==================== block 1
## src/rtl/sync_fifo_wr_arb.sv

```systemverilog
// ---------------------------------------------------------------------------
// sync_fifo_wr_arb
//
// Round-robin write arbiter that shares the single upstream port of
// sync_fifo among N_REQ independent valid/ready producers. A grant is held
// in a register. The winner's stream is muxed straight through to the FIFO,
// and priority rotates after every transfer. Without the burst option that
// means after every beat; with it, after up to MAX_BURST beats.
//
// Optional feature macro: SYNC_FIFO_ARB_BURST_EN
//   When this macro is defined, a grant is kept for up to MAX_BURST
//   consecutive beats before the arbiter re-arbitrates.
//
// Parameters
//   N_REQ      number of producers (2..8)
//   DATA_W     data width, matches the FIFO word
//   MAX_BURST  beat limit per grant in the burst build (1..255)
//
// Ports
//   clk         in   rising-edge clock
//   nrst        in   asynchronous active-low reset
//   req_valid   in   [N_REQ]          per-producer valid
//   req_data    in   [N_REQ*DATA_W]   producer i at [i*DATA_W +: DATA_W]
//   req_ready   out  [N_REQ]          per-producer ready, one-hot or zero
//   fifo_valid  out                   to FIFO upstr_d_valid
//   fifo_data   out  [DATA_W]         to FIFO upstr_data
//   fifo_ready  in                    from FIFO upstr_d_ready
//   grant_vld   out                   a grant is currently held
//   grant_id    out  [clog2(N_REQ)]   current or most recent grantee
// ---------------------------------------------------------------------------
module sync_fifo_wr_arb #(
    parameter int N_REQ     = 4,
    parameter int DATA_W    = 33,
    parameter int MAX_BURST = 8
) (
    input  logic                      clk,
    input  logic                      nrst,
    input  logic [N_REQ-1:0]          req_valid,
    input  logic [N_REQ*DATA_W-1:0]   req_data,
    output logic [N_REQ-1:0]          req_ready,
    output logic                      fifo_valid,
    output logic [DATA_W-1:0]         fifo_data,
    input  logic                      fifo_ready,
    output logic                      grant_vld,
    output logic [$clog2(N_REQ)-1:0]  grant_id
);

    localparam int ID_W = $clog2(N_REQ);

    generate
        if (N_REQ < 2 || N_REQ > 8) begin : g_bad_n_req
            $error("sync_fifo_wr_arb: N_REQ must be in 2..8");
        end
        if (MAX_BURST < 1 || MAX_BURST > 255) begin : g_bad_max_burst
            $error("sync_fifo_wr_arb: MAX_BURST must be in 1..255");
        end
    endgenerate

    typedef enum logic {
        IDLE  = 1'b0,
        GRANT = 1'b1
    } state_t;

    state_t           state_q, state_d;
    logic [ID_W-1:0]  grant_q, grant_d;
    logic [ID_W-1:0]  last_q,  last_d;

    logic [DATA_W-1:0] words [N_REQ];

    logic [ID_W:0]    pick;
    logic             pick_hit;
    logic [ID_W-1:0]  pick_id;
    logic             beat;
    logic             rearb;

`ifdef SYNC_FIFO_ARB_BURST_EN
    logic [7:0]       beat_cnt_q, beat_cnt_d;
    logic             burst_more;
`endif

    // Unpack the flat producer bus into an indexable array so that the
    // data path stays a single N:1 mux selected by the registered grant.
    generate
        for (genvar i = 0; i < N_REQ; i++) begin : g_words
            assign words[i] = req_data[i*DATA_W +: DATA_W];
        end
    endgenerate

    // Round-robin search starting just after 'last'. 'last' itself has the
    // lowest priority. The loop runs from the farthest candidate to the
    // nearest one, so the nearest valid requester is the one left in r.
    // The result is {hit, index}.
    function automatic logic [ID_W:0] rr_pick(input logic [N_REQ-1:0] v,
                                              input logic [ID_W-1:0]  last);
        logic [ID_W:0]   r;
        logic [ID_W-1:0] sel;
        int              idx;
        r = '0;
        for (int k = N_REQ; k >= 1; k--) begin
            idx = (int'(last) + k) % N_REQ;
            sel = ID_W'(idx);
            if (v[sel]) begin
                r = {1'b1, sel};
            end
        end
        return r;
    endfunction

    assign pick     = rr_pick(req_valid, last_q);
    assign pick_hit = pick[ID_W];
    assign pick_id  = pick[ID_W-1:0];

    assign grant_vld = (state_q == GRANT);
    assign grant_id  = grant_q;
    assign beat      = grant_vld & req_valid[grant_q] & fifo_ready;

`ifdef SYNC_FIFO_ARB_BURST_EN
    assign burst_more = (int'(beat_cnt_q) + 1) < MAX_BURST;
`endif

    // Output path: purely combinational from the registered grant and the
    // live inputs. There is no path from req_valid into the grant selection.
    always_comb begin
        req_ready  = '0;
        fifo_valid = 1'b0;
        fifo_data  = '0;
        if (grant_vld) begin
            fifo_valid = req_valid[grant_q];
            fifo_data  = words[grant_q];
            for (int i = 0; i < N_REQ; i++) begin
                if (grant_q == ID_W'(i)) begin
                    req_ready[i] = fifo_ready;
                end
            end
        end
    end

    // Next-state logic. A finished beat re-arbitrates in the same cycle, so
    // back-to-back requesters stream with no bubble. A withdrawn request
    // drops to IDLE rather than waiting on it.
    always_comb begin
        state_d = state_q;
        grant_d = grant_q;
        last_d  = last_q;
        rearb   = 1'b0;
`ifdef SYNC_FIFO_ARB_BURST_EN
        beat_cnt_d = beat_cnt_q;
`endif
        unique case (state_q)
            IDLE: begin
                if (pick_hit) begin
                    state_d = GRANT;
                    grant_d = pick_id;
                    last_d  = pick_id;
                end
            end
            GRANT: begin
                if (beat) begin
`ifdef SYNC_FIFO_ARB_BURST_EN
                    if (burst_more) begin
                        beat_cnt_d = beat_cnt_q + 8'd1;
                    end else begin
                        beat_cnt_d = '0;
                        rearb      = 1'b1;
                    end
`else
                    rearb = 1'b1;
`endif
                end else if (!req_valid[grant_q]) begin
                    state_d = IDLE;
`ifdef SYNC_FIFO_ARB_BURST_EN
                    beat_cnt_d = '0;
`endif
                end
                if (rearb) begin
                    if (pick_hit) begin
                        grant_d = pick_id;
                        last_d  = pick_id;
                    end else begin
                        state_d = IDLE;
                    end
                end
            end
            default: state_d = IDLE;
        endcase
    end

    // Grant register stage. last_q resets to N_REQ-1 so producer 0 wins first.
    always_ff @(posedge clk or negedge nrst) begin
        if (!nrst) begin
            state_q <= IDLE;
            grant_q <= '0;
            last_q  <= ID_W'(N_REQ - 1);
        end else begin
            state_q <= state_d;
            grant_q <= grant_d;
            last_q  <= last_d;
        end
    end

`ifdef SYNC_FIFO_ARB_BURST_EN
    always_ff @(posedge clk or negedge nrst) begin
        if (!nrst) begin
            beat_cnt_q <= '0;
        end else begin
            beat_cnt_q <= beat_cnt_d;
        end
    end
`endif

endmodule
```

## config.mk

```make
export PLATFORM = sky130hd
export DESIGN_NAME = sync_fifo_wr_arb
export DESIGN_NICKNAME = d
export VERILOG_FILES = /design/src/rtl/sync_fifo_wr_arb.sv
export SDC_FILE = /design/constraint.sdc
export NUM_CORES = 1
export LEC_CHECK = 0
export CAP_MARGIN = 20
export CORE_AREA = 2 2 77 79
export CTS_BUF_LIST = sky130_fd_sc_hd__clkbuf_16
export CTS_CLUSTER_DIAMETER = 150
export DETAILED_ROUTE_END_ITERATION = 8
export DIE_AREA = 0 0 79 81
export PLACE_DENSITY_LB_ADDON = 0.08
export SYNTH_ARGS = -nofsm -noshare
export SYNTH_HDL_FRONTEND = slang
export SYNTH_SLANG_ARGS = --single-unit
```

## constraint.sdc

```tcl
create_clock -name clk -period 1.7 [get_ports clk]
set_clock_uncertainty 0.15 [all_clocks]
set_input_delay 0.17 -clock clk [delete_from_list [all_inputs] [get_ports clk]]
set_output_delay 0.17 -clock clk [all_outputs]
set_load 0.02 [all_outputs]
```

==================== block 2
===== src/rtl/wbdownsizer.sv =====
// ============================================================================
// Module   : wbdownsizer
// Brief    : 128-bit pipelined Wishbone slave to 32-bit Wishbone master bridge.
//            Each wide request is split into one narrow beat per selected lane.
// Revision : 1.0 - initial release
// ============================================================================
`default_nettype none

module wbdownsizer #(
    parameter  int AWIN  = 28,
    parameter  int DWIN  = 128,
    parameter  int DWOUT = 32,
    localparam int AWOUT = AWIN + 2
) (
    input  logic                 i_clk,
    input  logic                 i_reset_n,
    // wide slave side
    input  logic                 i_s_cyc,
    input  logic                 i_s_stb,
    input  logic                 i_s_we,
    input  logic [AWIN-1:0]      i_s_addr,
    input  logic [DWIN-1:0]      i_s_data,
    input  logic [DWIN/8-1:0]    i_s_sel,
    output logic                 o_s_ack,
    output logic                 o_s_stall,
    output logic [DWIN-1:0]      o_s_data,
    output logic                 o_s_err,
    // narrow master side
    output logic                 o_m_cyc,
    output logic                 o_m_stb,
    output logic                 o_m_we,
    output logic [AWOUT-1:0]     o_m_addr,
    output logic [DWOUT-1:0]     o_m_data,
    output logic [DWOUT/8-1:0]   o_m_sel,
    input  logic                 i_m_ack,
    input  logic                 i_m_stall,
    input  logic                 i_m_err,
    input  logic [DWOUT-1:0]     i_m_data
);

    localparam int c_LANES = 4;

    typedef enum logic [1:0] {
        S_IDLE  = 2'd0,
        S_ISSUE = 2'd1,
        S_WAIT  = 2'd2
    } state_t;

    state_t                r_state;
    state_t                w_state_next;

    logic                  r_we;
    logic [AWIN-1:0]       r_addr;
    logic [DWIN-1:0]       r_data;
    logic [DWIN/8-1:0]     r_sel;
    logic [c_LANES-1:0]    r_issue_mask;
    logic [c_LANES-1:0]    r_ack_mask;
    logic [DWIN-1:0]       r_s_data;
    logic                  r_s_ack;
    logic                  r_s_err;

    logic [c_LANES-1:0]    w_req_mask;
    logic                  w_accept;
    logic                  w_busy;
    logic                  w_abort;
    logic                  w_err;
    logic                  w_take;
    logic                  w_ack;
    logic                  w_done;
    logic [c_LANES-1:0]    w_issue_next;
    logic [c_LANES-1:0]    w_ack_next;
    logic [1:0]            w_iss_lane;
    logic [1:0]            w_ack_lane;
    logic [6:0]            w_iss_base;
    logic [3:0]            w_sel_base;
    logic [6:0]            w_ack_base;
    logic                  w_s_ack_next;
    logic                  w_s_err_next;

    // Mask bit n stands for lane n; lane 0 lives in the most significant slice.
    generate
        for (genvar g = 0; g < c_LANES; g++) begin : g_lane
            assign w_req_mask[g] = |i_s_sel[(c_LANES-1-g)*4 +: 4];
        end
    endgenerate

    function automatic logic [1:0] f_lowest(input logic [c_LANES-1:0] m);
        if (m[0])      return 2'd0;
        else if (m[1]) return 2'd1;
        else if (m[2]) return 2'd2;
        else           return 2'd3;
    endfunction

    assign w_busy       = (r_state != S_IDLE);
    assign w_accept     = (r_state == S_IDLE) && i_s_cyc && i_s_stb;
    assign w_abort      = w_busy && !i_s_cyc;
    assign w_err        = w_busy && i_s_cyc && i_m_err;
    assign w_take       = (r_state == S_ISSUE) && !i_m_stall && (r_issue_mask != '0);
    assign w_ack        = w_busy && i_s_cyc && !i_m_err && i_m_ack && (r_ack_mask != '0);
    assign w_issue_next = w_take ? (r_issue_mask & (r_issue_mask - 4'd1)) : r_issue_mask;
    assign w_ack_next   = w_ack  ? (r_ack_mask & (r_ack_mask - 4'd1)) : r_ack_mask;
    assign w_done       = w_ack && (w_ack_next == '0);

    // Lane n maps to slice (3-n), and 3-n is simply ~n for a 2-bit index.
    assign w_iss_lane = f_lowest(r_issue_mask);
    assign w_ack_lane = f_lowest(r_ack_mask);
    assign w_iss_base = {~w_iss_lane, 5'b0};
    assign w_sel_base = {~w_iss_lane, 2'b0};
    assign w_ack_base = {~w_ack_lane, 5'b0};

    always_ff @(posedge i_clk or negedge i_reset_n) begin
        if (!i_reset_n) begin
            r_state <= S_IDLE;
        end else begin
            r_state <= w_state_next;
        end
    end

    always_comb begin
        w_state_next = r_state;
        w_s_ack_next = 1'b0;
        w_s_err_next = 1'b0;
        case (r_state)
            S_IDLE: begin
                if (w_accept) begin
                    if (w_req_mask != '0) begin
                        w_state_next = S_ISSUE;
                    end else begin
                        w_s_ack_next = 1'b1;
                    end
                end
            end
            S_ISSUE, S_WAIT: begin
                if (w_abort) begin
                    w_state_next = S_IDLE;
                end else if (w_err) begin
                    w_state_next = S_IDLE;
                    w_s_err_next = 1'b1;
                end else if (w_done) begin
                    w_state_next = S_IDLE;
                    w_s_ack_next = 1'b1;
                end else if ((r_state == S_ISSUE) && (w_issue_next == '0)) begin
                    w_state_next = S_WAIT;
                end
            end
            default: begin
                w_state_next = S_IDLE;
            end
        endcase
    end

    always_ff @(posedge i_clk or negedge i_reset_n) begin
        if (!i_reset_n) begin
            r_we         <= 1'b0;
            r_addr       <= '0;
            r_data       <= '0;
            r_sel        <= '0;
            r_issue_mask <= '0;
            r_ack_mask   <= '0;
            r_s_data     <= '0;
            r_s_ack      <= 1'b0;
            r_s_err      <= 1'b0;
        end else begin
            r_s_ack <= w_s_ack_next;
            r_s_err <= w_s_err_next;
            if (w_accept) begin
                r_we         <= i_s_we;
                r_addr       <= i_s_addr;
                r_data       <= i_s_data;
                r_sel        <= i_s_sel;
                r_issue_mask <= w_req_mask;
                r_ack_mask   <= w_req_mask;
                r_s_data     <= '0;
            end else if (w_abort || w_err) begin
                r_issue_mask <= '0;
                r_ack_mask   <= '0;
            end else begin
                r_issue_mask <= w_issue_next;
                r_ack_mask   <= w_ack_next;
                if (w_ack) begin
                    r_s_data[w_ack_base +: DWOUT] <= i_m_data;
                end
            end
        end
    end

    assign o_s_ack   = r_s_ack;
    assign o_s_err   = r_s_err;
    assign o_s_data  = r_s_data;
    assign o_s_stall = w_busy;
    assign o_m_cyc   = w_busy;
    assign o_m_stb   = (r_state == S_ISSUE);
    assign o_m_we    = r_we;
    assign o_m_addr  = {r_addr, w_iss_lane};
    assign o_m_data  = r_data[w_iss_base +: DWOUT];
    assign o_m_sel   = r_sel[w_sel_base +: 4];

endmodule

`default_nettype wire

===== config.mk =====
export PLATFORM = sky130hd
export DESIGN_NAME = wbdownsizer
export DESIGN_NICKNAME = d
export VERILOG_FILES = /design/src/rtl/wbdownsizer.sv
export SDC_FILE = /design/constraint.sdc
export NUM_CORES = 1
export LEC_CHECK = 0
export ABC_CLOCK_PERIOD_IN_PS = 3200
export CORE_UTILIZATION = 50
export DETAILED_ROUTE_END_ITERATION = 6
export PLACE_DENSITY = 0.85
export SLEW_MARGIN = 15
export SYNTH_ARGS = -nofsm -noshare
export SYNTH_HDL_FRONTEND = slang
export SYNTH_SLANG_ARGS = --single-unit

===== constraint.sdc =====
create_clock -name i_clk -period 3.2 [get_ports i_clk]
set_input_delay 0.64 -clock i_clk [delete_from_list [all_inputs] [get_ports i_clk]]
set_output_delay 0.64 -clock i_clk [all_outputs]
set_load 0.02 [all_outputs]

==================== block 3
===== config.mk =====
export PLATFORM = sky130hd
export DESIGN_NAME = axi_err_slave
export DESIGN_NICKNAME = d
export VERILOG_FILES = /design/src/rtl/axi_err_pkg.sv /design/src/rtl/axi_id_fifo.sv /design/src/rtl/axi_err_slave.sv
export SDC_FILE = /design/constraint.sdc
export NUM_CORES = 1
export LEC_CHECK = 0
export CELL_PAD_IN_SITES_DETAIL_PLACEMENT = 0
export CELL_PAD_IN_SITES_GLOBAL_PLACEMENT = 2
export CORE_MARGIN = 2
export CORE_UTILIZATION = 28
export DETAILED_ROUTE_END_ITERATION = 12
export PLACE_DENSITY = 0.85
export RECOVER_POWER = 100
export SKIP_CTS_REPAIR_TIMING = 1
export SYNTH_ARGS = -nofsm -noshare
export SYNTH_HDL_FRONTEND = slang
export SYNTH_SLANG_ARGS = --single-unit
export TNS_END_PERCENT = 30

===== constraint.sdc =====
create_clock -name ACLK -period 4.9 [get_ports ACLK]
set_input_delay 0.98 -clock ACLK [delete_from_list [all_inputs] [get_ports ACLK]]
set_output_delay 0.98 -clock ACLK [all_outputs]
set_load 0.01 [all_outputs]

===== src/rtl/axi_err_pkg.sv =====
// axi_err_pkg: shared response codes, FSM state types and queue sizing for the AXI error slave
package axi_err_pkg;
  typedef enum logic [1:0] {OKAY = 2'b00, EXOKAY = 2'b01, SLVERR = 2'b10, DECERR = 2'b11} resp_t;
  typedef enum logic {R_IDLE, R_DATA} rstate_t;
  typedef enum logic [1:0] {W_IDLE, W_DATA, W_RESP} wstate_t;
  localparam int PTR_W = 1;
endpackage


===== src/rtl/axi_id_fifo.sv =====
// axi_id_fifo: sync ID FIFO (W x DEPTH); push_i/pop_i are ignored when full/empty, head_o is the oldest entry
module axi_id_fifo #(
  parameter int W = 8,
  parameter int DEPTH = 2
) (
  input  logic         ACLK,
  input  logic         ARESETn,
  input  logic         push_i,
  input  logic         pop_i,
  input  logic [W-1:0] din_i,
  output logic         full_o,
  output logic         empty_o,
  output logic [W-1:0] head_o
);
  localparam int PW = $clog2(DEPTH);
  logic [W-1:0] mem_q [DEPTH];
  logic [PW-1:0] wp_q, rp_q;
  logic [PW:0] cnt_q;
  logic do_push, do_pop;
  assign do_push = push_i && !full_o;
  assign do_pop = pop_i && !empty_o;
  assign full_o = cnt_q == (PW+1)'(DEPTH);
  assign empty_o = cnt_q == '0;
  assign head_o = mem_q[rp_q];
  always_ff @(posedge ACLK) begin
    if (!ARESETn) begin
      wp_q <= '0;
      rp_q <= '0;
      cnt_q <= '0;
    end else begin
      if (do_push) mem_q[wp_q] <= din_i;
      wp_q <= wp_q + PW'(do_push);
      rp_q <= rp_q + PW'(do_pop);
      cnt_q <= cnt_q + (PW+1)'(do_push) - (PW+1)'(do_pop);
    end
  end
endmodule


===== src/rtl/axi_err_slave.sv =====
// axi_err_slave: AXI default slave answering every burst with ERR_RESP; AR/R, AW/W/B channels plus saturating rd/wr error counters
module axi_err_slave
  import axi_err_pkg::*;
#(
  parameter int    ID_W     = 8,
  parameter int    DATA_W   = 32,
  parameter int    LEN_W    = 4,
  parameter int    AW_DEPTH = 2 ** PTR_W,
  parameter resp_t ERR_RESP = DECERR,
  parameter int    CNT_W    = 16
) (
  input  logic              ACLK,
  input  logic              ARESETn,
  input  logic [ID_W-1:0]   AWID,
  input  logic              AWVALID,
  output logic              AWREADY,
  input  logic              WLAST,
  input  logic              WVALID,
  output logic              WREADY,
  output logic [ID_W-1:0]   BID,
  output logic [1:0]        BRESP,
  output logic              BVALID,
  input  logic              BREADY,
  input  logic [ID_W-1:0]   ARID,
  input  logic [LEN_W-1:0]  ARLEN,
  input  logic              ARVALID,
  output logic              ARREADY,
  output logic [ID_W-1:0]   RID,
  output logic [DATA_W-1:0] RDATA,
  output logic [1:0]        RRESP,
  output logic              RLAST,
  output logic              RVALID,
  input  logic              RREADY,
  output logic [CNT_W-1:0]  rd_err_cnt,
  output logic [CNT_W-1:0]  wr_err_cnt
);
  rstate_t rs_q, rs_d;
  wstate_t ws_q, ws_d;
  logic [ID_W-1:0] rid_q, rid_d, head;
  logic [LEN_W-1:0] rlen_q, rlen_d, rcnt_q, rcnt_d;
  logic [CNT_W-1:0] rd_q, wr_q;
  logic full, empty, push, pop;
  axi_id_fifo #(.W(ID_W), .DEPTH(AW_DEPTH)) u_fifo (
    .ACLK(ACLK), .ARESETn(ARESETn), .push_i(push), .pop_i(pop), .din_i(AWID),
    .full_o(full), .empty_o(empty), .head_o(head)
  );
  assign ARREADY = rs_q == R_IDLE;
  assign RVALID = rs_q == R_DATA;
  assign RID = RVALID ? rid_q : '0;
  assign RRESP = RVALID ? ERR_RESP : OKAY;
  assign RLAST = RVALID && rcnt_q == rlen_q;
  assign RDATA = '0;
  assign AWREADY = !full;
  assign WREADY = ws_q == W_DATA;
  assign BVALID = ws_q == W_RESP;
  assign BID = BVALID ? head : '0;
  assign BRESP = BVALID ? ERR_RESP : OKAY;
  assign push = AWVALID && AWREADY;
  assign pop = BVALID && BREADY;
  assign rd_err_cnt = rd_q;
  assign wr_err_cnt = wr_q;
  always_comb begin
    rs_d = rs_q;
    rid_d = rid_q;
    rlen_d = rlen_q;
    rcnt_d = rcnt_q;
    if (rs_q == R_IDLE) begin
      if (ARVALID) begin
        rs_d = R_DATA;
        rid_d = ARID;
        rlen_d = ARLEN;
        rcnt_d = '0;
      end
    end else if (RREADY) begin
      rs_d = RLAST ? R_IDLE : R_DATA;
      rcnt_d = RLAST ? rcnt_q : rcnt_q + LEN_W'(1);
    end
  end
  always_comb begin
    ws_d = ws_q == W_IDLE ? (empty ? W_IDLE : W_DATA) :
           ws_q == W_DATA ? (WVALID && WLAST ? W_RESP : W_DATA) :
           (BREADY ? W_IDLE : W_RESP);
  end
  always_ff @(posedge ACLK) begin
    if (!ARESETn) begin
      rs_q <= R_IDLE;
      ws_q <= W_IDLE;
      rid_q <= '0;
      rlen_q <= '0;
      rcnt_q <= '0;
      rd_q <= '0;
      wr_q <= '0;
    end else begin
      rs_q <= rs_d;
      ws_q <= ws_d;
      rid_q <= rid_d;
      rlen_q <= rlen_d;
      rcnt_q <= rcnt_d;
      rd_q <= rd_q + CNT_W'(ARVALID && ARREADY && rd_q != '1);
      wr_q <= wr_q + CNT_W'(push && wr_q != '1);
    end
  end
endmodule

==================== block 4
===== src/rtl/det_arb_pkg.sv =====
// Shared definitions for the detector arbiter.
//   - FSM state encoding (localparams plus the enum built on them)
//   - default preamble / idle symbols used as parameter defaults by det_arb_ctrl
package det_arb_pkg;

  localparam logic [2:0] IDLE   = 3'd0;
  localparam logic [2:0] PRE0   = 3'd1;
  localparam logic [2:0] PRE1   = 3'd2;
  localparam logic [2:0] XFER   = 3'd3;
  localparam logic [2:0] DRAIN0 = 3'd4;
  localparam logic [2:0] DRAIN1 = 3'd5;
  localparam logic [2:0] RESP   = 3'd6;

  typedef enum logic [2:0] {
    S_IDLE   = IDLE,
    S_PRE0   = PRE0,
    S_PRE1   = PRE1,
    S_XFER   = XFER,
    S_DRAIN0 = DRAIN0,
    S_DRAIN1 = DRAIN1,
    S_RESP   = RESP
  } state_t;

  // PRE0 followed by PRE1 parks the detector in a non-match state.
  localparam logic [1:0] DEF_PRE0     = 2'b00;
  localparam logic [1:0] DEF_PRE1     = 2'b10;
  localparam logic [1:0] DEF_IDLE_SYM = 2'b00;

endpackage


===== src/rtl/det_arb_rr.sv =====
// N-way grant picker (purely combinational).
// Build option: DET_ARB_RR_EN
//   defined   -> round-robin: first set request at or after ptr wins
//   undefined -> fixed priority: lowest set index wins, no ptr port
// Ports:
//   req  in  N          request vector
//   ptr  in  $clog2(N)  registered round-robin start index (RR build only)
//   any  out 1          at least one request set
//   idx  out $clog2(N)  index of the winning request
module det_arb_rr
  import det_arb_pkg::*;
#(
  parameter int N = 4
) (
  input  logic [N-1:0]         req,
`ifdef DET_ARB_RR_EN
  input  logic [$clog2(N)-1:0] ptr,
`endif
  output logic                 any,
  output logic [$clog2(N)-1:0] idx
);

`ifdef DET_ARB_RR_EN
  int k;

  always_comb begin
    any = 1'b0;
    idx = '0;
    k   = 0;
    for (int i = 0; i < N; i++) begin
      k = (int'(ptr) + i) % N;
      if (!any && req[k]) begin
        any = 1'b1;
        idx = $clog2(N)'(k);
      end
    end
  end
`else
  // Scanning downwards lets the lowest set index overwrite the others.
  always_comb begin
    any = 1'b0;
    idx = '0;
    for (int i = N - 1; i >= 0; i--) begin
      if (req[i]) begin
        any = 1'b1;
        idx = $clog2(N)'(i);
      end
    end
  end
`endif

endmodule


===== src/rtl/det_arb_ctrl.sv =====
// Shares one 2-bit-symbol Moore pattern detector between N requesters.
// Each granted burst is preceded by a PRE0,PRE1 preamble so the detector
// starts from a known non-match state; matches on burst symbols are counted
// and one result is returned per burst.
// Build option: DET_ARB_RR_EN (round-robin when defined, fixed priority otherwise)
// Ports:
//   clk, rstn                       clock, async active-low reset
//   i_req_valid/i_req_sym/i_req_last per-requester symbol stream (sym k = [2k+1:2k])
//   o_req_ready                      accept strobe for the granted requester
//   o_det_sym / i_det_match          registered detector input / Moore output
//   o_rsp_valid/src/count/err        burst result, held until i_rsp_ready
//   o_busy                           high whenever the FSM is not IDLE
//
// state  | meaning
// IDLE   | waiting for a request, drives IDLE_SYM
// PRE0   | registers PRE0 to the detector
// PRE1   | registers PRE1 to the detector
// XFER   | streaming granted requester's symbols
// DRAIN0 | flushing tag pipe (stage 1)
// DRAIN1 | flushing tag pipe (stage 2)
// RESP   | result presented, waiting for i_rsp_ready
module det_arb_ctrl
  import det_arb_pkg::*;
#(
  parameter int         N        = 4,
  parameter int         CNT_W    = 8,
  parameter logic [1:0] PRE0     = DEF_PRE0,
  parameter logic [1:0] PRE1     = DEF_PRE1,
  parameter logic [1:0] IDLE_SYM = DEF_IDLE_SYM
) (
  input  logic                 clk,
  input  logic                 rstn,
  input  logic [N-1:0]         i_req_valid,
  input  logic [2*N-1:0]       i_req_sym,
  input  logic [N-1:0]         i_req_last,
  output logic [N-1:0]         o_req_ready,
  output logic [1:0]           o_det_sym,
  input  logic                 i_det_match,
  output logic                 o_rsp_valid,
  output logic [$clog2(N)-1:0] o_rsp_src,
  output logic [CNT_W-1:0]     o_rsp_count,
  output logic                 o_rsp_err,
  input  logic                 i_rsp_ready,
  output logic                 o_busy
);

  localparam int               IDX_W   = $clog2(N);
  localparam logic [CNT_W-1:0] CNT_MAX = {CNT_W{1'b1}};

  state_t             state_q, state_d;
  logic [IDX_W-1:0]   grant_q;
  logic [1:0]         sym_q, sym_d;
  logic [1:0]         tag_q;
  logic [CNT_W-1:0]   cnt_q;
  logic               err_q;
  logic               push, err_set, grant_load, rsp_acc;
  logic               pick_any;
  logic [IDX_W-1:0]   pick_idx;

`ifdef DET_ARB_RR_EN
  logic [IDX_W-1:0]   ptr_q;

  always_ff @(posedge clk or negedge rstn) begin
    if (!rstn) begin
      ptr_q <= '0;
    end else if (rsp_acc) begin
      ptr_q <= (grant_q == IDX_W'(N - 1)) ? '0 : grant_q + 1'b1;
    end
  end
`endif

  det_arb_rr #(.N(N)) u_rr (
    .req (i_req_valid),
`ifdef DET_ARB_RR_EN
    .ptr (ptr_q),
`endif
    .any (pick_any),
    .idx (pick_idx)
  );

  always_comb begin
    state_d     = state_q;
    sym_d       = IDLE_SYM;
    push        = 1'b0;
    err_set     = 1'b0;
    grant_load  = 1'b0;
    rsp_acc     = 1'b0;
    o_req_ready = '0;
    case (state_q)
      S_IDLE: begin
        if (pick_any) begin
          grant_load = 1'b1;
          state_d    = S_PRE0;
        end
      end
      S_PRE0: begin
        sym_d   = PRE0;
        state_d = S_PRE1;
      end
      S_PRE1: begin
        sym_d   = PRE1;
        state_d = S_XFER;
      end
      S_XFER: begin
        o_req_ready[grant_q] = 1'b1;
        if (i_req_valid[grant_q]) begin
          sym_d = i_req_sym[{grant_q, 1'b0} +: 2];
          push  = 1'b1;
          if (i_req_last[grant_q]) state_d = S_DRAIN0;
        end else begin
          // Bubble aborts the burst; the idle symbol carries a zero tag.
          err_set = 1'b1;
          state_d = S_DRAIN0;
        end
      end
      S_DRAIN0: state_d = S_DRAIN1;
      S_DRAIN1: state_d = S_RESP;
      S_RESP: begin
        if (i_rsp_ready) begin
          rsp_acc = 1'b1;
          state_d = S_IDLE;
        end
      end
      default: state_d = S_IDLE;
    endcase
  end

  // tag_q[1] is the tag of the symbol whose match result is on i_det_match now.
  always_ff @(posedge clk or negedge rstn) begin
    if (!rstn) begin
      state_q <= S_IDLE;
      grant_q <= '0;
      sym_q   <= IDLE_SYM;
      tag_q   <= '0;
      cnt_q   <= '0;
      err_q   <= 1'b0;
    end else begin
      state_q <= state_d;
      sym_q   <= sym_d;
      tag_q   <= {tag_q[0], push};
      if (grant_load) grant_q <= pick_idx;
      if (grant_load || rsp_acc) begin
        cnt_q <= '0;
        err_q <= 1'b0;
      end else begin
        if (tag_q[1] && i_det_match && (cnt_q != CNT_MAX)) cnt_q <= cnt_q + 1'b1;
        if (err_set) err_q <= 1'b1;
      end
    end
  end

  assign o_det_sym   = sym_q;
  assign o_rsp_valid = (state_q == S_RESP);
  assign o_rsp_src   = grant_q;
  assign o_rsp_count = cnt_q;
  assign o_rsp_err   = err_q;
  assign o_busy      = (state_q != S_IDLE);

endmodule


===== config.mk =====
export PLATFORM = sky130hd
export DESIGN_NAME = det_arb_ctrl
export DESIGN_NICKNAME = d
export VERILOG_FILES = /design/src/rtl/det_arb_pkg.sv /design/src/rtl/det_arb_rr.sv /design/src/rtl/det_arb_ctrl.sv
export SDC_FILE = /design/constraint.sdc
export NUM_CORES = 1
export LEC_CHECK = 0
export CAP_MARGIN = 20
export CORE_UTILIZATION = 46
export CTS_CLUSTER_DIAMETER = 80
export DETAILED_ROUTE_END_ITERATION = 12
export PLACE_DENSITY_LB_ADDON = 0.15
export SYNTH_ARGS = -nofsm -noshare
export SYNTH_HDL_FRONTEND = slang
export SYNTH_HIERARCHICAL = 1
export SYNTH_SLANG_ARGS = --single-unit

===== constraint.sdc =====
create_clock -name clk -period 3.5 [get_ports clk]
set_input_delay 1.05 -clock clk [delete_from_list [all_inputs] [get_ports clk]]
set_output_delay 1.05 -clock clk [all_outputs]
set_load 0.02 [all_outputs]


==> layout pictures side by side <==
Placement by cell class.
Fill, decap, tap and diode cells in grey.
shot_01.png
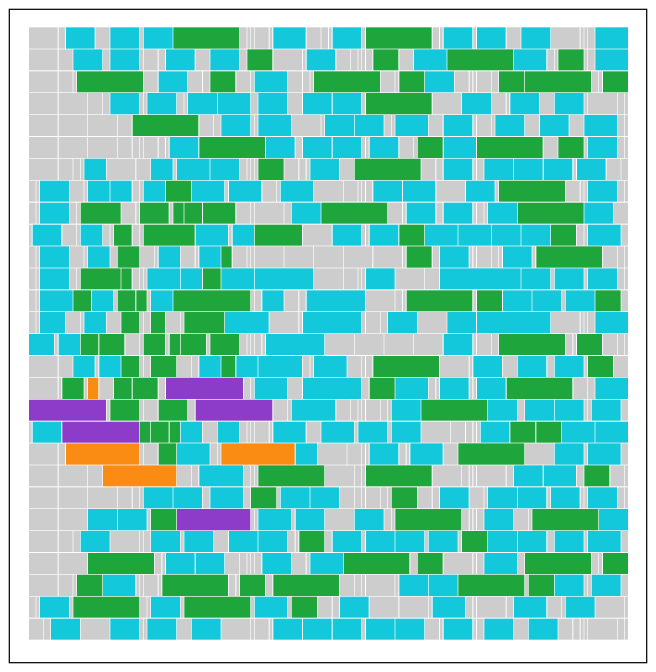
shot_02.png
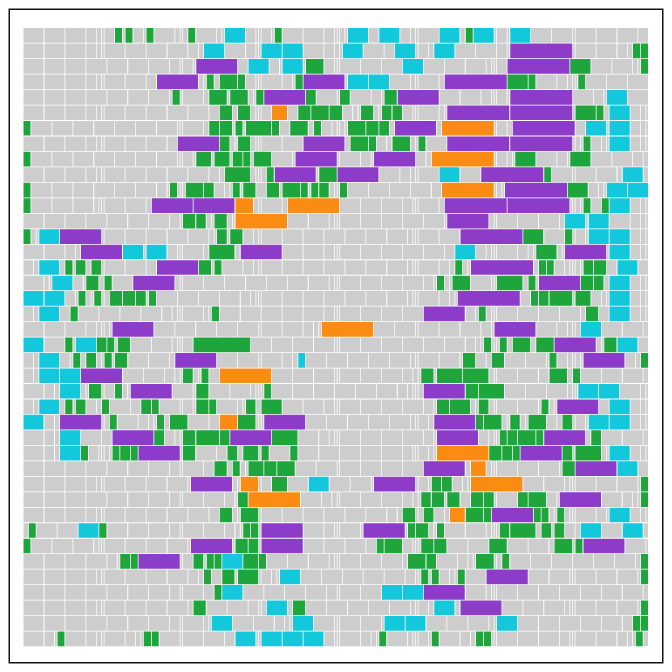
shot_03.png
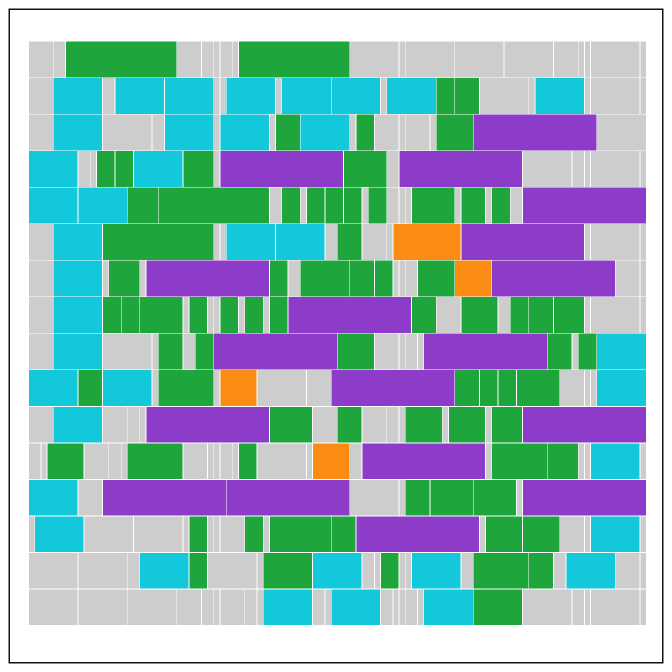
shot_04.png
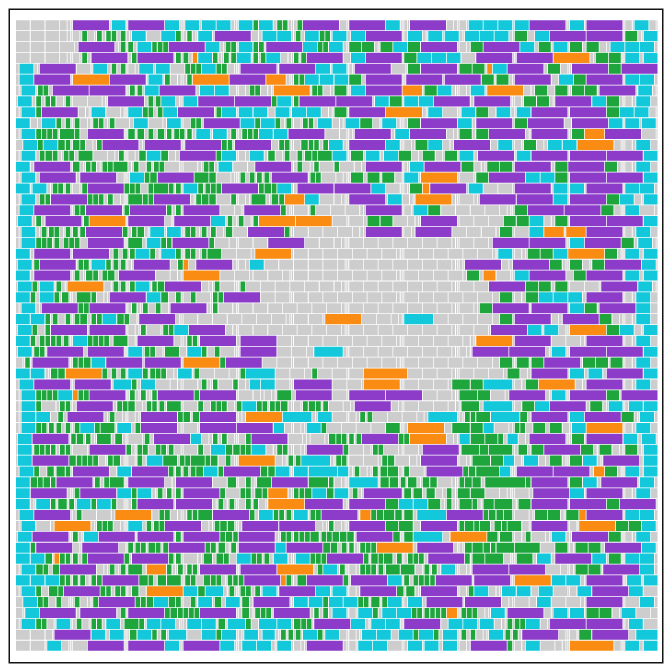
shot_02.png comes from block 3.
shot_01.png comes from block 1.
shot_03.png comes from block 4.
shot_04.png comes from block 2.
- lowest utilization: shot_02.png
- fewest cells: shot_03.png

Figure 1. Signal metal coverage by tile (block 2).
Bar = 50 um. The die is cut into 33 by 33 equal tiles; dark blue is low, red is high, scaled to the fullest tile. Values are wire area over tile area, all layers added.
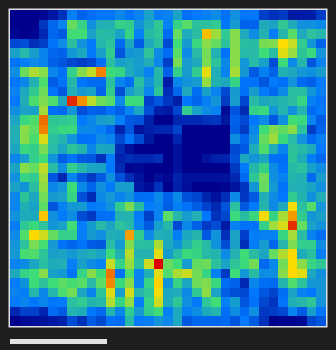
The emptiest ninth of the die: centre. 5.2% of the tiles are nearly empty. The fullest tile reaches 0.78. The mean over all tiles is 0.25.

==> results.json, block 2 <==
{
  "xor_area_frac": 0.0006765,
  "mux_share": 0.02165,
  "cap_violations": 0,
  "powerComb_uw": 6410,
  "clkTransAtPathRegs_ns": 0.06,
  "taps": 330,
  "yosysSeqAreaShare": 0.6049,
  "max_stage_delay_ns": 0.62,
  "grt_pass1_wl_um": 62650,
  "power-top-group": "combinational cells",
  "detail_route.first_pass.iterations": 5,
  "worstSkewPairLatency_ns": 0.50,
  "ff2ff_path_depth": 8,
  "cp-start-kind": "flip-flop",
  "path_class": "reg -> out",
  "grt_antenna_before_repair": 7,
  "status": "finished clean",
  "yosysMostFrequentCell": "nand2_1",
  "cts_tree": "built",
  "grt.total_usage": 0.3011,
  "swShare": 0.3673,
  "drive_gt1_frac": 0.05398,
  "io_pins": 412,
  "setup_tns_ns": 0,
  "fp_util": 0.5112,
  "post_drt_via_cell_ratio": 5.524,
  "cellPowerDensity_mw_per_mm2": 874.1,
  "end_kind": "output port",
  "synth.avg_cell_area_um2": 9.801,
  "synthDominantCellAreaShare": 0.6049,
  "htree_levels": 2,
  "ys_top_cells_by_area": "dfrtp_1, nand2_1, a22o_1",
  "cp-endpoint": "o_m_data[7]",
  "mappedNetlistNets": 1541,
  "dieHeight_um": 162.9,
  "r2r-start": "r_state[0]",
  "yosys_register_bits": 313,
  "critPathSlowestCell": "clkdlybuf4s50_1",
  "holdWs_ns": 0.1027,
  "crit_family": "buffers and inverters",
  "skew_ns": 0.01027,
  "inverters": 17,
  "buffers_excl_clock": 435,
  "crit_chain": "buf_12, buf_6, nor2_1, o21ai_0, o22ai_1, a21oi_1, clkdlybuf4s50_1",
  "synthArstFlopShare": 1.000,
  "cts_post_setup_buffers_inserted": 0,
  "detail-route-antenna-nets": 0,
  "cts_buffer_depth": 3
}
-- block 2: metrics by stage --
stage	cells	setup slack, ns	area (um2)	total power [uW]
global placement	1994	0.4784	17410	12010
detailed placement	1994	0.4303	17410	12220
floorplan	1321	0.7664	12950	9293
CTS	2053	0.01134	18570	16300
global route	2057	0.009237	18600	17160
finish	2057	0.1026	18600	16260
-- block 2: state kept, by name (all words and copies together), names as in the netlist --
signal / flops
r_addr: 28
r_ack_mask: 4
r_sel: 16
r_issue_mask: 4
r_data: 128
o_s_data: 128
o_s_ack: 1
o_m_we: 1
r_state: 2
o_s_err: 1
-- block 2: logic make-up (layout without fill, tap and decap cells) --
| logic type | count (synthesis) | after routing |
|---|---|---|
| multiplexers | 28 | 28 |
| adder cells (fa/ha/maj) | 8 | 8 |
| buffers and inverters | 109 | 511 |
| XOR/XNOR | 1 | 1 |
| AND-OR/OR-AND | 248 | 248 |
| flip-flops | 313 | 313 |
| other | 0 | 4 |
| AND/OR/NAND/NOR | 614 | 614 |
-- block 2: per-layer routing --
metal  vias up  global-route usage
li1       5148                   -
met3       112             0.07614
met4         4              0.1304
met1      5516              0.3765
met2       583              0.4954
met5         -                   0
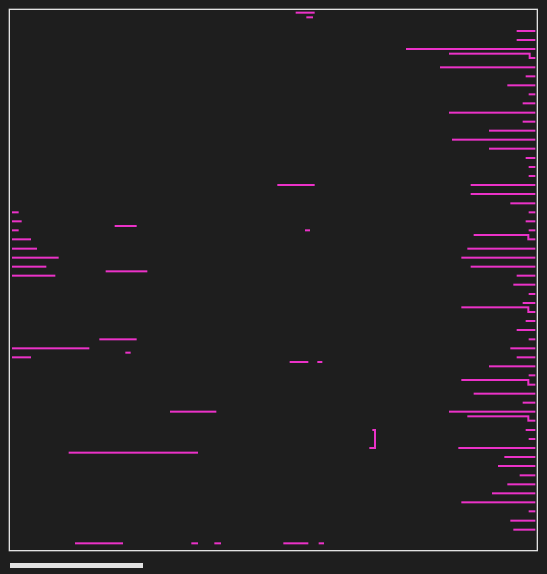
Figure 2: block 1, signal wires on met3.
Bar = 20 um.
The wires run mostly horizontal. 76 nets have wire on it. The longest straight run is 19.1 um. The layer holds 5.6% of the routed length. The layer carries 408 um of wire.

Figure 3. Signal wires on met1 (block 1).
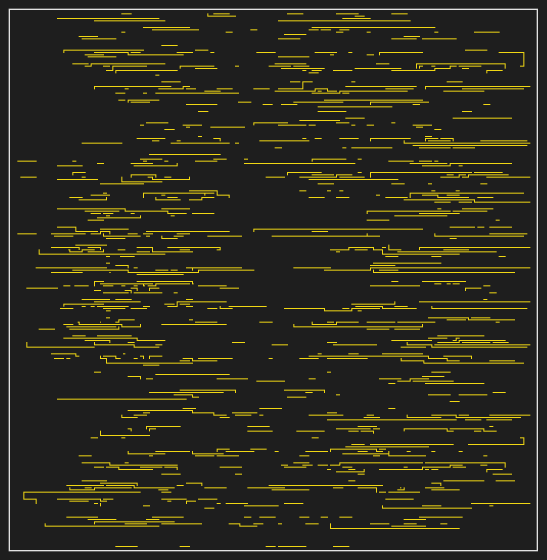
The layer holds 38% of the routed length. The wires run mostly horizontal. The longest straight run is 25.3 um. The layer carries 2790 um of wire. 412 nets have wire on it.

==> results.json, block 1 <==
{
  "status": "complete, but fails checks",
  "violations": "setup timing",
  "ff_type": "dfrtp_1",
  "ys_top_cells_by_area": "mux4_2, mux4_1, and2_1",
  "utilization": 0.6944,
  "layout_top_cells": "clkdlybuf4s50_1, buf_6, and2_4, mux4_2, buf_4",
  "detail-route-antenna-nets": 0,
  "hold_path_class": "in -> async",
  "yosys_warnings": 0,
  "setup_viol": 43,
  "startpoint": "grant_id[0]",
  "cp-endpoint": "fifo_data[20]",
  "mi_logic_area_mm2": 0.001333,
  "ir_drop_mv": 1.086,
  "drv_slew": 0,
  "wl_per_cell_um": 17.94,
  "grt.total_usage": 0.2130,
  "setup_slack_ns": -0.3289,
  "fmax_ghz": 0.4929,
  "finalCritPeriodShare": 1.193,
  "pwr-share-seq": 0.045,
  "clock_cell_area_share": 0.02000,
  "synthDistinctLibCells": 29,
  "comb.multi_input.count": 100,
  "largest_class": "buffers",
  "ys_cells": 121,
  "swShare": 0.3748,
  "synthArstFlopShare": 1.000,
  "r2r-start": "grant_id[0]"
}
==> block 1: kinds of logic (layout without fill, tap and decap cells) <==
kind of cell / count (synthesis) / in the layout / synth area share
and+or+nand+nor: 54 / 54 / 0.2260
muxes: 36 / 36 / 0.5676
buffers and inverters: 16 / 227 / 0.06677
AOI/OAI and AO/OA: 10 / 10 / 0.05222
DFF: 5 / 5 / 0.08733
==> block 1: metal layers <==
| metal | share of wire | track usage |
|---|---|---|
| met4 | 0.024 | 0.04310 |
| met2 | 0.54 | 0.4068 |
| met5 | 0 | 0 |
| met1 | 0.38 | 0.2519 |
| met3 | 0.056 | 0.03444 |
==> block 1: critical path, cell delays in order (launching register included) <==
cell	delay (ns)
dfrtp_2	0.42
buf_12	0.14
clkbuf_16	0.14
mux4_2	0.49
and2_4	0.17
buf_6	0.12
==> block 1: registers in the layout, indices dropped and copies added (netlist names) <==
name	count
grant_vld	1
grant_id	2
last_q	2
==> block 1: per-stage QoR <==
stage	setup slack, ns	cells	area, um2
after floorplan	-0.02611	121	1474
after global placement	-0.4677	387	3495
after detailed placement	-0.5089	387	3495
after CTS	-0.3572	405	3800
after global routing	-0.3613	407	3941
final	-0.3289	407	3941
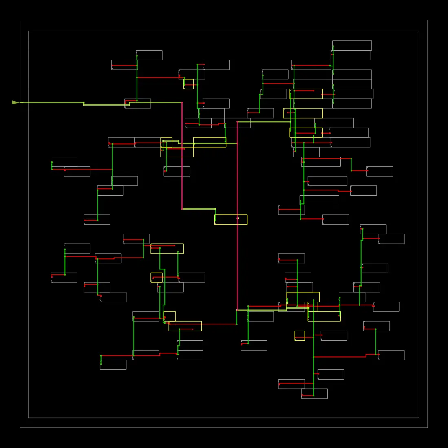
Figure 4: block 3, clock wiring as the flow saved it.
number of sequential cells: 72
Setup Skew: 0.006049 ns
# clk buffers: 9

Figure 5. Signal wires on met3 (block 3).
Bar = 20 um.
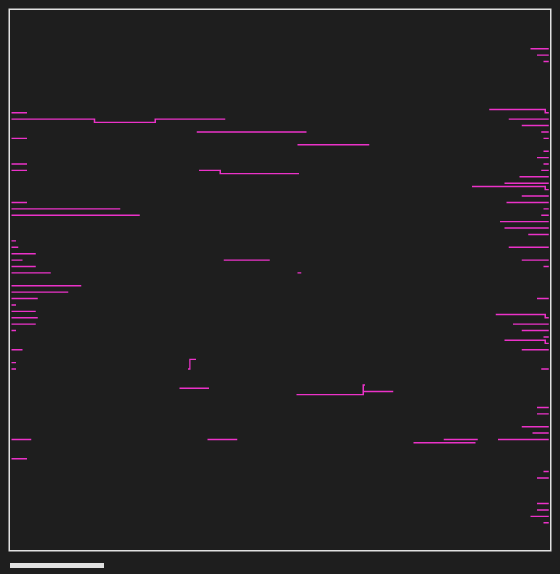
78 nets have wire on it. The layer holds 6.9% of the routed length. The wires run mostly horizontal. The longest straight run is 26.9 um.
Routed WL: 7546 um
GR Util met3: 0.04023
DR vias: 2685

==> results.json, block 3 <==
{
  "setup_slack_ns": 1.609,
  "cts_tree": "built",
  "ys_cells": 372,
  "drv_slew": 0,
  "power.leakage_uw": 0.001785,
  "pre_cts_slack_ns": 1.669,
  "hpwl_um": 5543,
  "grt_max_degree": 30,
  "p_comb_frac": 0.099,
  "enable_flop_cells": 16,
  "status": "finished clean",
  "setup_tns_ns": 0,
  "drive_gt1_frac": 0.04825,
  "critPathSlowestCell": "clkbuf_1",
  "ys_area_mm2": 0.003427,
  "crit_chain": "dlygate4sd3_1, inv_1, clkbuf_1, nor2_1",
  "power_clock_uw": 657
}
## block 3: placed cells by master (no fill, tap or decap), drive strengths merged, types with 14 or more instances in the layout
cell type / instances
clkdlybuf4s50: 22
nand3: 15
a21oi: 20
conb: 32
dfxtp: 56
dlygate4sd3: 63
inv: 14
nor2: 39
nand2: 38
and2: 16
xnor2: 16
edfxtp: 16
## block 3: layer usage
metal	vias up	routed length [um]
li1	1358	-
met2	91	3406
met3	6	523
met4	0	82
met1	1230	3533
met5	-	0
## block 3: cell usage after synthesis (2+ instances only)
library cell and n:
nor2_1 39, clkbuf_1 12, nand2_1 38, nand2b_1 4, or3_1 9, nand4_2 2, edfxtp_1 16, o31ai_1 2
nor3_1 6, nand4_1 8, and4_1 2, ha_1 8, xnor2_1 16, nor2b_1 4, o21ai_0 8, a21o_1 2
nand3_1 15, a21oi_1 20, dfxtp_1 56, xor2_1 10, inv_1 12, and2_1 16, nor4_1 5, mux2i_1 10
buf_4 36, or4_1 2
## block 3: area by class of cell
type,count,share of cell area
flip-flops and latches,72,0.3508
well taps,147,0.04028
inverters,12,0.009866
multi-input cells,270,0.3453
clock buffers,9,0.04933
clock inverters,7,0.01726
repair buffers,86,0.1872
Figure 6. Signal wires on met1 (block 4).
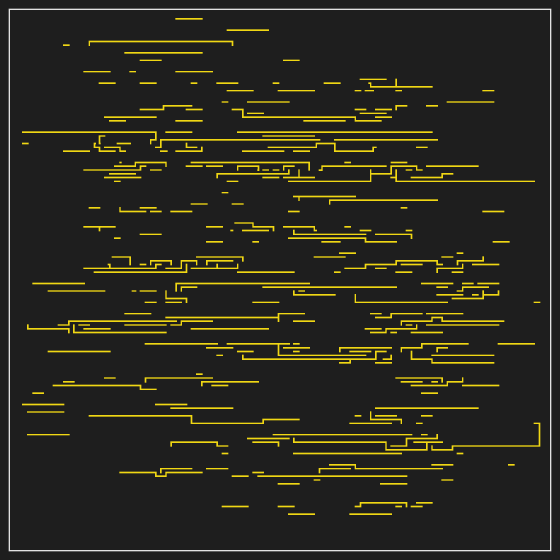
The longest straight run is 17.5 um. The layer carries 937 um of wire. The layer holds 40% of the routed length.
Routed WL: 2321 um
DR vias: 906
GR met1 Demand/Resource: 0.2238

==> results.json, block 4 <==
{
  "status": "finished clean",
  "adder_share": 0.01255,
  "max_stage_delay_ns": 0.63,
  "ctsHoldBuffers": 0,
  "cts_buffers": 3,
  "cellPowerDensity_mw_per_mm2": 590.7,
  "die_area_mm2": 0.002358,
  "grt_pass1_wl_um": 3843,
  "dp.cells": 160,
  "largest_register_ffs": 8,
  "path_max_fanout": 9,
  "enable_flop_cells": 0,
  "synthArstFlopShare": 1.000,
  "grt_pass1_vias": 930,
  "synth.cell_area_um2": 997.2,
  "swShare": 0.3929,
  "detail_route.first_pass.iterations": 4,
  "hp-start": "tag_q[0]",
  "nNetsFinal": 159,
  "cp-start-kind": "flip-flop",
  "tool_warnings": 26,
  "wl_per_cell_um": 14.15,
  "reg2reg_to": "state_q[1]",
  "pwr-share-clk": 0.152,
  "coreArea_mm2": 0.002002,
  "total_power_uw": 841.8,
  "utilization": 0.7119,
  "setup_viol": 0,
  "path_class": "reg -> out",
  "grt_antenna_before_repair": 0
}
-- block 4: synth_stat cells, drive strengths merged (2+ instances only) --
| cell type | number |
|---|---|
| a211oi | 2 |
| nand2 | 10 |
| inv | 4 |
| mux4 | 4 |
| dfrtp | 18 |
| nor3 | 3 |
| nand3 | 3 |
| o21ai | 4 |
| xor2 | 3 |
| mux2 | 2 |
| nor2 | 14 |
| clkbuf | 3 |
| or4 | 2 |
| a21oi | 7 |
| or3 | 2 |
| nand4 | 2 |
| o31ai | 2 |
| and3 | 2 |
-- block 4: final cells by class --
cell class	instances	area [um2]
flip-flops and latches	18	450.4
multi-input cells	73	509.2
repair buffers	38	380.4
well taps	27	33.78
inverters	4	15.01
fillers	152	576.8
clock buffers	4	36.28
-- block 4: layer usage --
layer  track usage  wire length (um)  vias to the layer above  share of wire
met4       0.09314                29                        0          0.012
met3       0.05031                91                        4          0.039
met5             0                 0                        -              0
li1              -                 -                      433              -
met2        0.4038              1263                       27           0.54
met1        0.2238               936                      442           0.40
-- block 4: critical path: cells and delay by family (launching register included) --
| kind | cells | cell delay (ns) |
|---|---|---|
| buffers and inverters | 1 | 0.63 |
| DFF | 1 | 0.49 |
| and+or+nand+nor | 3 | 0.55 |

==================== block 5
Figure 7. Signal metal coverage by tile (block 5).
Bar = 50 um. The die is cut into 30 by 30 equal tiles; dark blue is low, red is high, scaled to the fullest tile. Values are wire area over tile area, all layers added.
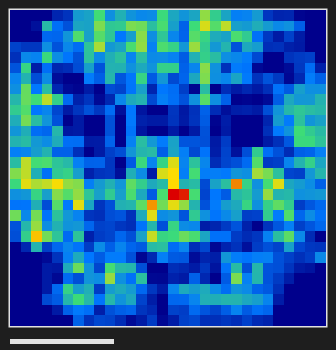

File: src/rtl/axis_pkt_len_guard.sv
// AXI-Stream packet length guard: truncates over-long packets, flags runts and
// FIFO overflows in m_tuser, and keeps saturating statistics.
module axis_pkt_len_guard #(
    parameter int unsigned DATA_BYTES = 8,
    parameter int unsigned MAX_WORDS  = 64,
    parameter int unsigned MIN_WORDS  = 1,
    parameter int unsigned CNT_WIDTH  = 16
) (
    input  logic                    clk,
    input  logic                    sreset,
    input  logic [DATA_BYTES*8-1:0] s_tdata,
    input  logic [DATA_BYTES-1:0]   s_tkeep,
    input  logic                    s_tlast,
    input  logic                    s_tvalid,
    output logic                    s_tready,
    input  logic                    in_overflow,
    output logic [DATA_BYTES*8-1:0] m_tdata,
    output logic [DATA_BYTES-1:0]   m_tkeep,
    output logic                    m_tlast,
    output logic                    m_tvalid,
    output logic                    m_tuser,
    input  logic                    m_tready,
    output logic [CNT_WIDTH-1:0]    pkt_cnt,
    output logic [CNT_WIDTH-1:0]    trunc_cnt,
    output logic [CNT_WIDTH-1:0]    runt_cnt,
    output logic [CNT_WIDTH-1:0]    ovf_cnt
);

    localparam int unsigned         DW          = DATA_BYTES * 8;
    localparam logic [15:0]          LP_LAST_IDX = 16'(MAX_WORDS - 1);
    localparam logic [16:0]          LP_MIN      = 17'(MIN_WORDS);
    localparam logic [15:0]          LP_WC_MAX   = 16'hFFFF;
    localparam logic [CNT_WIDTH-1:0] LP_CNT_MAX  = '1;

    typedef enum logic {
        ST_PASS    = 1'b0,
        ST_DISCARD = 1'b1
    } state_t;

    state_t                r_state;
    logic [15:0]           r_word_cnt;
    logic                  r_err;
    logic [DW-1:0]         r_m_tdata;
    logic [DATA_BYTES-1:0] r_m_tkeep;
    logic                  r_m_tlast;
    logic                  r_m_tvalid;
    logic                  r_m_tuser;
    logic [CNT_WIDTH-1:0]  r_pkt_cnt;
    logic [CNT_WIDTH-1:0]  r_trunc_cnt;
    logic [CNT_WIDTH-1:0]  r_runt_cnt;
    logic [CNT_WIDTH-1:0]  r_ovf_cnt;

    logic w_out_free;
    logic w_accept;
    logic w_fwd;
    logic w_trunc;
    logic w_runt;
    logic w_fwd_last;
    logic w_err_now;

    function automatic logic [CNT_WIDTH-1:0] sat_inc(input logic [CNT_WIDTH-1:0] c);
        return (c == LP_CNT_MAX) ? c : c + CNT_WIDTH'(1);
    endfunction

    // Drops in DISCARD never wait on the output register.
    assign w_out_free = !r_m_tvalid || m_tready;
    assign s_tready   = (r_state == ST_DISCARD) || w_out_free;
    assign w_accept   = s_tvalid && s_tready;
    assign w_fwd      = w_accept && (r_state == ST_PASS);
    assign w_trunc    = w_fwd && (r_word_cnt == LP_LAST_IDX) && !s_tlast;
    assign w_runt     = w_fwd && s_tlast && (({1'b0, r_word_cnt} + 17'd1) < LP_MIN);
    assign w_fwd_last = w_fwd && (s_tlast || w_trunc);
    // An overflow coinciding with the closing beat belongs to that packet.
    assign w_err_now  = r_err || in_overflow;

    always_ff @(posedge clk) begin
        if (sreset) begin
            r_state     <= ST_PASS;
            r_word_cnt  <= '0;
            r_err       <= 1'b0;
            r_m_tdata   <= '0;
            r_m_tkeep   <= '0;
            r_m_tlast   <= 1'b0;
            r_m_tvalid  <= 1'b0;
            r_m_tuser   <= 1'b0;
            r_pkt_cnt   <= '0;
            r_trunc_cnt <= '0;
            r_runt_cnt  <= '0;
            r_ovf_cnt   <= '0;
        end else begin
            if (w_out_free) begin
                r_m_tvalid <= w_fwd;
                if (w_fwd) begin
                    r_m_tdata <= s_tdata;
                    r_m_tkeep <= s_tkeep;
                    r_m_tlast <= s_tlast || w_trunc;
                    r_m_tuser <= w_fwd_last && (w_trunc || w_runt || w_err_now);
                end
            end

            r_err <= w_fwd_last ? 1'b0 : w_err_now;

            if (w_accept) begin
                if (s_tlast) begin
                    r_word_cnt <= '0;
                end else if (r_word_cnt != LP_WC_MAX) begin
                    r_word_cnt <= r_word_cnt + 16'd1;
                end
            end

            case (r_state)
                ST_PASS: begin
                    if (w_trunc) begin
                        r_state <= ST_DISCARD;
                    end
                end
                ST_DISCARD: begin
                    if (w_accept && s_tlast) begin
                        r_state <= ST_PASS;
                    end
                end
                default: r_state <= ST_PASS;
            endcase

            if (w_fwd_last) begin
                r_pkt_cnt <= sat_inc(r_pkt_cnt);
            end
            if (w_trunc) begin
                r_trunc_cnt <= sat_inc(r_trunc_cnt);
            end
            if (w_runt) begin
                r_runt_cnt <= sat_inc(r_runt_cnt);
            end
            if (in_overflow) begin
                r_ovf_cnt <= sat_inc(r_ovf_cnt);
            end
        end
    end

    assign m_tdata   = r_m_tdata;
    assign m_tkeep   = r_m_tkeep;
    assign m_tlast   = r_m_tlast;
    assign m_tvalid  = r_m_tvalid;
    assign m_tuser   = r_m_tuser;
    assign pkt_cnt   = r_pkt_cnt;
    assign trunc_cnt = r_trunc_cnt;
    assign runt_cnt  = r_runt_cnt;
    assign ovf_cnt   = r_ovf_cnt;

endmodule

File: config.mk
export PLATFORM = sky130hd
export DESIGN_NAME = axis_pkt_len_guard
export DESIGN_NICKNAME = d
export VERILOG_FILES = /design/src/rtl/axis_pkt_len_guard.sv
export SDC_FILE = /design/constraint.sdc
export NUM_CORES = 1
export LEC_CHECK = 0
export ABC_CLOCK_PERIOD_IN_PS = 2850
export CORE_UTILIZATION = 30
export CTS_CLUSTER_DIAMETER = 150
export DETAILED_ROUTE_END_ITERATION = 8
export PLACE_DENSITY = 0.59
export SLEW_MARGIN = 20
export SYNTH_ARGS = -nofsm -noshare
export SYNTH_HDL_FRONTEND = slang
export SYNTH_SLANG_ARGS = --single-unit
File: constraint.sdc
create_clock -name clk -period 2.85 [get_ports clk]
set_input_delay 0.57 -clock clk [delete_from_list [all_inputs] [get_ports clk]]
set_output_delay 0.57 -clock clk [all_outputs]
set_load 0.01 [all_outputs]
==================== block 6
===== config.mk =====
export PLATFORM = sky130hd
export DESIGN_NAME = scc_dmem_dump
export DESIGN_NICKNAME = d
export VERILOG_FILES = /design/src/rtl/scc_dmem_dump.sv
export SDC_FILE = /design/constraint.sdc
export NUM_CORES = 1
export LEC_CHECK = 0
export CORE_MARGIN = 2
export CORE_UTILIZATION = 40
export DETAILED_ROUTE_END_ITERATION = 7
export PLACE_DENSITY = 0.82
export SLEW_MARGIN = 20
export SYNTH_ARGS = -nofsm -noshare
export SYNTH_HDL_FRONTEND = slang
export SYNTH_SLANG_ARGS = --single-unit

===== constraint.sdc =====
create_clock -name clk -period 1.57 [get_ports clk]
set_input_delay 0.314 -clock clk [delete_from_list [all_inputs] [get_ports clk]]
set_output_delay 0.314 -clock clk [all_outputs]
set_load 0.05 [all_outputs]

===== src/rtl/scc_dmem_dump.sv =====
// Post-halt data-memory dump engine: streams a header record then (byte address, word) records.
// Optional `DUMP_SKIP_ZERO_EN suppresses zero words except the final one.
module scc_dmem_dump #(
    parameter int unsigned ADDR_W     = 10,
    parameter int unsigned DEPTH      = 1024,
    parameter logic [31:0] WATCH_ADDR = 32'h0000_0190
) (
    input  logic              clk,
    input  logic              rst,
    input  logic              clk_en,
    input  logic              halt_f,
    input  logic [1:0]        err_bits,
    output logic              dm_rd_en,
    output logic [ADDR_W-1:0] dm_rd_addr,
    input  logic [31:0]       dm_rd_data,
    output logic              out_valid,
    input  logic              out_ready,
    output logic [31:0]       out_addr,
    output logic [31:0]       out_data,
    output logic              out_last,
    output logic              busy,
    output logic              done,
    output logic              watch_hit,
    output logic [31:0]       watch_value
);

    localparam logic [2:0] StIdle = 3'd0;
    localparam logic [2:0] StHdr  = 3'd1;
    localparam logic [2:0] StRead = 3'd2;
    localparam logic [2:0] StWait = 3'd3;
    localparam logic [2:0] StSend = 3'd4;
    localparam logic [2:0] StDone = 3'd5;

    localparam logic [ADDR_W-1:0] LastPtr = ADDR_W'(DEPTH - 1);

    logic [2:0]        state_q, state_d;
    logic [ADDR_W-1:0] ptr_q, ptr_d;
    logic              armed_q;
    logic              out_valid_q, out_valid_d;
    logic [31:0]       out_addr_q, out_addr_d;
    logic [31:0]       out_data_q, out_data_d;
    logic              out_last_q, out_last_d;
    logic              busy_q, busy_d;
    logic              done_q, done_d;
    logic              watch_hit_q, watch_hit_d;
    logic [31:0]       watch_value_q, watch_value_d;

    logic [31:0] byte_addr;
    logic        is_last;
    logic        hs;
    logic        skip;

    assign byte_addr = {{(30 - ADDR_W){1'b0}}, ptr_q, 2'b00};
    assign is_last   = (ptr_q == LastPtr);
    assign hs        = out_valid_q & out_ready;

`ifdef DUMP_SKIP_ZERO_EN
    assign skip = (dm_rd_data == 32'd0) && !is_last;
`else
    assign skip = 1'b0;
`endif

    always_comb begin
        state_d       = state_q;
        ptr_d         = ptr_q;
        out_valid_d   = out_valid_q;
        out_addr_d    = out_addr_q;
        out_data_d    = out_data_q;
        out_last_d    = out_last_q;
        busy_d        = busy_q;
        done_d        = done_q;
        watch_hit_d   = watch_hit_q;
        watch_value_d = watch_value_q;
        case (state_q)
            StIdle: begin
                // armed_q blocks a halt_f that coincides with reset release
                if (halt_f && armed_q) begin
                    state_d     = StHdr;
                    busy_d      = 1'b1;
                    out_valid_d = 1'b1;
                    out_addr_d  = 32'hFFFF_FFFF;
                    out_data_d  = {30'b0, err_bits};
                    out_last_d  = 1'b0;
                end
            end
            StHdr: begin
                if (hs) begin
                    out_valid_d = 1'b0;
                    state_d     = StRead;
                end
            end
            StRead: state_d = StWait;
            StWait: begin
                if (byte_addr == WATCH_ADDR) begin
                    watch_hit_d   = 1'b1;
                    watch_value_d = dm_rd_data;
                end
                if (skip) begin
                    ptr_d   = ptr_q + ADDR_W'(1);
                    state_d = StRead;
                end else begin
                    out_valid_d = 1'b1;
                    out_addr_d  = byte_addr;
                    out_data_d  = dm_rd_data;
                    out_last_d  = is_last;
                    state_d     = StSend;
                end
            end
            StSend: begin
                if (hs) begin
                    out_valid_d = 1'b0;
                    if (out_last_q) begin
                        state_d = StDone;
                        busy_d  = 1'b0;
                        done_d  = 1'b1;
                    end else begin
                        ptr_d   = ptr_q + ADDR_W'(1);
                        state_d = StRead;
                    end
                end
            end
            StDone: state_d = StDone;
            default: state_d = StIdle;
        endcase
    end

    always_ff @(posedge clk or negedge rst) begin
        if (!rst) begin
            state_q       <= StIdle;
            ptr_q         <= '0;
            armed_q       <= 1'b0;
            out_valid_q   <= 1'b0;
            out_addr_q    <= '0;
            out_data_q    <= '0;
            out_last_q    <= 1'b0;
            busy_q        <= 1'b0;
            done_q        <= 1'b0;
            watch_hit_q   <= 1'b0;
            watch_value_q <= '0;
        end else if (clk_en) begin
            state_q       <= state_d;
            ptr_q         <= ptr_d;
            armed_q       <= 1'b1;
            out_valid_q   <= out_valid_d;
            out_addr_q    <= out_addr_d;
            out_data_q    <= out_data_d;
            out_last_q    <= out_last_d;
            busy_q        <= busy_d;
            done_q        <= done_d;
            watch_hit_q   <= watch_hit_d;
            watch_value_q <= watch_value_d;
        end
    end

    assign dm_rd_en    = clk_en & (state_q == StRead);
    assign dm_rd_addr  = ptr_q;
    assign out_valid   = out_valid_q;
    assign out_addr    = out_addr_q;
    assign out_data    = out_data_q;
    assign out_last    = out_last_q;
    assign busy        = busy_q;
    assign done        = done_q;
    assign watch_hit   = watch_hit_q;
    assign watch_value = watch_value_q;

endmodule


Figure 8. Signal wires on met1 (block 5).
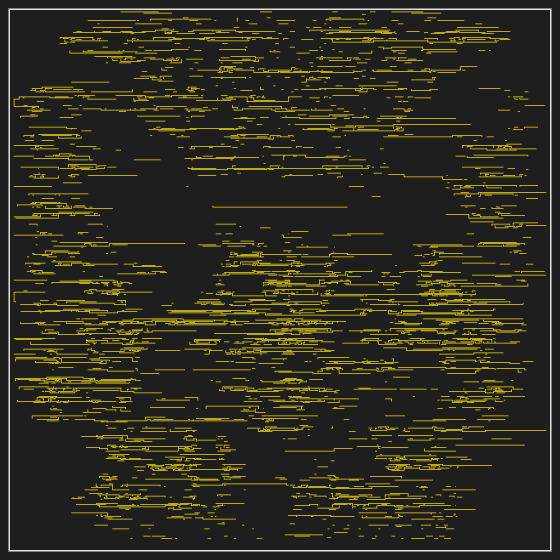
The longest straight run is 37.7 um. The layer carries 8600 um of wire.
GR met1 Demand/Resource: 0.2041
Routed WL: 18310 um
DR vias: 6443

Figure 9. Signal wires on met3 (block 5).
Bar = 50 um.
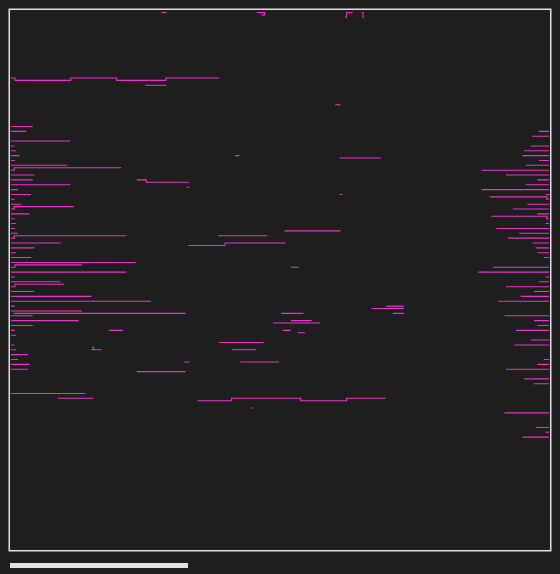
The layer holds 6.6% of the routed length. 121 nets have wire on it. The layer carries 1210 um of wire.
GR Util met3: 0.04940

## Picture notes: Figure 7
9.3% of the tiles are over half the peak. The mean over all tiles is 0.13. The emptiest ninth of the die: south-east. The fullest tile reaches 0.52.
Avg WL per Cell: 13.68 um
GR Util All Layers: 0.1550

==> results.json, block 5 <==
{
  "io_pins": 218,
  "die_area_mm2": 0.02289,
  "dp.cells": 1307,
  "pwr-share-seq": 0.456,
  "clkTransAtPathRegs_ns": 0.06,
  "end_kind": "flip-flop",
  "rrSetupSlack_ns": 0.23,
  "flops": 157,
  "layout_top_cells": "clkdlybuf4s50_1, nand2_1, dfxtp_1, a21oi_1, nor2_1",
  "comb_share": 0.3381,
  "min_period_ns": 2.618,
  "area.sequential_mm2": 0.003143,
  "fillers": 2154,
  "nNetsFinal": 1129,
  "yosysSeqAreaShare": 0.4700,
  "synthDistinctLibCells": 55,
  "grt_pass1_vias": 5551,
  "dieHeight_um": 151.3,
  "synth.cell_area_mm2": 0.006688,
  "cts_buffer_depth": 2,
  "ctsHoldBuffers": 0,
  "diodes": 0,
  "ys_top_cells_by_area": "dfxtp_1, nand2_1, a21oi_1",
  "taps": 280,
  "setup_slack_ns": 0.2324,
  "cts_buffers": 17,
  "mappedNetlistNets": 917,
  "startpoint": "r_word_cnt[0]",
  "design_area_mm2": 0.009802,
  "synth.avg_cell_area_um2": 8.019,
  "seq-cell-share": 0.3207,
  "cap_violations": 0,
  "cp-endpoint": "runt_cnt[15]",
  "powerComb_uw": 514,
  "total_power_uw": 5045,
  "slew_headroom": 0.6663,
  "post_drt_via_cell_ratio": 4.812,
  "htree_levels": 4,
  "final_cells": 1339,
  "p_seq_uw": 2300,
  "drive_gt1_frac": 0.06610,
  "cp-start-kind": "flip-flop",
  "drc_errors": 0,
  "ff_type": "dfxtp_1",
  "syn_to_final_growth_pct": 46.57,
  "cp.required_ns": 3.20,
  "coreArea_mm2": 0.02182,
  "path_max_fanout": 13,
  "cts_tree": "built",
  "synthDominantCellAreaShare": 0.4700,
  "status": "finished clean"
}
-- block 5: routing by layer --
metal / vias up / routed length (um) / track usage
li1: 3292 / - / -
met1: 2979 / 8597 / 0.2041
met2: 159 / 8345 / 0.2379
met3: 13 / 1206 / 0.04940
met4: 0 / 165 / 0.05050
met5: - / 0 / 0
-- block 5: cell families (layout without fill, tap and decap cells) --
kind of cell / after synthesis / after routing / synth area share
mux: 5 / 5 / 0.007671
buf+inv: 56 / 281 / 0.03461
fa+ha+maj: 5 / 5 / 0.009355
compound gates: 176 / 176 / 0.1457
xor+xnor: 38 / 38 / 0.04976
flops: 157 / 157 / 0.4700
simple gates: 397 / 397 / 0.2829
-- block 5: sequential cells by signal, indices dropped and copies added (netlist names) --
register / count
m_tdata: 64
ovf_cnt: 16
pkt_cnt: 16
r_word_cnt: 16
runt_cnt: 16
trunc_cnt: 16
m_tkeep: 8
m_tlast: 1
m_tuser: 1
m_tvalid: 1
r_err: 1
r_state: 1
-- block 5: critical path, stage by stage, from the launching register on --
cell and delay (ns):
dfxtp_1 0.37, ha_1 0.24, buf_4 0.16, and4_1 0.26, nor3_1 0.15, o211a_1 0.17
o2111ai_2 0.14, a211o_4 0.41, or4b_1 0.51, a21oi_1 0.15
Figure 10. Clock wiring as the flow saved it (block 6).
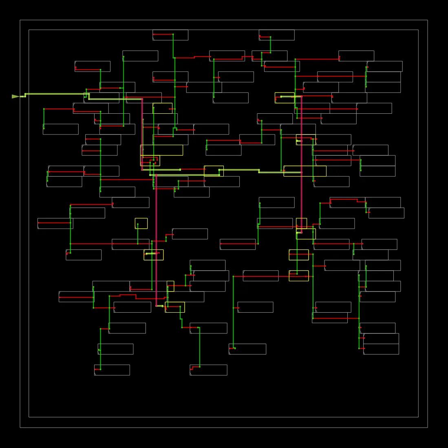
worst skew pair latency: 0.36 ns
CTS Buf Count: 9
CTS sink cnt: 94

==> results.json, block 6 <==
{
  "ys_area_mm2": 0.004154,
  "synth.cell_area_mm2": 0.004154,
  "fmax_ghz": 0.6193,
  "setup_viol": 32,
  "end_kind": "flip-flop",
  "mux_share": 0.1205,
  "status": "complete, but fails checks",
  "nNetsFinal": 523,
  "setup_slack_ns": -0.04479,
  "use_met1": 0.2501,
  "path_class": "reg -> reg",
  "use_met3": 0.03495,
  "layout_top_cell": "buf_4",
  "cts_buffer_depth": 2,
  "wl_per_cell_um": 17.22,
  "root_buffer": "clkbuf_8",
  "cts_post_setup_buffers_inserted": 5,
  "crit_chain": "inv_2, ha_4, nand4_4, nor3_4, nand3_4, buf_12, mux2_4",
  "yosys.area_share.simple": 0.1090,
  "pwr-share-clk": 0.146,
  "internal_power_uw": 6806,
  "cp-start-kind": "flip-flop",
  "pwr-share-seq": 0.294,
  "std_cell_rows": 37,
  "violations": "setup timing",
  "ys_cells": 315,
  "top_usage_layer": "met2",
  "xor_area_frac": 0.01898,
  "critPathSlowestCell": "dfrtp_2",
  "layout_top_cells": "buf_4, dfrtp_1, buf_12, clkdlybuf4s50_1, a22o_1",
  "power.leakage_uw": 0.003348
}
==> block 6: final cells by class <==
cell class	instances	area (um2)	share of cell area
repair buffers	196	2265	0.3438
clock buffers	10	137.6	0.02090
inverters	4	15.01	0.002280
clock inverters	5	81.33	0.01235
multi-input cells	177	1553	0.2358
well taps	136	170.2	0.02584
flip-flops and latches	94	2365	0.3590
==> block 6: power by group through the flow <==
stage / Combinational, uW / Clock (uW) / Sequential, uW
6_report: 6750 / 1760 / 3540
5_1_grt: 7020 / 1910 / 3610
4_1_cts: 6680 / 1800 / 3550
3_5_place_dp: 6560 / 0 / 3610
3_3_place_gp: 6440 / 0 / 3600
2_1_floorplan: 1900 / 0 / 5440
==> block 6: worst paths after layout <==
check                      depth (start not counted)              end
min                                                2          armed_q
min reg2reg                                        1        watch_hit
max in group asynchronous                          3    dm_rd_addr[2]
min in group clk                                   2          armed_q
max                                                7  watch_value[28]
max reg2reg                                        7  watch_value[28]
==> block 6: flip-flops by register name, indices dropped and copies added, names as in the netlist <==
register,flops
done,1
state_q,3
armed_q,1
watch_value,32
out_data,32
dm_rd_addr,10
out_last,1
out_valid,1
watch_hit,1
out_addr,11
busy,1

==================== block 7
Figure 11. Signal metal coverage by tile (block 7).
Bar = 50 um. The die is cut into 27 by 27 equal tiles; dark blue is low, red is high, scaled to the fullest tile. Values are wire area over tile area, all layers added.
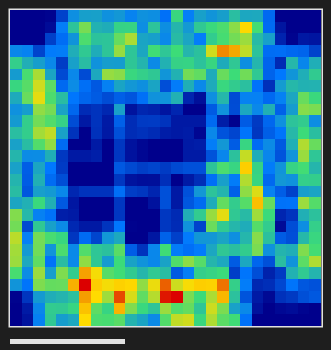

===== config.mk =====
export PLATFORM = sky130hd
export DESIGN_NAME = fp_addsub_sched
export DESIGN_NICKNAME = d
export VERILOG_FILES = /design/src/rtl/fp_addsub_sched.sv
export SDC_FILE = /design/constraint.sdc
export NUM_CORES = 1
export LEC_CHECK = 0
export CORE_AREA = 2 2 133 135
export DETAILED_ROUTE_END_ITERATION = 8
export DIE_AREA = 0 0 135 137
export PLACE_DENSITY = 0.78
export SLEW_MARGIN = 40
export SYNTH_ARGS = -nofsm -noshare
export SYNTH_HDL_FRONTEND = slang
export SYNTH_SLANG_ARGS = --single-unit

===== constraint.sdc =====
create_clock -name i_clk -period 2 [get_ports i_clk]
set_clock_uncertainty 0.1 [all_clocks]
set_input_delay 0.3 -clock i_clk [delete_from_list [all_inputs] [get_ports i_clk]]
set_output_delay 0.3 -clock i_clk [all_outputs]
set_load 0.02 [all_outputs]

===== src/rtl/fp_addsub_sched.sv =====
// fp_addsub_sched
// Shares one fixed-latency pipelined floating-point adder among NREQ
// requesters. A round-robin arbiter issues at most one operation per cycle.
// Subtraction is folded into the adder by flipping the sign bit of B.
// A tag pipeline carries the requester index alongside the adder so that
// each result returns to the requester that issued it. A requester is busy
// from its handshake until its response, so it has at most one op in flight.
//
// Ports
//   i_clk, i_rst      clock, synchronous active-high reset
//   i_req_valid[i]    requester i presents an operation
//   i_req_sub[i]      1 = A-B, 0 = A+B
//   i_req_a/i_req_b   operands, requester i in slice [i*W +: W]
//   o_req_ready[i]    combinational grant; handshake = valid & ready
//   o_add_valid       issue strobe to the shared adder (registered)
//   o_add_a/o_add_b   adder operands, B sign already adjusted
//   i_add_result      adder output, valid ADD_LAT cycles after o_add_valid
//   o_rsp_valid       one-hot owner of o_rsp_data (registered)
//   o_rsp_data        shared result bus, holds when no response
//   o_idle            registered "no operation in flight"
module fp_addsub_sched #(
    parameter int NREQ    = 4,
    parameter int ADD_LAT = 3,
    parameter int W       = 27
) (
    input  logic              i_clk,
    input  logic              i_rst,
    input  logic [NREQ-1:0]   i_req_valid,
    input  logic [NREQ-1:0]   i_req_sub,
    input  logic [NREQ*W-1:0] i_req_a,
    input  logic [NREQ*W-1:0] i_req_b,
    output logic [NREQ-1:0]   o_req_ready,
    output logic              o_add_valid,
    output logic [W-1:0]      o_add_a,
    output logic [W-1:0]      o_add_b,
    input  logic [W-1:0]      i_add_result,
    output logic [NREQ-1:0]   o_rsp_valid,
    output logic [W-1:0]      o_rsp_data,
    output logic              o_idle
);
    localparam int IW = (NREQ > 1) ? $clog2(NREQ) : 1;

    logic [IW-1:0]   r_ptr;
    logic [NREQ-1:0] r_busy;
    logic            r_add_valid;
    logic [W-1:0]    r_add_a;
    logic [W-1:0]    r_add_b;
    logic [NREQ-1:0] r_rsp_valid;
    logic [W-1:0]    r_rsp_data;
    logic            r_idle;

    // Stage 0 lines up with o_add_valid; stage ADD_LAT lines up with
    // i_add_result.
    logic [ADD_LAT:0] r_vld_pipe;
    logic [IW-1:0]    r_idx_pipe [ADD_LAT:0];

    logic [NREQ-1:0] w_elig;
    logic [NREQ-1:0] w_grant;
    logic            w_gnt_any;
    logic [IW-1:0]   w_gidx;
    logic [W-1:0]    w_sel_a;
    logic [W-1:0]    w_sel_b;
    logic [W-1:0]    w_adj_b;
    logic [IW-1:0]   w_ptr_nxt;
    logic [NREQ-1:0] w_retire;

    assign w_elig = i_req_valid & ~r_busy;

    // Round-robin scan starting at r_ptr; first eligible index wins.
    always_comb begin
        int j;
        j         = 0;
        w_grant   = '0;
        w_gnt_any = 1'b0;
        w_gidx    = '0;
        for (int k = 0; k < NREQ; k++) begin
            j = int'(r_ptr) + k;
            if (j >= NREQ) j = j - NREQ;
            if (!w_gnt_any && w_elig[j]) begin
                w_gnt_any = 1'b1;
                w_gidx    = IW'(j);
            end
        end
        if (w_gnt_any) w_grant[w_gidx] = 1'b1;
    end

    assign w_sel_a   = i_req_a[w_gidx*W +: W];
    assign w_sel_b   = i_req_b[w_gidx*W +: W];
    // Pure sign-bit flip: zeros, infinities and NaNs only change sign.
    assign w_adj_b   = i_req_sub[w_gidx] ? {~w_sel_b[W-1], w_sel_b[W-2:0]} : w_sel_b;
    assign w_ptr_nxt = (w_gidx == IW'(NREQ-1)) ? '0 : w_gidx + 1'b1;

    always_comb begin
        w_retire = '0;
        if (r_vld_pipe[ADD_LAT]) w_retire[r_idx_pipe[ADD_LAT]] = 1'b1;
    end

    always_ff @(posedge i_clk) begin
        if (i_rst) begin
            r_ptr       <= '0;
            r_busy      <= '0;
            r_vld_pipe  <= '0;
            r_add_valid <= 1'b0;
            r_add_a     <= '0;
            r_add_b     <= '0;
            r_rsp_valid <= '0;
            r_rsp_data  <= '0;
            r_idle      <= 1'b1;
        end else begin
            // Retirement and grant never hit the same index: a busy
            // requester is not eligible.
            r_busy      <= (r_busy & ~w_retire) | w_grant;
            r_vld_pipe  <= {r_vld_pipe[ADD_LAT-1:0], w_gnt_any};
            r_add_valid <= w_gnt_any;
            if (w_gnt_any) begin
                r_ptr   <= w_ptr_nxt;
                r_add_a <= w_sel_a;
                r_add_b <= w_adj_b;
            end
            r_rsp_valid <= w_retire;
            if (|w_retire) r_rsp_data <= i_add_result;
            r_idle      <= ~|r_busy;
        end
    end

    // Index pipe needs no reset: its entries are qualified by r_vld_pipe.
    always_ff @(posedge i_clk) begin
        r_idx_pipe[0] <= w_gidx;
        for (int k = 1; k <= ADD_LAT; k++) r_idx_pipe[k] <= r_idx_pipe[k-1];
    end

    assign o_req_ready = w_grant;
    assign o_add_valid = r_add_valid;
    assign o_add_a     = r_add_a;
    assign o_add_b     = r_add_b;
    assign o_rsp_valid = r_rsp_valid;
    assign o_rsp_data  = r_rsp_data;
    assign o_idle      = r_idle;
endmodule


==================== block 8
[config.mk]
export PLATFORM = sky130hd
export DESIGN_NAME = ascii_decimal_parser
export DESIGN_NICKNAME = d
export VERILOG_FILES = /design/src/rtl/ascii_decimal_parser.sv
export SDC_FILE = /design/constraint.sdc
export NUM_CORES = 1
export LEC_CHECK = 0
export CELL_PAD_IN_SITES_DETAIL_PLACEMENT = 1
export CELL_PAD_IN_SITES_GLOBAL_PLACEMENT = 2
export CORE_AREA = 2 2 84 86
export CTS_BUF_LIST = sky130_fd_sc_hd__clkbuf_16
export DETAILED_ROUTE_END_ITERATION = 10
export DIE_AREA = 0 0 86 88
export GPL_TIMING_DRIVEN = 0
export PLACE_DENSITY = 0.87
export SYNTH_ARGS = -nofsm -noshare
export SYNTH_HDL_FRONTEND = slang
export SYNTH_SLANG_ARGS = --single-unit
[constraint.sdc]
create_clock -name clk -period 10.5 [get_ports clk]
set_clock_uncertainty 0.1 [all_clocks]
set_input_delay 2.1 -clock clk [delete_from_list [all_inputs] [get_ports clk]]
set_output_delay 2.1 -clock clk [all_outputs]
set_load 0.005 [all_outputs]
[src/rtl/ascii_decimal_parser.sv]
`default_nettype none
// ============================================================================
// Module   : ascii_decimal_parser
// Brief    : Byte-serial ASCII decimal to binary converter with optional sign,
//            overflow, bad-character and empty-number detection.
// Revision : 1.0
// ============================================================================
module ascii_decimal_parser #(
    parameter int MAX_DIGITS = 3,
    parameter int OUT_W      = 10,
    parameter int ALLOW_SIGN = 0,
    parameter int FIXED_LEN  = 0
) (
    input  logic             clk,
    input  logic             rst,
    input  logic [7:0]       in,
    input  logic             w_RX_dv,
    output logic [OUT_W-1:0] out,
    output logic             out_valid,
    output logic             err,
    output logic [1:0]       err_code,
    output logic             busy
);

    localparam int ACC_W = OUT_W + 4;
    localparam int CNT_W = $clog2(MAX_DIGITS + 1);

    localparam logic [ACC_W-1:0] c_one     = ACC_W'(1);
    localparam logic [ACC_W-1:0] c_ten     = ACC_W'(10);
    localparam logic [ACC_W-1:0] c_lim_neg = c_one << (OUT_W - 1);
    localparam logic [ACC_W-1:0] c_lim_pos = c_lim_neg - c_one;
    localparam logic [ACC_W-1:0] c_lim_uns = (c_one << OUT_W) - c_one;
    localparam logic [CNT_W-1:0] c_max_cnt = CNT_W'(MAX_DIGITS);

    localparam logic [1:0] c_code_char  = 2'd1;
    localparam logic [1:0] c_code_ovf   = 2'd2;
    localparam logic [1:0] c_code_empty = 2'd3;

    typedef enum logic [1:0] {
        S_IDLE  = 2'd0,
        S_ACCUM = 2'd1,
        S_ERR   = 2'd2
    } state_t;

    state_t             r_state, w_state_nxt;
    logic [ACC_W-1:0]   r_acc, w_acc_nxt;
    logic [CNT_W-1:0]   r_cnt, w_cnt_nxt;
    logic               r_neg, w_neg_nxt;
    logic [OUT_W-1:0]   r_out, w_out_nxt;
    logic               r_out_valid, w_out_valid_nxt;
    logic               r_err, w_err_nxt;
    logic [1:0]         r_err_code, w_err_code_nxt;

    logic               w_is_digit, w_is_term, w_is_minus;
    logic [ACC_W-1:0]   w_base, w_sum, w_limit, w_commit_src;
    logic               w_over;
    logic [CNT_W-1:0]   w_cnt_inc;
    logic               w_commit, w_fail;
    logic [1:0]         w_fail_code;

    assign w_is_digit = (in >= 8'h30) && (in <= 8'h39);
    assign w_is_term  = (in == 8'h0A) || (in == 8'h0D) || (in == 8'h20) || (in == 8'h2C);
    assign w_is_minus = (ALLOW_SIGN != 0) && (in == 8'h2D);

    // In IDLE the new digit starts a fresh number, so the running value is zero.
    assign w_base    = (r_state == S_ACCUM) ? r_acc : '0;
    assign w_sum     = (w_base * c_ten) + ACC_W'(in[3:0]);
    assign w_limit   = (ALLOW_SIGN == 0) ? c_lim_uns : (r_neg ? c_lim_neg : c_lim_pos);
    assign w_over    = (w_sum > w_limit);
    assign w_cnt_inc = r_cnt + CNT_W'(1);

    always_comb begin
        w_state_nxt     = r_state;
        w_acc_nxt       = r_acc;
        w_cnt_nxt       = r_cnt;
        w_neg_nxt       = r_neg;
        w_out_nxt       = r_out;
        w_out_valid_nxt = 1'b0;
        w_err_nxt       = 1'b0;
        w_err_code_nxt  = r_err_code;
        w_commit        = 1'b0;
        w_fail          = 1'b0;
        w_fail_code     = 2'd0;
        w_commit_src    = w_sum;

        if (w_RX_dv) begin
            case (r_state)
                S_IDLE: begin
                    if (w_is_term) begin
                        w_state_nxt = S_IDLE;
                    end else if (w_is_digit) begin
                        if (w_over) begin
                            w_fail      = 1'b1;
                            w_fail_code = c_code_ovf;
                        end else if ((FIXED_LEN != 0) && (MAX_DIGITS == 1)) begin
                            w_commit = 1'b1;
                        end else begin
                            w_acc_nxt   = w_sum;
                            w_cnt_nxt   = CNT_W'(1);
                            w_state_nxt = S_ACCUM;
                        end
                    end else if (w_is_minus) begin
                        w_neg_nxt   = 1'b1;
                        w_acc_nxt   = '0;
                        w_cnt_nxt   = '0;
                        w_state_nxt = S_ACCUM;
                    end else begin
                        w_fail      = 1'b1;
                        w_fail_code = c_code_char;
                    end
                end
                S_ACCUM: begin
                    if (w_is_digit) begin
                        if ((r_cnt == c_max_cnt) || w_over) begin
                            w_fail      = 1'b1;
                            w_fail_code = c_code_ovf;
                        end else if ((FIXED_LEN != 0) && (w_cnt_inc == c_max_cnt)) begin
                            w_commit = 1'b1;
                        end else begin
                            w_acc_nxt = w_sum;
                            w_cnt_nxt = w_cnt_inc;
                        end
                    end else if (w_is_term) begin
                        if (r_cnt == '0) begin
                            w_fail      = 1'b1;
                            w_fail_code = c_code_empty;
                        end else begin
                            w_commit     = 1'b1;
                            w_commit_src = r_acc;
                        end
                    end else begin
                        w_fail      = 1'b1;
                        w_fail_code = c_code_char;
                    end
                end
                S_ERR: begin
                    if (w_is_term) begin
                        w_state_nxt = S_IDLE;
                    end
                end
                default: begin
                    w_state_nxt = S_IDLE;
                end
            endcase
        end

        if (w_commit) begin
            w_out_nxt       = OUT_W'(r_neg ? (~w_commit_src + c_one) : w_commit_src);
            w_out_valid_nxt = 1'b1;
            w_acc_nxt       = '0;
            w_cnt_nxt       = '0;
            w_neg_nxt       = 1'b0;
            w_state_nxt     = S_IDLE;
        end

        // A lone '-' is already framed by its terminator, so it returns straight to IDLE.
        if (w_fail) begin
            w_err_nxt      = 1'b1;
            w_err_code_nxt = w_fail_code;
            w_acc_nxt      = '0;
            w_cnt_nxt      = '0;
            w_neg_nxt      = 1'b0;
            w_state_nxt    = (w_fail_code == c_code_empty) ? S_IDLE : S_ERR;
        end
    end

    always_ff @(posedge clk or negedge rst) begin
        if (!rst) begin
            r_state     <= S_IDLE;
            r_acc       <= '0;
            r_cnt       <= '0;
            r_neg       <= 1'b0;
            r_out       <= '0;
            r_out_valid <= 1'b0;
            r_err       <= 1'b0;
            r_err_code  <= 2'd0;
        end else begin
            r_state     <= w_state_nxt;
            r_acc       <= w_acc_nxt;
            r_cnt       <= w_cnt_nxt;
            r_neg       <= w_neg_nxt;
            r_out       <= w_out_nxt;
            r_out_valid <= w_out_valid_nxt;
            r_err       <= w_err_nxt;
            r_err_code  <= w_err_code_nxt;
        end
    end

    assign out       = r_out;
    assign out_valid = r_out_valid;
    assign err       = r_err;
    assign err_code  = r_err_code;
    assign busy      = (r_state != S_IDLE);

endmodule
`default_nettype wire

==================== block 9
**config.mk**
```make
export PLATFORM = sky130hd
export DESIGN_NAME = spi_master
export DESIGN_NICKNAME = d
export VERILOG_FILES = /design/src/rtl/spi_pkg.sv /design/src/rtl/spi_sync2.sv /design/src/rtl/spi_master.sv
export SDC_FILE = /design/constraint.sdc
export NUM_CORES = 1
export LEC_CHECK = 0
export ABC_AREA = 1
export CAP_MARGIN = 20
export CELL_PAD_IN_SITES_DETAIL_PLACEMENT = 0
export CELL_PAD_IN_SITES_GLOBAL_PLACEMENT = 1
export CORE_MARGIN = 2
export CORE_UTILIZATION = 39
export DETAILED_ROUTE_END_ITERATION = 12
export GPL_ROUTABILITY_DRIVEN = 0
export HOLD_SLACK_MARGIN = 0.03
export PLACE_DENSITY = 0.8
export SYNTH_ARGS = -nofsm -noshare
export SYNTH_HDL_FRONTEND = slang
export SYNTH_SLANG_ARGS = --single-unit
```
**constraint.sdc**
```tcl
create_clock -name clk -period 1.8 [get_ports clk]
set_clock_uncertainty 0.15 [all_clocks]
set_input_delay 0.27 -clock clk [delete_from_list [all_inputs] [get_ports clk]]
set_output_delay 0.27 -clock clk [all_outputs]
set_load 0.02 [all_outputs]
```
**src/rtl/spi_pkg.sv**
```systemverilog
// spi_pkg: shared FSM state encoding, default timing constants and helpers for spi_master
package spi_pkg;
    typedef enum logic [2:0] {IDLE, SETUP, SCK_HI, SCK_LO, HOLD, GAP} state_t;
    localparam int SPI_HALF_PERIOD_DEF = 8;
    localparam int SPI_CS_SETUP_DEF    = 8;
    localparam int SPI_CS_HOLD_DEF     = 8;
    localparam int SPI_CS_IDLE_DEF     = 8;
    localparam int SPI_MIN_MARGIN      = 4;
    function automatic int spi_max4(input int a, input int b, input int c, input int d);
        int m;
        m = (a > b) ? a : b;
        m = (c > m) ? c : m;
        return (d > m) ? d : m;
    endfunction
endpackage

```
**src/rtl/spi_sync2.sv**
```systemverilog
// spi_sync2: two-flop synchronizer, sync active-high reset to 0
// ports: clk, rst, d (async in), q (synchronized out)
module spi_sync2 (
    input  logic clk,
    input  logic rst,
    input  logic d,
    output logic q
);
    logic meta;
    always_ff @(posedge clk) begin
        if (rst) begin
            meta <= 1'b0;
            q    <= 1'b0;
        end else begin
            meta <= d;
            q    <= meta;
        end
    end
endmodule

```
**src/rtl/spi_master.sv**
```systemverilog
// spi_master: mode-0 SPI initiator, 8-bit MSB-first frames with start/busy/done host handshake
// ports: clk, rst (sync, active high); start, tx_data -> busy, done, rx_data; SCK, MOSI, SS out; MISO in
// SPI_MASTER_LOOPBACK_EN: when defined, MOSI feeds the MISO synchronizer and the MISO port is ignored
module spi_master
    import spi_pkg::*;
#(
    parameter int HALF_PERIOD = SPI_HALF_PERIOD_DEF,
    parameter int CS_SETUP    = SPI_CS_SETUP_DEF,
    parameter int CS_HOLD     = SPI_CS_HOLD_DEF,
    parameter int CS_IDLE     = SPI_CS_IDLE_DEF
) (
    input  logic       clk,
    input  logic       rst,
    input  logic       start,
    input  logic [7:0] tx_data,
    output logic       busy,
    output logic       done,
    output logic [7:0] rx_data,
    output logic       SCK,
    output logic       MOSI,
    output logic       SS,
    input  logic       MISO
);
    localparam int MAXP = spi_max4(HALF_PERIOD, CS_SETUP, CS_HOLD, CS_IDLE);
    localparam int CW   = $clog2(MAXP);

    if (HALF_PERIOD < SPI_MIN_MARGIN || CS_SETUP < SPI_MIN_MARGIN ||
        CS_HOLD < SPI_MIN_MARGIN || CS_IDLE < SPI_MIN_MARGIN) begin : g_bad_param
        $error("spi_master: timing parameter below minimum margin");
    end

    state_t        state, nstate;
    logic [CW-1:0] cnt, rld;
    logic [7:0]    tx_sh, rx_sh;
    logic [3:0]    bits;
    logic          miso_src, miso_sync, tc;
    logic          accept, setup_end, hi_end, lo_end, hold_end, gap_end;
    logic          ss_n, sck_n, mosi_n, busy_n;

`ifdef SPI_MASTER_LOOPBACK_EN
    assign miso_src = MOSI;
`else
    assign miso_src = MISO;
`endif

    spi_sync2 u_miso_sync (
        .clk(clk),
        .rst(rst),
        .d  (miso_src),
        .q  (miso_sync)
    );

    assign tc = (cnt == '0);

    // every state entry reloads the shared counter with its duration minus one
    always_ff @(posedge clk) begin
        if (rst) begin
            state <= IDLE;
            cnt   <= '0;
        end else begin
            state <= nstate;
            cnt   <= (nstate != state) ? rld : (tc ? cnt : cnt - 1'b1);
        end
    end

    always_comb begin
        nstate = state;
        unique case (state)
            IDLE:    nstate = start ? SETUP : IDLE;
            SETUP:   nstate = tc ? SCK_HI : SETUP;
            SCK_HI:  nstate = tc ? ((bits == 4'd7) ? HOLD : SCK_LO) : SCK_HI;
            SCK_LO:  nstate = tc ? SCK_HI : SCK_LO;
            HOLD:    nstate = tc ? GAP : HOLD;
            GAP:     nstate = tc ? IDLE : GAP;
            default: nstate = IDLE;
        endcase
        rld = (nstate == SETUP) ? CW'(CS_SETUP - 1) :
              (nstate == HOLD)  ? CW'(CS_HOLD - 1)  :
              (nstate == GAP)   ? CW'(CS_IDLE - 1)  : CW'(HALF_PERIOD - 1);
    end

    always_comb begin
        accept    = (state == IDLE) && start;
        setup_end = (state == SETUP) && tc;
        hi_end    = (state == SCK_HI) && tc;
        lo_end    = (state == SCK_LO) && tc;
        hold_end  = (state == HOLD) && tc;
        gap_end   = (state == GAP) && tc;
        ss_n      = accept ? 1'b0 : (hold_end ? 1'b1 : SS);
        sck_n     = (setup_end || lo_end) ? 1'b1 : (hi_end ? 1'b0 : SCK);
        // tx_sh[6] is the next bit to present since tx_sh shifts on the same edge
        mosi_n    = accept ? tx_data[7] :
                    (hi_end && bits != 4'd7) ? tx_sh[6] :
                    hold_end ? 1'b0 : MOSI;
        busy_n    = accept ? 1'b1 : (gap_end ? 1'b0 : busy);
    end

    always_ff @(posedge clk) begin
        if (rst) begin
            SS      <= 1'b1;
            SCK     <= 1'b0;
            MOSI    <= 1'b0;
            busy    <= 1'b0;
            done    <= 1'b0;
            rx_data <= 8'h00;
            tx_sh   <= 8'h00;
            rx_sh   <= 8'h00;
            bits    <= 4'd0;
        end else begin
            SS      <= ss_n;
            SCK     <= sck_n;
            MOSI    <= mosi_n;
            busy    <= busy_n;
            done    <= hold_end;
            rx_data <= hold_end ? rx_sh : rx_data;
            tx_sh   <= accept ? tx_data : (hi_end ? {tx_sh[6:0], 1'b0} : tx_sh);
            rx_sh   <= hi_end ? {rx_sh[6:0], miso_sync} : rx_sh;
            bits    <= accept ? 4'd0 : (hi_end ? bits + 4'd1 : bits);
        end
    end
endmodule

```
==================== block 10
--- src/rtl/pwm_defs_pkg.sv ---
// Shared definitions for the PWM waveform generator: FSM encoding, period limit,
// dead-counter width and the phase wrap helper.
package pwm_defs;

  typedef enum logic [1:0] {
    ST_OFF  = 2'd0,
    ST_RUN  = 2'd1,
    ST_DEAD = 2'd2
  } pwm_state_e;

  localparam logic [7:0] PWM_PERIOD_MAX = 8'd254;
  localparam int         DEAD_W         = 4;

  typedef logic [DEAD_W-1:0] dead_cnt_t;

  // Phase runs 0..PWM_PERIOD_MAX and wraps, giving a 255-tick period.
  function automatic logic [7:0] phase_next(input logic [7:0] phase);
    return (phase == PWM_PERIOD_MAX) ? 8'd0 : phase + 8'd1;
  endfunction

endpackage

--- src/rtl/pwm_prescaler.sv ---
// Tick prescaler: a down-counter that fires a tick every clk_div+1 clocks while
// enabled and is held at zero otherwise, so the first enabled cycle ticks at once.
module pwm_prescaler #(
  parameter int DIV_WIDTH = 8
) (
  input  logic                 clock,
  input  logic                 reset,
  input  logic                 enable,
  input  logic [DIV_WIDTH-1:0] clk_div,
  output logic                 tick
);

  logic [DIV_WIDTH-1:0] cnt_q, cnt_d;

  // NOTE: every always_comb output gets a default first so no path can infer a latch.
  always_comb begin
    cnt_d = cnt_q;
    if (!enable) begin
      cnt_d = '0;
    end else if (cnt_q == '0) begin
      cnt_d = clk_div;
    end else begin
      cnt_d = cnt_q - DIV_WIDTH'(1);
    end
  end

  assign tick = enable && (cnt_q == '0);

  // NOTE: clocked state uses non-blocking assignments so all registers update together.
  always_ff @(posedge clock or posedge reset) begin
    if (reset) begin
      cnt_q <= '0;
    end else begin
      cnt_q <= cnt_d;
    end
  end

endmodule

--- src/rtl/pwm_gen.sv ---
// PWM waveform generator: applies ratio/direction requests glitch-free at period
// boundaries and inserts whole dead periods of zero drive on direction reversal.
module pwm_gen
  import pwm_defs::*;
#(
  parameter int DIV_WIDTH    = 8,
  parameter int DEAD_PERIODS = 4
) (
  input  logic                 clock,
  input  logic                 reset,
  input  logic                 pwm_enable,
  input  logic                 pwm_update,
  input  logic [7:0]           pwm_ratio,
  input  logic                 pwm_direction,
  input  logic [DIV_WIDTH-1:0] clk_div,
  output logic                 pwm_done,
  output logic                 pwm_out,
  output logic                 dir_out
);

  pwm_state_e state_q, state_d;

  logic [7:0] phase_q, phase_d;
  logic [7:0] active_q, active_d;
  logic [7:0] pend_ratio_q, pend_ratio_d;
  logic       pend_dir_q, pend_dir_d;
  logic       pending_q, pending_d;
  dead_cnt_t  dead_q, dead_d;
  logic       dir_q, dir_d;
  logic       done_q, done_d;
  logic       pwm_out_q, pwm_out_d;

  logic run_active;
  logic tick;
  logic boundary;
  logic dead_last;
  logic apply;
  logic enter_dead;
  logic dead_dec;

  // Counting only runs while enabled and out of OFF; the enable-low cycle resets it.
  assign run_active = pwm_enable && (state_q != ST_OFF);
  assign boundary   = tick && (phase_q == PWM_PERIOD_MAX);
  assign dead_last  = (dead_q == dead_cnt_t'(1));

  pwm_prescaler #(
    .DIV_WIDTH(DIV_WIDTH)
  ) u_prescaler (
    .clock  (clock),
    .reset  (reset),
    .enable (run_active),
    .clk_div(clk_div),
    .tick   (tick)
  );

  always_ff @(posedge clock or posedge reset) begin
    if (reset) begin
      state_q <= ST_OFF;
    end else begin
      state_q <= state_d;
    end
  end

  always_comb begin
    state_d = state_q;
    if (!pwm_enable) begin
      state_d = ST_OFF;
    end else begin
      case (state_q)
        ST_OFF:  state_d = ST_RUN;
        ST_RUN:  if (boundary && pending_q && (pend_dir_q != dir_q)) state_d = ST_DEAD;
        ST_DEAD: if (boundary && dead_last) state_d = ST_RUN;
        default: state_d = ST_OFF;
      endcase
    end
  end

  always_comb begin
    apply      = 1'b0;
    enter_dead = 1'b0;
    dead_dec   = 1'b0;
    case (state_q)
      ST_OFF: apply = pending_q;
      ST_RUN: begin
        if (boundary && pending_q) begin
          if (pend_dir_q == dir_q) apply = 1'b1;
          else                     enter_dead = 1'b1;
        end
      end
      ST_DEAD: begin
        if (boundary) begin
          if (dead_last) apply    = 1'b1;
          else           dead_dec = 1'b1;
        end
      end
      default: ;
    endcase
  end

  always_comb begin
    phase_d      = '0;
    pend_ratio_d = pend_ratio_q;
    pend_dir_d   = pend_dir_q;
    pending_d    = pending_q;
    active_d     = active_q;
    dir_d        = dir_q;
    dead_d       = dead_q;

    if (run_active) begin
      phase_d = tick ? phase_next(phase_q) : phase_q;
    end

    // A fresh capture wins over the clear, so an update on the applying edge stays pending.
    if (pwm_update) begin
      pending_d    = 1'b1;
      pend_ratio_d = pwm_ratio;
      pend_dir_d   = pwm_direction;
    end else if (apply) begin
      pending_d = 1'b0;
    end

    if (apply) begin
      active_d = pend_ratio_q;
      dir_d    = pend_dir_q;
    end else if (enter_dead) begin
      active_d = '0;
    end

    if (enter_dead) begin
      dead_d = dead_cnt_t'(DEAD_PERIODS);
    end else if (dead_dec) begin
      dead_d = dead_q - dead_cnt_t'(1);
    end

    done_d    = apply;
    pwm_out_d = run_active && (phase_q < active_q);
  end

  always_ff @(posedge clock or posedge reset) begin
    if (reset) begin
      phase_q      <= '0;
      active_q     <= '0;
      pend_ratio_q <= '0;
      pend_dir_q   <= 1'b0;
      pending_q    <= 1'b0;
      dead_q       <= '0;
      dir_q        <= 1'b0;
      done_q       <= 1'b0;
      pwm_out_q    <= 1'b0;
    end else begin
      phase_q      <= phase_d;
      active_q     <= active_d;
      pend_ratio_q <= pend_ratio_d;
      pend_dir_q   <= pend_dir_d;
      pending_q    <= pending_d;
      dead_q       <= dead_d;
      dir_q        <= dir_d;
      done_q       <= done_d;
      pwm_out_q    <= pwm_out_d;
    end
  end

  assign pwm_done = done_q;
  assign pwm_out  = pwm_out_q;
  assign dir_out  = dir_q;

endmodule

--- config.mk ---
export PLATFORM = sky130hd
export DESIGN_NAME = pwm_gen
export DESIGN_NICKNAME = d
export VERILOG_FILES = /design/src/rtl/pwm_defs_pkg.sv /design/src/rtl/pwm_prescaler.sv /design/src/rtl/pwm_gen.sv
export SDC_FILE = /design/constraint.sdc
export NUM_CORES = 1
export LEC_CHECK = 0
export ABC_AREA = 0
export CAP_MARGIN = 20
export CORE_MARGIN = 1.5
export CORE_UTILIZATION = 55
export CTS_BUF_LIST = sky130_fd_sc_hd__clkbuf_2
export CTS_CLUSTER_DIAMETER = 150
export DETAILED_ROUTE_END_ITERATION = 10
export PLACE_DENSITY = 0.78
export SLEW_MARGIN = 10
export SYNTH_ARGS = -nofsm -noshare
export SYNTH_HDL_FRONTEND = slang
export SYNTH_SLANG_ARGS = --single-unit
--- constraint.sdc ---
create_clock -name clock -period 6.8 [get_ports clock]
set_input_delay 1.36 -clock clock [delete_from_list [all_inputs] [get_ports clock]]
set_output_delay 1.36 -clock clock [all_outputs]
set_load 0.05 [all_outputs]

==> notes/layouts.md <==
Pictures saved along the way, in no particular order.

Placement by cell class.
Fill, decap, tap and diode cells in grey.
picture 1
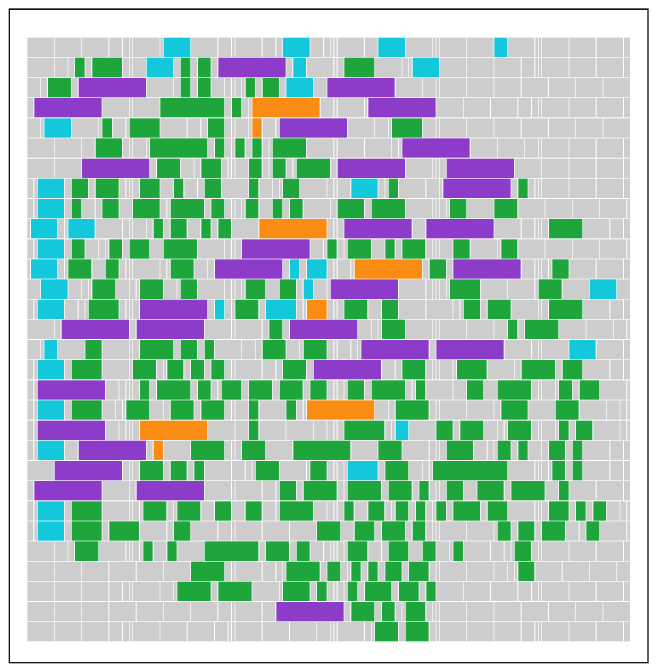
picture 2
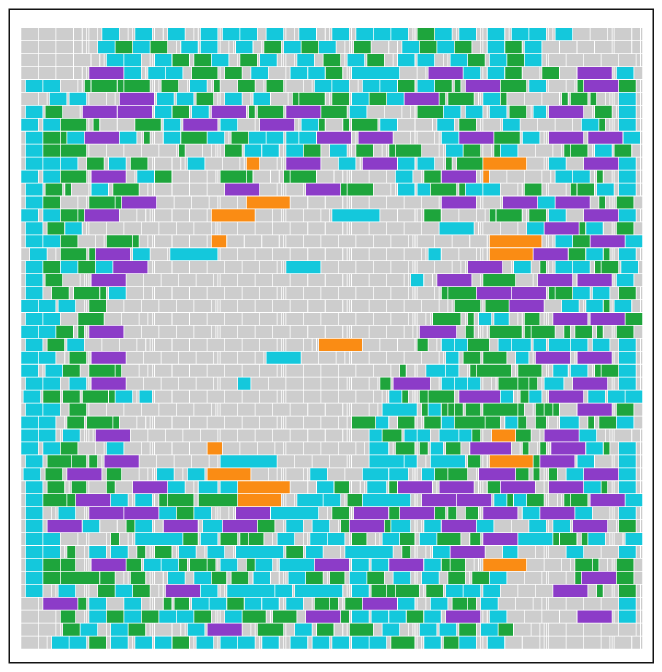
picture 3
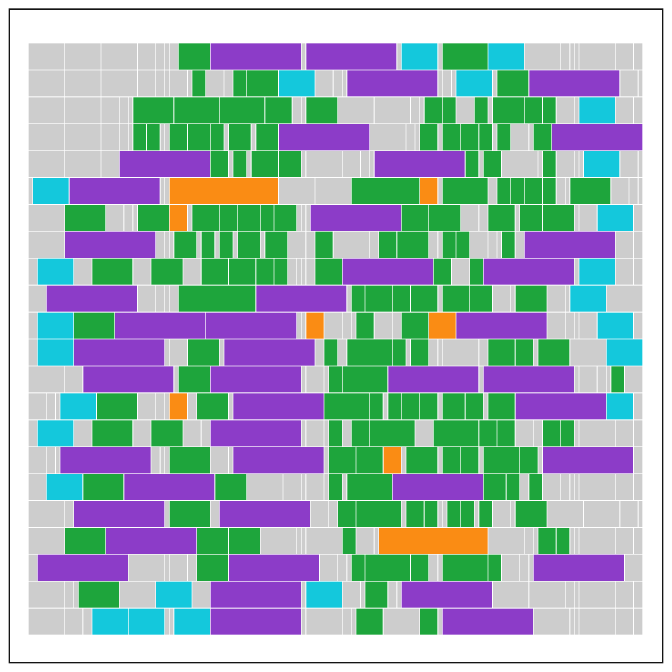
picture 4
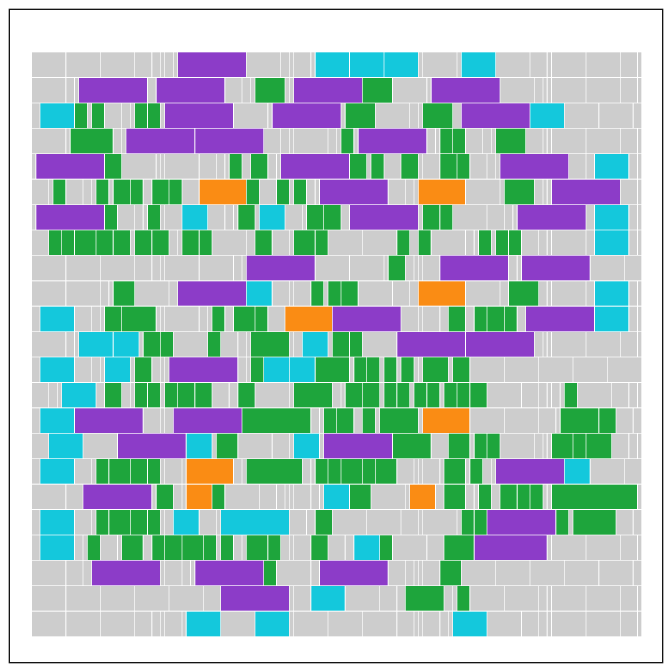
| picture | from |
|---|---|
| picture 4 | block 9 |
| picture 3 | block 10 |
| picture 1 | block 8 |
| picture 2 | block 7 |
The one with the most sequential cells is picture 2.
The one with the lowest utilization is picture 1.

Figure 12. Clock wiring as the flow saved it (block 9).
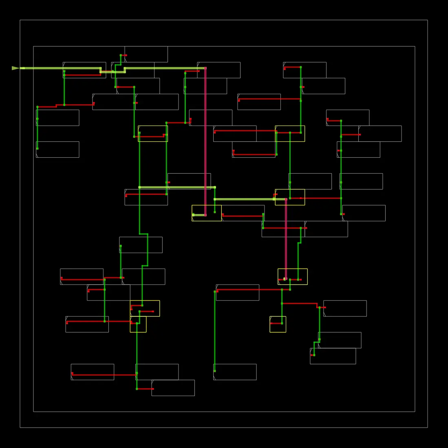
# clk buffers: 6
CTS Buf Count: 5
worst skew pair latency: 0.29 ns
P_clk: 629 uW
CTS sink cnt: 40

==> results.json, block 9 <==
{
  "status": "finished clean",
  "die_area_mm2": 0.004870,
  "use_met3": 0.03488,
  "tool_warnings": 28,
  "path_depth": 1,
  "fp_util": 0.4130,
  "drive_gt1_frac": 0.2032,
  "cp-endpoint": "SS",
  "drc_errors": 0,
  "synthDistinctLibCells": 26,
  "ctsHoldBuffers": 0,
  "end_kind": "output port",
  "ys_cells": 210,
  "synthCells": 210,
  "wl_per_cell_um": 11.36,
  "crit_family": "buffers and inverters",
  "startpoint": "SS",
  "largest_area_cell": "dfxtp_1",
  "grt.total_usage": 0.1518,
  "min_period_ns": 1.672,
  "path_max_fanout": 2,
  "cp-start-kind": "flip-flop",
  "placed_cell_area_mm2": 0.002068,
  "final-hold-violation-count": 0,
  "rrSetupSlack_ns": 0.14,
  "ys_area_mm2": 0.001688,
  "hpwl_um": 2552,
  "ff2ff_path_depth": 11,
  "wl_met2_um": 1560,
  "crit_chain": "clkdlybuf4s50_1",
  "synth.cell_area_mm2": 0.001688,
  "max_stage_delay_ns": 0.61,
  "clkTransAtPathRegs_ns": 0.08,
  "drv_slew": 0,
  "cp.required_ns": 1.38,
  "fillers": 425,
  "setup_viol": 0,
  "htree_levels": 2,
  "synthArstFlopShare": 0
}
## block 9: metrics by stage
stage	total power [uW]	instances	worst slack (ns)	utilization	hold slack [ns]
finish	2779	301	0.1279	0.5416	0.2559
global placement	2076	291	0.06743	0.5061	0.2409
floorplan	1791	210	0.2073	-	0.2270
CTS	2701	299	0.02750	0.5300	0.2587
detailed placement	2076	291	0.03985	0.5061	0.2483
global route	2994	301	-0.02298	0.5416	0.2758
## block 9: layout by cell type, fill, tap and decap left out, types with 8 or more instances in the layout
cell type	Yosys	routed
dfxtp_1	40	39
nand2_1	35	34
clkdlybuf4s50_1	0	24
nor2_1	24	22
inv_1	19	17
o21ai_0	14	14
buf_4	0	14
a21oi_1	13	13
nand3_1	11	11
inv_2	6	8
## block 9: report_power, final
group	internal, uW	total, uW	switching [uW]
Clock	310	629	319
Sequential	1020	1120	101
Combinational	447	1030	586
Total	1770	2780	1010
## block 9: final cells by class
cell class              count  area, um2  area share
multi-input cells         139      792.0      0.3578
flip-flops and latches     40      802.0      0.3624
well taps                  50      62.56     0.02826
inverters                  25      93.84     0.04240
repair buffers             39      365.4      0.1651
clock buffers               6      82.58     0.03731
clock inverters             2      15.01    0.006784
Figure 13. Signal wires on met3 (block 8).
Bar = 20 um.
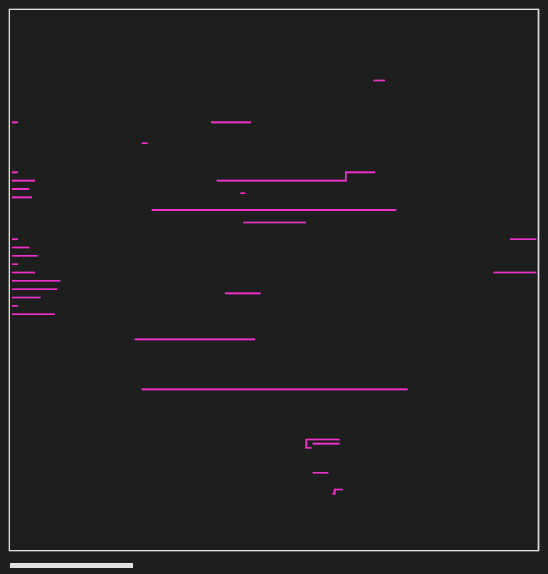
26 nets have wire on it. The longest straight run is 43.0 um.

==> results.json, block 8 <==
{
  "status": "finished clean",
  "cts_post_setup_buffers_inserted": 0,
  "met2_usage": 0.3242,
  "ys_area_mm2": 0.002507,
  "drc_errors": 0,
  "tool_warnings": 27,
  "synthDominantCellAreaShare": 0.3094,
  "wl_met1_um": 2874,
  "max_stage_delay_ns": 0.61,
  "hp-start": "r_acc[11]",
  "root_buffer": "clkbuf_16",
  "synth.cell_area_mm2": 0.002507,
  "cp.arrival_ns": 5.32,
  "pre_cts_slack_ns": 5.042,
  "placed_cell_area_mm2": 0.002843,
  "slew_headroom": 0.1142,
  "yosys_warnings": 0,
  "path_class": "reg -> reg",
  "xor_area_frac": 0.06986,
  "num_vias": 2053,
  "grt_pass1_vias": 2212,
  "synth.avg_cell_area_um2": 9.719,
  "utilization": 0.4490,
  "clkTransAtPathRegs_ns": 0.05,
  "power.leakage_uw": 0.001270,
  "top_usage_layer": "met2",
  "wirelength_um": 6324,
  "yosys.area_share.simple": 0.2176,
  "design_area_mm2": 0.002983,
  "rrSetupSlack_ns": 5.29,
  "yosysMostFrequentCell": "dfrtp_1",
  "synthCells": 258,
  "crit_family": "simple AND/OR/NAND/NOR gates",
  "cap_violations": 0,
  "ctsHoldBuffers": 0,
  "nNetsFinal": 319,
  "synthDistinctLibCells": 64,
  "hpwl_um": 4842,
  "total_power_uw": 331.2,
  "path_buffers": 4,
  "path_max_fanout": 10,
  "setup_viol": 0,
  "cts_buffers": 5,
  "diodes": 0,
  "detail_route.first_pass.iterations": 4,
  "cp.required_ns": 10.61,
  "r2r-start": "r_state[1]",
  "cp-start-kind": "flip-flop",
  "use_met1": 0.2322
}
## block 8: report_power, final
part	switching, uW	internal [uW]
clock network	52.0	86.0
registers	8.16	128
logic	27.7	29.6
total	87.9	243
## block 8: area by class of cell
| class | count | area share |
|---|---|---|
| multi-input cells | 210 | 0.5516 |
| flip-flops and latches | 31 | 0.2601 |
| clock inverters | 3 | 0.005034 |
| plain buffers | 9 | 0.01888 |
| well taps | 80 | 0.03356 |
| inverters | 8 | 0.01007 |
| clock buffers | 5 | 0.04195 |
| repair buffers | 24 | 0.07886 |
## block 8: layout by cell type, fill, tap and decap left out, drive strengths merged, types with 3 or more instances in the layout
cell type | synthesis | routed
a211oi | 3 | 3
a21o | 4 | 4
a21oi | 8 | 8
a22o | 12 | 12
a31oi | 4 | 4
and2 | 10 | 10
and3 | 7 | 7
buf | 6 | 7
clkbuf | 3 | 8
clkdlybuf4s50 | 0 | 23
dfrtp | 31 | 31
ha | 18 | 18
inv | 8 | 8
mux2 | 11 | 11
nand2 | 9 | 9
nand2b | 6 | 6
nor2 | 28 | 28
nor3 | 5 | 5
nor4 | 4 | 4
nor4b | 3 | 3
o21a | 3 | 3
o21ai | 14 | 14
or2 | 5 | 5
xnor2 | 18 | 18
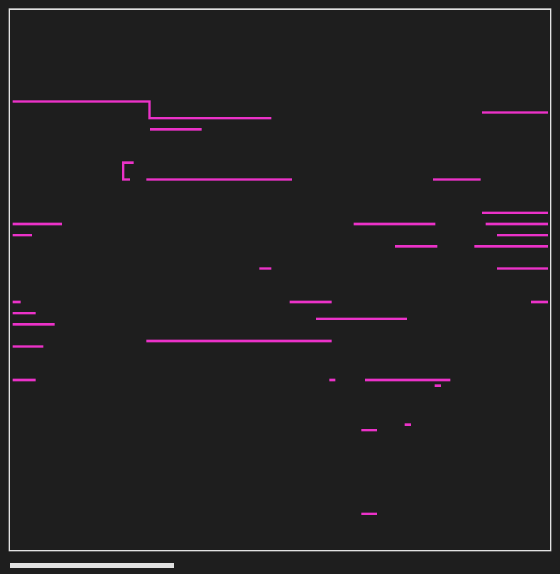
Figure 14: block 10, signal wires on met3.
Bar = 20 um.
24 nets have wire on it. The wires run mostly horizontal. The longest straight run is 22.3 um.

Figure 15. Signal metal coverage by tile (block 10).
Bar = 20 um. The die is cut into 13 by 13 equal tiles; dark blue is low, red is high, scaled to the fullest tile. Values are wire area over tile area, all layers added.
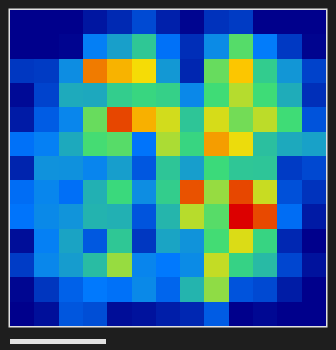
21% of the tiles are over half the peak. The fullest tile reaches 0.48. The densest ninth of the die: centre. 11% of the tiles are nearly empty.

==> results.json, block 10 <==
{
  "status": "finished clean",
  "nNetsFinal": 267,
  "drv_slew": 0,
  "power.leakage_uw": 0.001151,
  "ir_drop_mv": 0.1669,
  "whs_path_depth": 1,
  "cp.required_ns": 7.12,
  "die_w_um": 65.90,
  "drtIter0Drc": 125,
  "grt_overflow_total": 0,
  "slew_headroom": 0.4712,
  "io_pins": 24,
  "use_met3": 0.07666,
  "setup_viol": 0,
  "drive_gt1_frac": 0.1154,
  "synthDominantCellAreaShare": 0.4945,
  "diodes": 0,
  "ff2ff_path_depth": 7,
  "end_kind": "flip-flop",
  "htree_levels": 2,
  "detail-route-antenna-nets": 0,
  "coreArea_mm2": 0.003716,
  "finalCritPeriodShare": 0.4793,
  "enable_flop_cells": 0,
  "ctsHoldBuffers": 0,
  "min_period_ns": 3.259,
  "synth.avg_cell_area_um2": 10.67,
  "ys_top_cells_by_area": "dfrtp_1, ha_1, mux2_2",
  "grt_max_degree": 44,
  "top_cells_by_count": "dfrtp_1, nand2_1, o21ai_0",
  "holdPathEnd": "active_q[1]",
  "ys_cells": 204,
  "cts_tree": "built",
  "yosysSeqAreaShare": 0.4945,
  "setup_tns_ns": 0,
  "setup_slack_ns": 3.541,
  "cts_num_sinks": 43,
  "drc_errors": 0,
  "dieHeight_um": 65.90,
  "mi_logic_area_mm2": 0.001035,
  "cts_buffers": 5,
  "fmax_ghz": 0.3068,
  "holdWs_ns": 0.5219,
  "layout_top_cell": "dfrtp_1",
  "worstMarginPinSlew_ns": 0.7931,
  "crit_family": "AND-OR/OR-AND gates",
  "met2_usage": 0.3725,
  "wirelength_um": 4161,
  "path_buffers": 1,
  "total_power_uw": 752.7,
  "startpoint": "pwm_enable",
  "yosys_warnings": 0,
  "layout_top_cells": "dfrtp_1, clkdlybuf4s50_1, nand2_1, o21ai_0, inv_1",
  "grt_pass1_vias": 1690,
  "cp-start-kind": "input port",
  "synthArstFlopShare": 1.000,
  "use_met1": 0.2778,
  "dp.cells": 274
}
## block 10: logic make-up after synthesis
kind of cell	after synthesis	synth area share
compound gates	48	0.1507
xor+xnor	10	0.04025
fa+ha+maj	13	0.07476
buf+inv	17	0.02990
flops	43	0.4945
mux	11	0.05693
simple gates	62	0.1530
## block 10: sequential cells by signal (all words and copies together) (netlist names)
signal,cells
u_prescaler.cnt_q,8
pend_dir_q,1
pwm_out,1
pending_q,1
pwm_done,1
active_q,8
dead_q,4
phase_q,8
state_q,2
pend_ratio_q,8
dir_out,1
## block 10: final cells by class
class | instances | share of cell area
multi-input combinational | 144 | 0.4046
timing repair buffer | 24 | 0.09296
clock inverter | 3 | 0.02642
clock buffer | 5 | 0.009785
inverter | 15 | 0.02202
tap | 48 | 0.02348
sequential | 43 | 0.4207
## block 10: where the power goes
group / internal, uW / total, uW / leakage, uW / switching (uW)
Combinational: 111 / 242 / 0.000561 / 131
Sequential: 291 / 325 / 0.000541 / 33.7
Clock: 98.6 / 186 / 0.0000492 / 87.1
Figure 16. Signal wires on met1 (block 7).
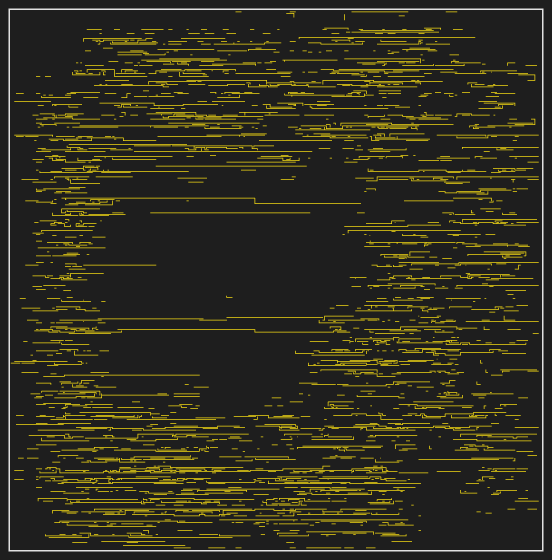
The layer holds 41% of the routed length. The longest straight run is 49.0 um.
GR met1 Demand/Resource: 0.2464
DR vias: 5201
Routed WL: 19290 um

Figure 17. Signal wires on met3 (block 7).
Bar = 50 um.
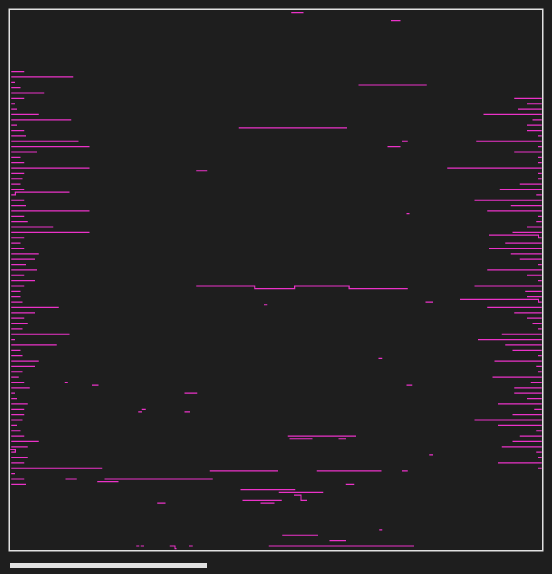
174 nets have wire on it. The layer carries 1200 um of wire.
GR Util met3: 0.03704

## Picture notes: Figure 11
20% of the tiles are over half the peak. The emptiest ninth of the die: centre. The mean over all tiles is 0.17. 10% of the tiles are nearly empty. The fullest tile reaches 0.52.
GR Util All Layers: 0.2030
Avg WL per Cell: 17.73 um

==> results.json, block 7 <==
{
  "status": "complete, but fails checks",
  "adder_share": 0.002477,
  "synthArstFlopShare": 0,
  "hpwl_um": 13750,
  "path_class": "reg -> out",
  "setup_viol": 58,
  "seq-cell-share": 0.2101,
  "largest_area_cell": "dfxtp_1",
  "diodes": 0,
  "drc_errors": 0,
  "detail_route.first_pass.iterations": 4,
  "syn_to_final_growth_pct": 97.20,
  "grt_pass1_wl_um": 29080,
  "r2r-start": "r_busy[0]",
  "holdPathEnd": "r_idx_pipe[3][0]",
  "met2_usage": 0.3567,
  "cts_buffer_depth": 2,
  "violations": "setup timing",
  "mux_share": 0.2655,
  "yosys_register_bits": 104,
  "largest_class": "buffers",
  "cp-start-kind": "flip-flop",
  "startpoint": "r_busy[0]",
  "io_pins": 344,
  "wl_met1_um": 7893,
  "setup_slack_ns": -0.2426,
  "tool_warnings": 28,
  "power.leakage_uw": 0.003914
}
block 7: power breakdown:
group	internal, uW	switching (uW)
combinational	3920	3250
sequential	2740	382
clock	1140	830
block 7: worst max-delay path, stage by stage (launching register included):
cell and delay (ns):
dfxtp_4 0.38, nand3b_4 0.16, a311oi_2 0.29, buf_4 0.19, nor2_1 0.05, ha_2 0.16
and2_4 0.14, buf_6 0.12
block 7: stage by stage:
step	hold WS [ns]	cell area, um2	setup WS, ns	setup TNS (ns)	power (uW)
after CTS	0.2284	9862	-0.2074	-7.338	12170
after floorplan	0.2096	5059	0.01880	0	6358
final	0.2286	9961	-0.2426	-9.343	12270
after detailed placement	0.2121	8994	-0.9595	-45.98	8991
after global routing	0.2363	9961	-0.2985	-14.07	12830
after global placement	0.2102	8994	-0.8962	-43.80	8964
block 7: what timing repair did:
item	in CTS	in global routing
gates cloned	10	0
pin swaps	35	17
gates resized	78	21
setup endpoints to repair	58	58
hold buffers	0	0
setup buffers	11	0
block 7: state kept, by name, summed over array words and instances, names as in the netlist:
register     cells
o_add_b         27
o_rsp_data      27
o_idle           1
r_idx_pipe       8
r_ptr            2
o_add_a         27
o_rsp_valid      4
r_vld_pipe       4
r_busy           4


==> layout pictures side by side <==
Clock wiring as the flow saved it.
image #1
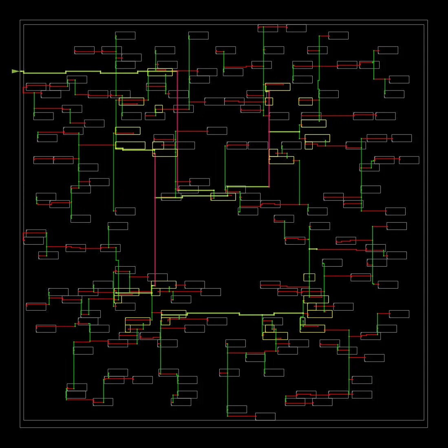
image #2
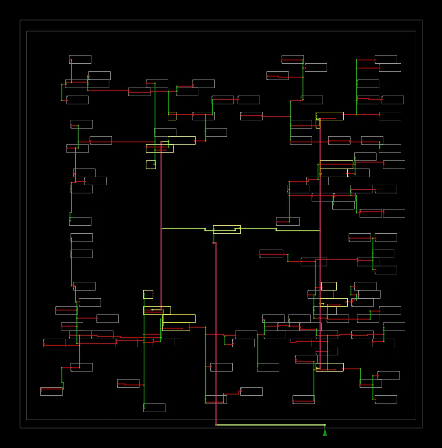
image #3
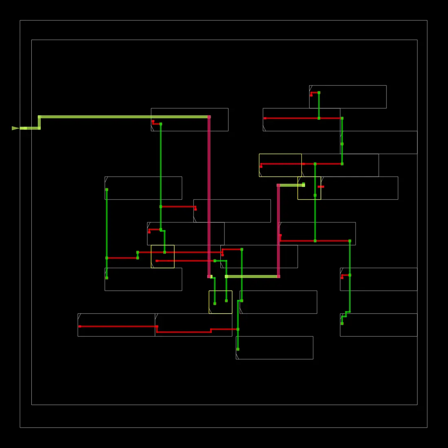
image #4
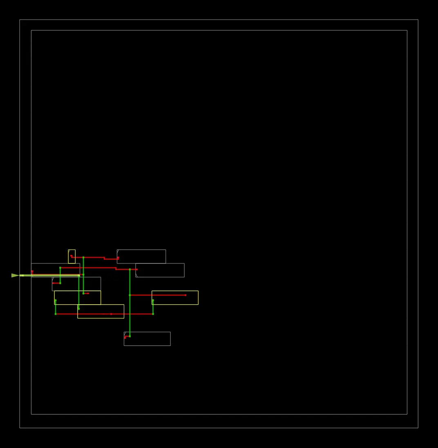
image #5
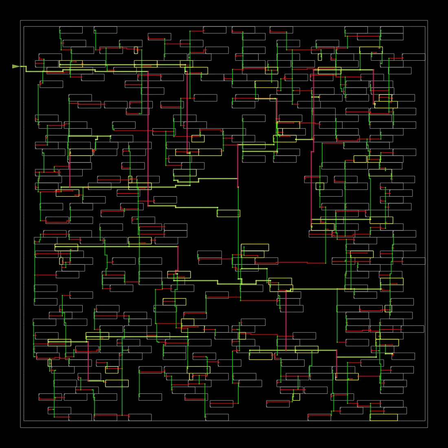
image #6
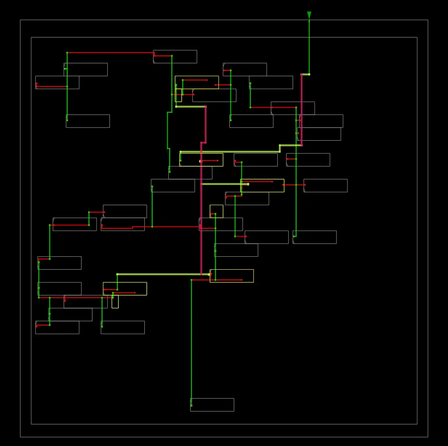
image #6: block 8
image #5: block 2
image #2: block 7
image #1: block 5
image #4: block 1
image #3: block 4


==> layout pictures side by side <==
Signal metal coverage by tile.
Plate I
Bar = 20 um. The die is cut into 21 by 21 equal tiles; dark blue is low, red is high, scaled to the fullest tile. Values are wire area over tile area, all layers added.
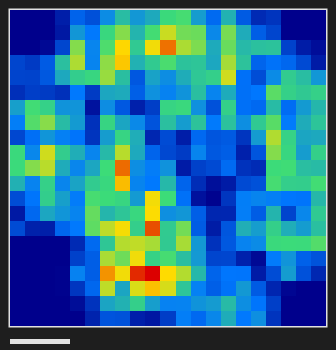
Plate II
Bar = 20 um. The die is cut into 17 by 18 equal tiles; dark blue is low, red is high, scaled to the fullest tile. Values are wire area over tile area, all layers added.
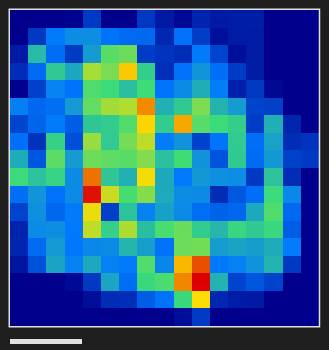
Plate III
Bar = 20 um. The die is cut into 23 by 23 equal tiles; dark blue is low, red is high, scaled to the fullest tile. Values are wire area over tile area, all layers added.
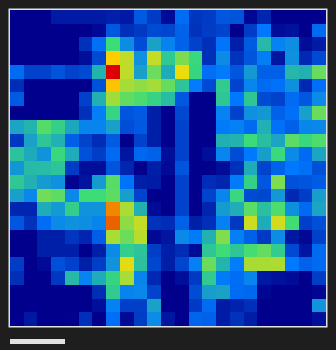
Plate IV
Bar = 20 um. The die is cut into 16 by 16 equal tiles; dark blue is low, red is high, scaled to the fullest tile. Values are wire area over tile area, all layers added.
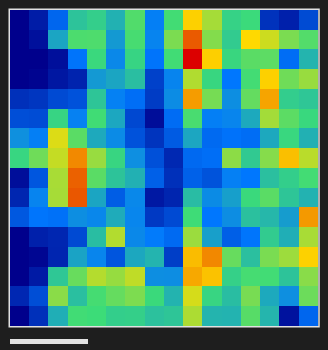
Plate V
Bar = 10 um. The die is cut into 10 by 10 equal tiles; dark blue is low, red is high, scaled to the fullest tile. Values are wire area over tile area, all layers added.
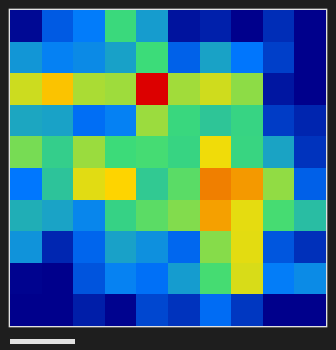
Plate VI
Bar = 20 um. The die is cut into 14 by 14 equal tiles; dark blue is low, red is high, scaled to the fullest tile. Values are wire area over tile area, all layers added.
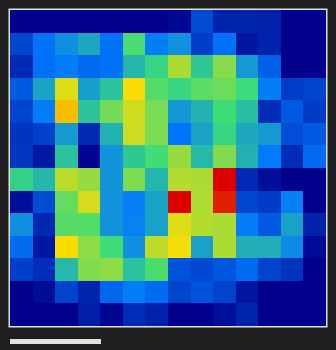
Block 6 is Plate I.
Block 1 is Plate IV.
Block 4 is Plate V.
Block 9 is Plate VI.
Block 3 is Plate III.
Block 8 is Plate II.

Power is estimated from default activity; no workload was simulated.
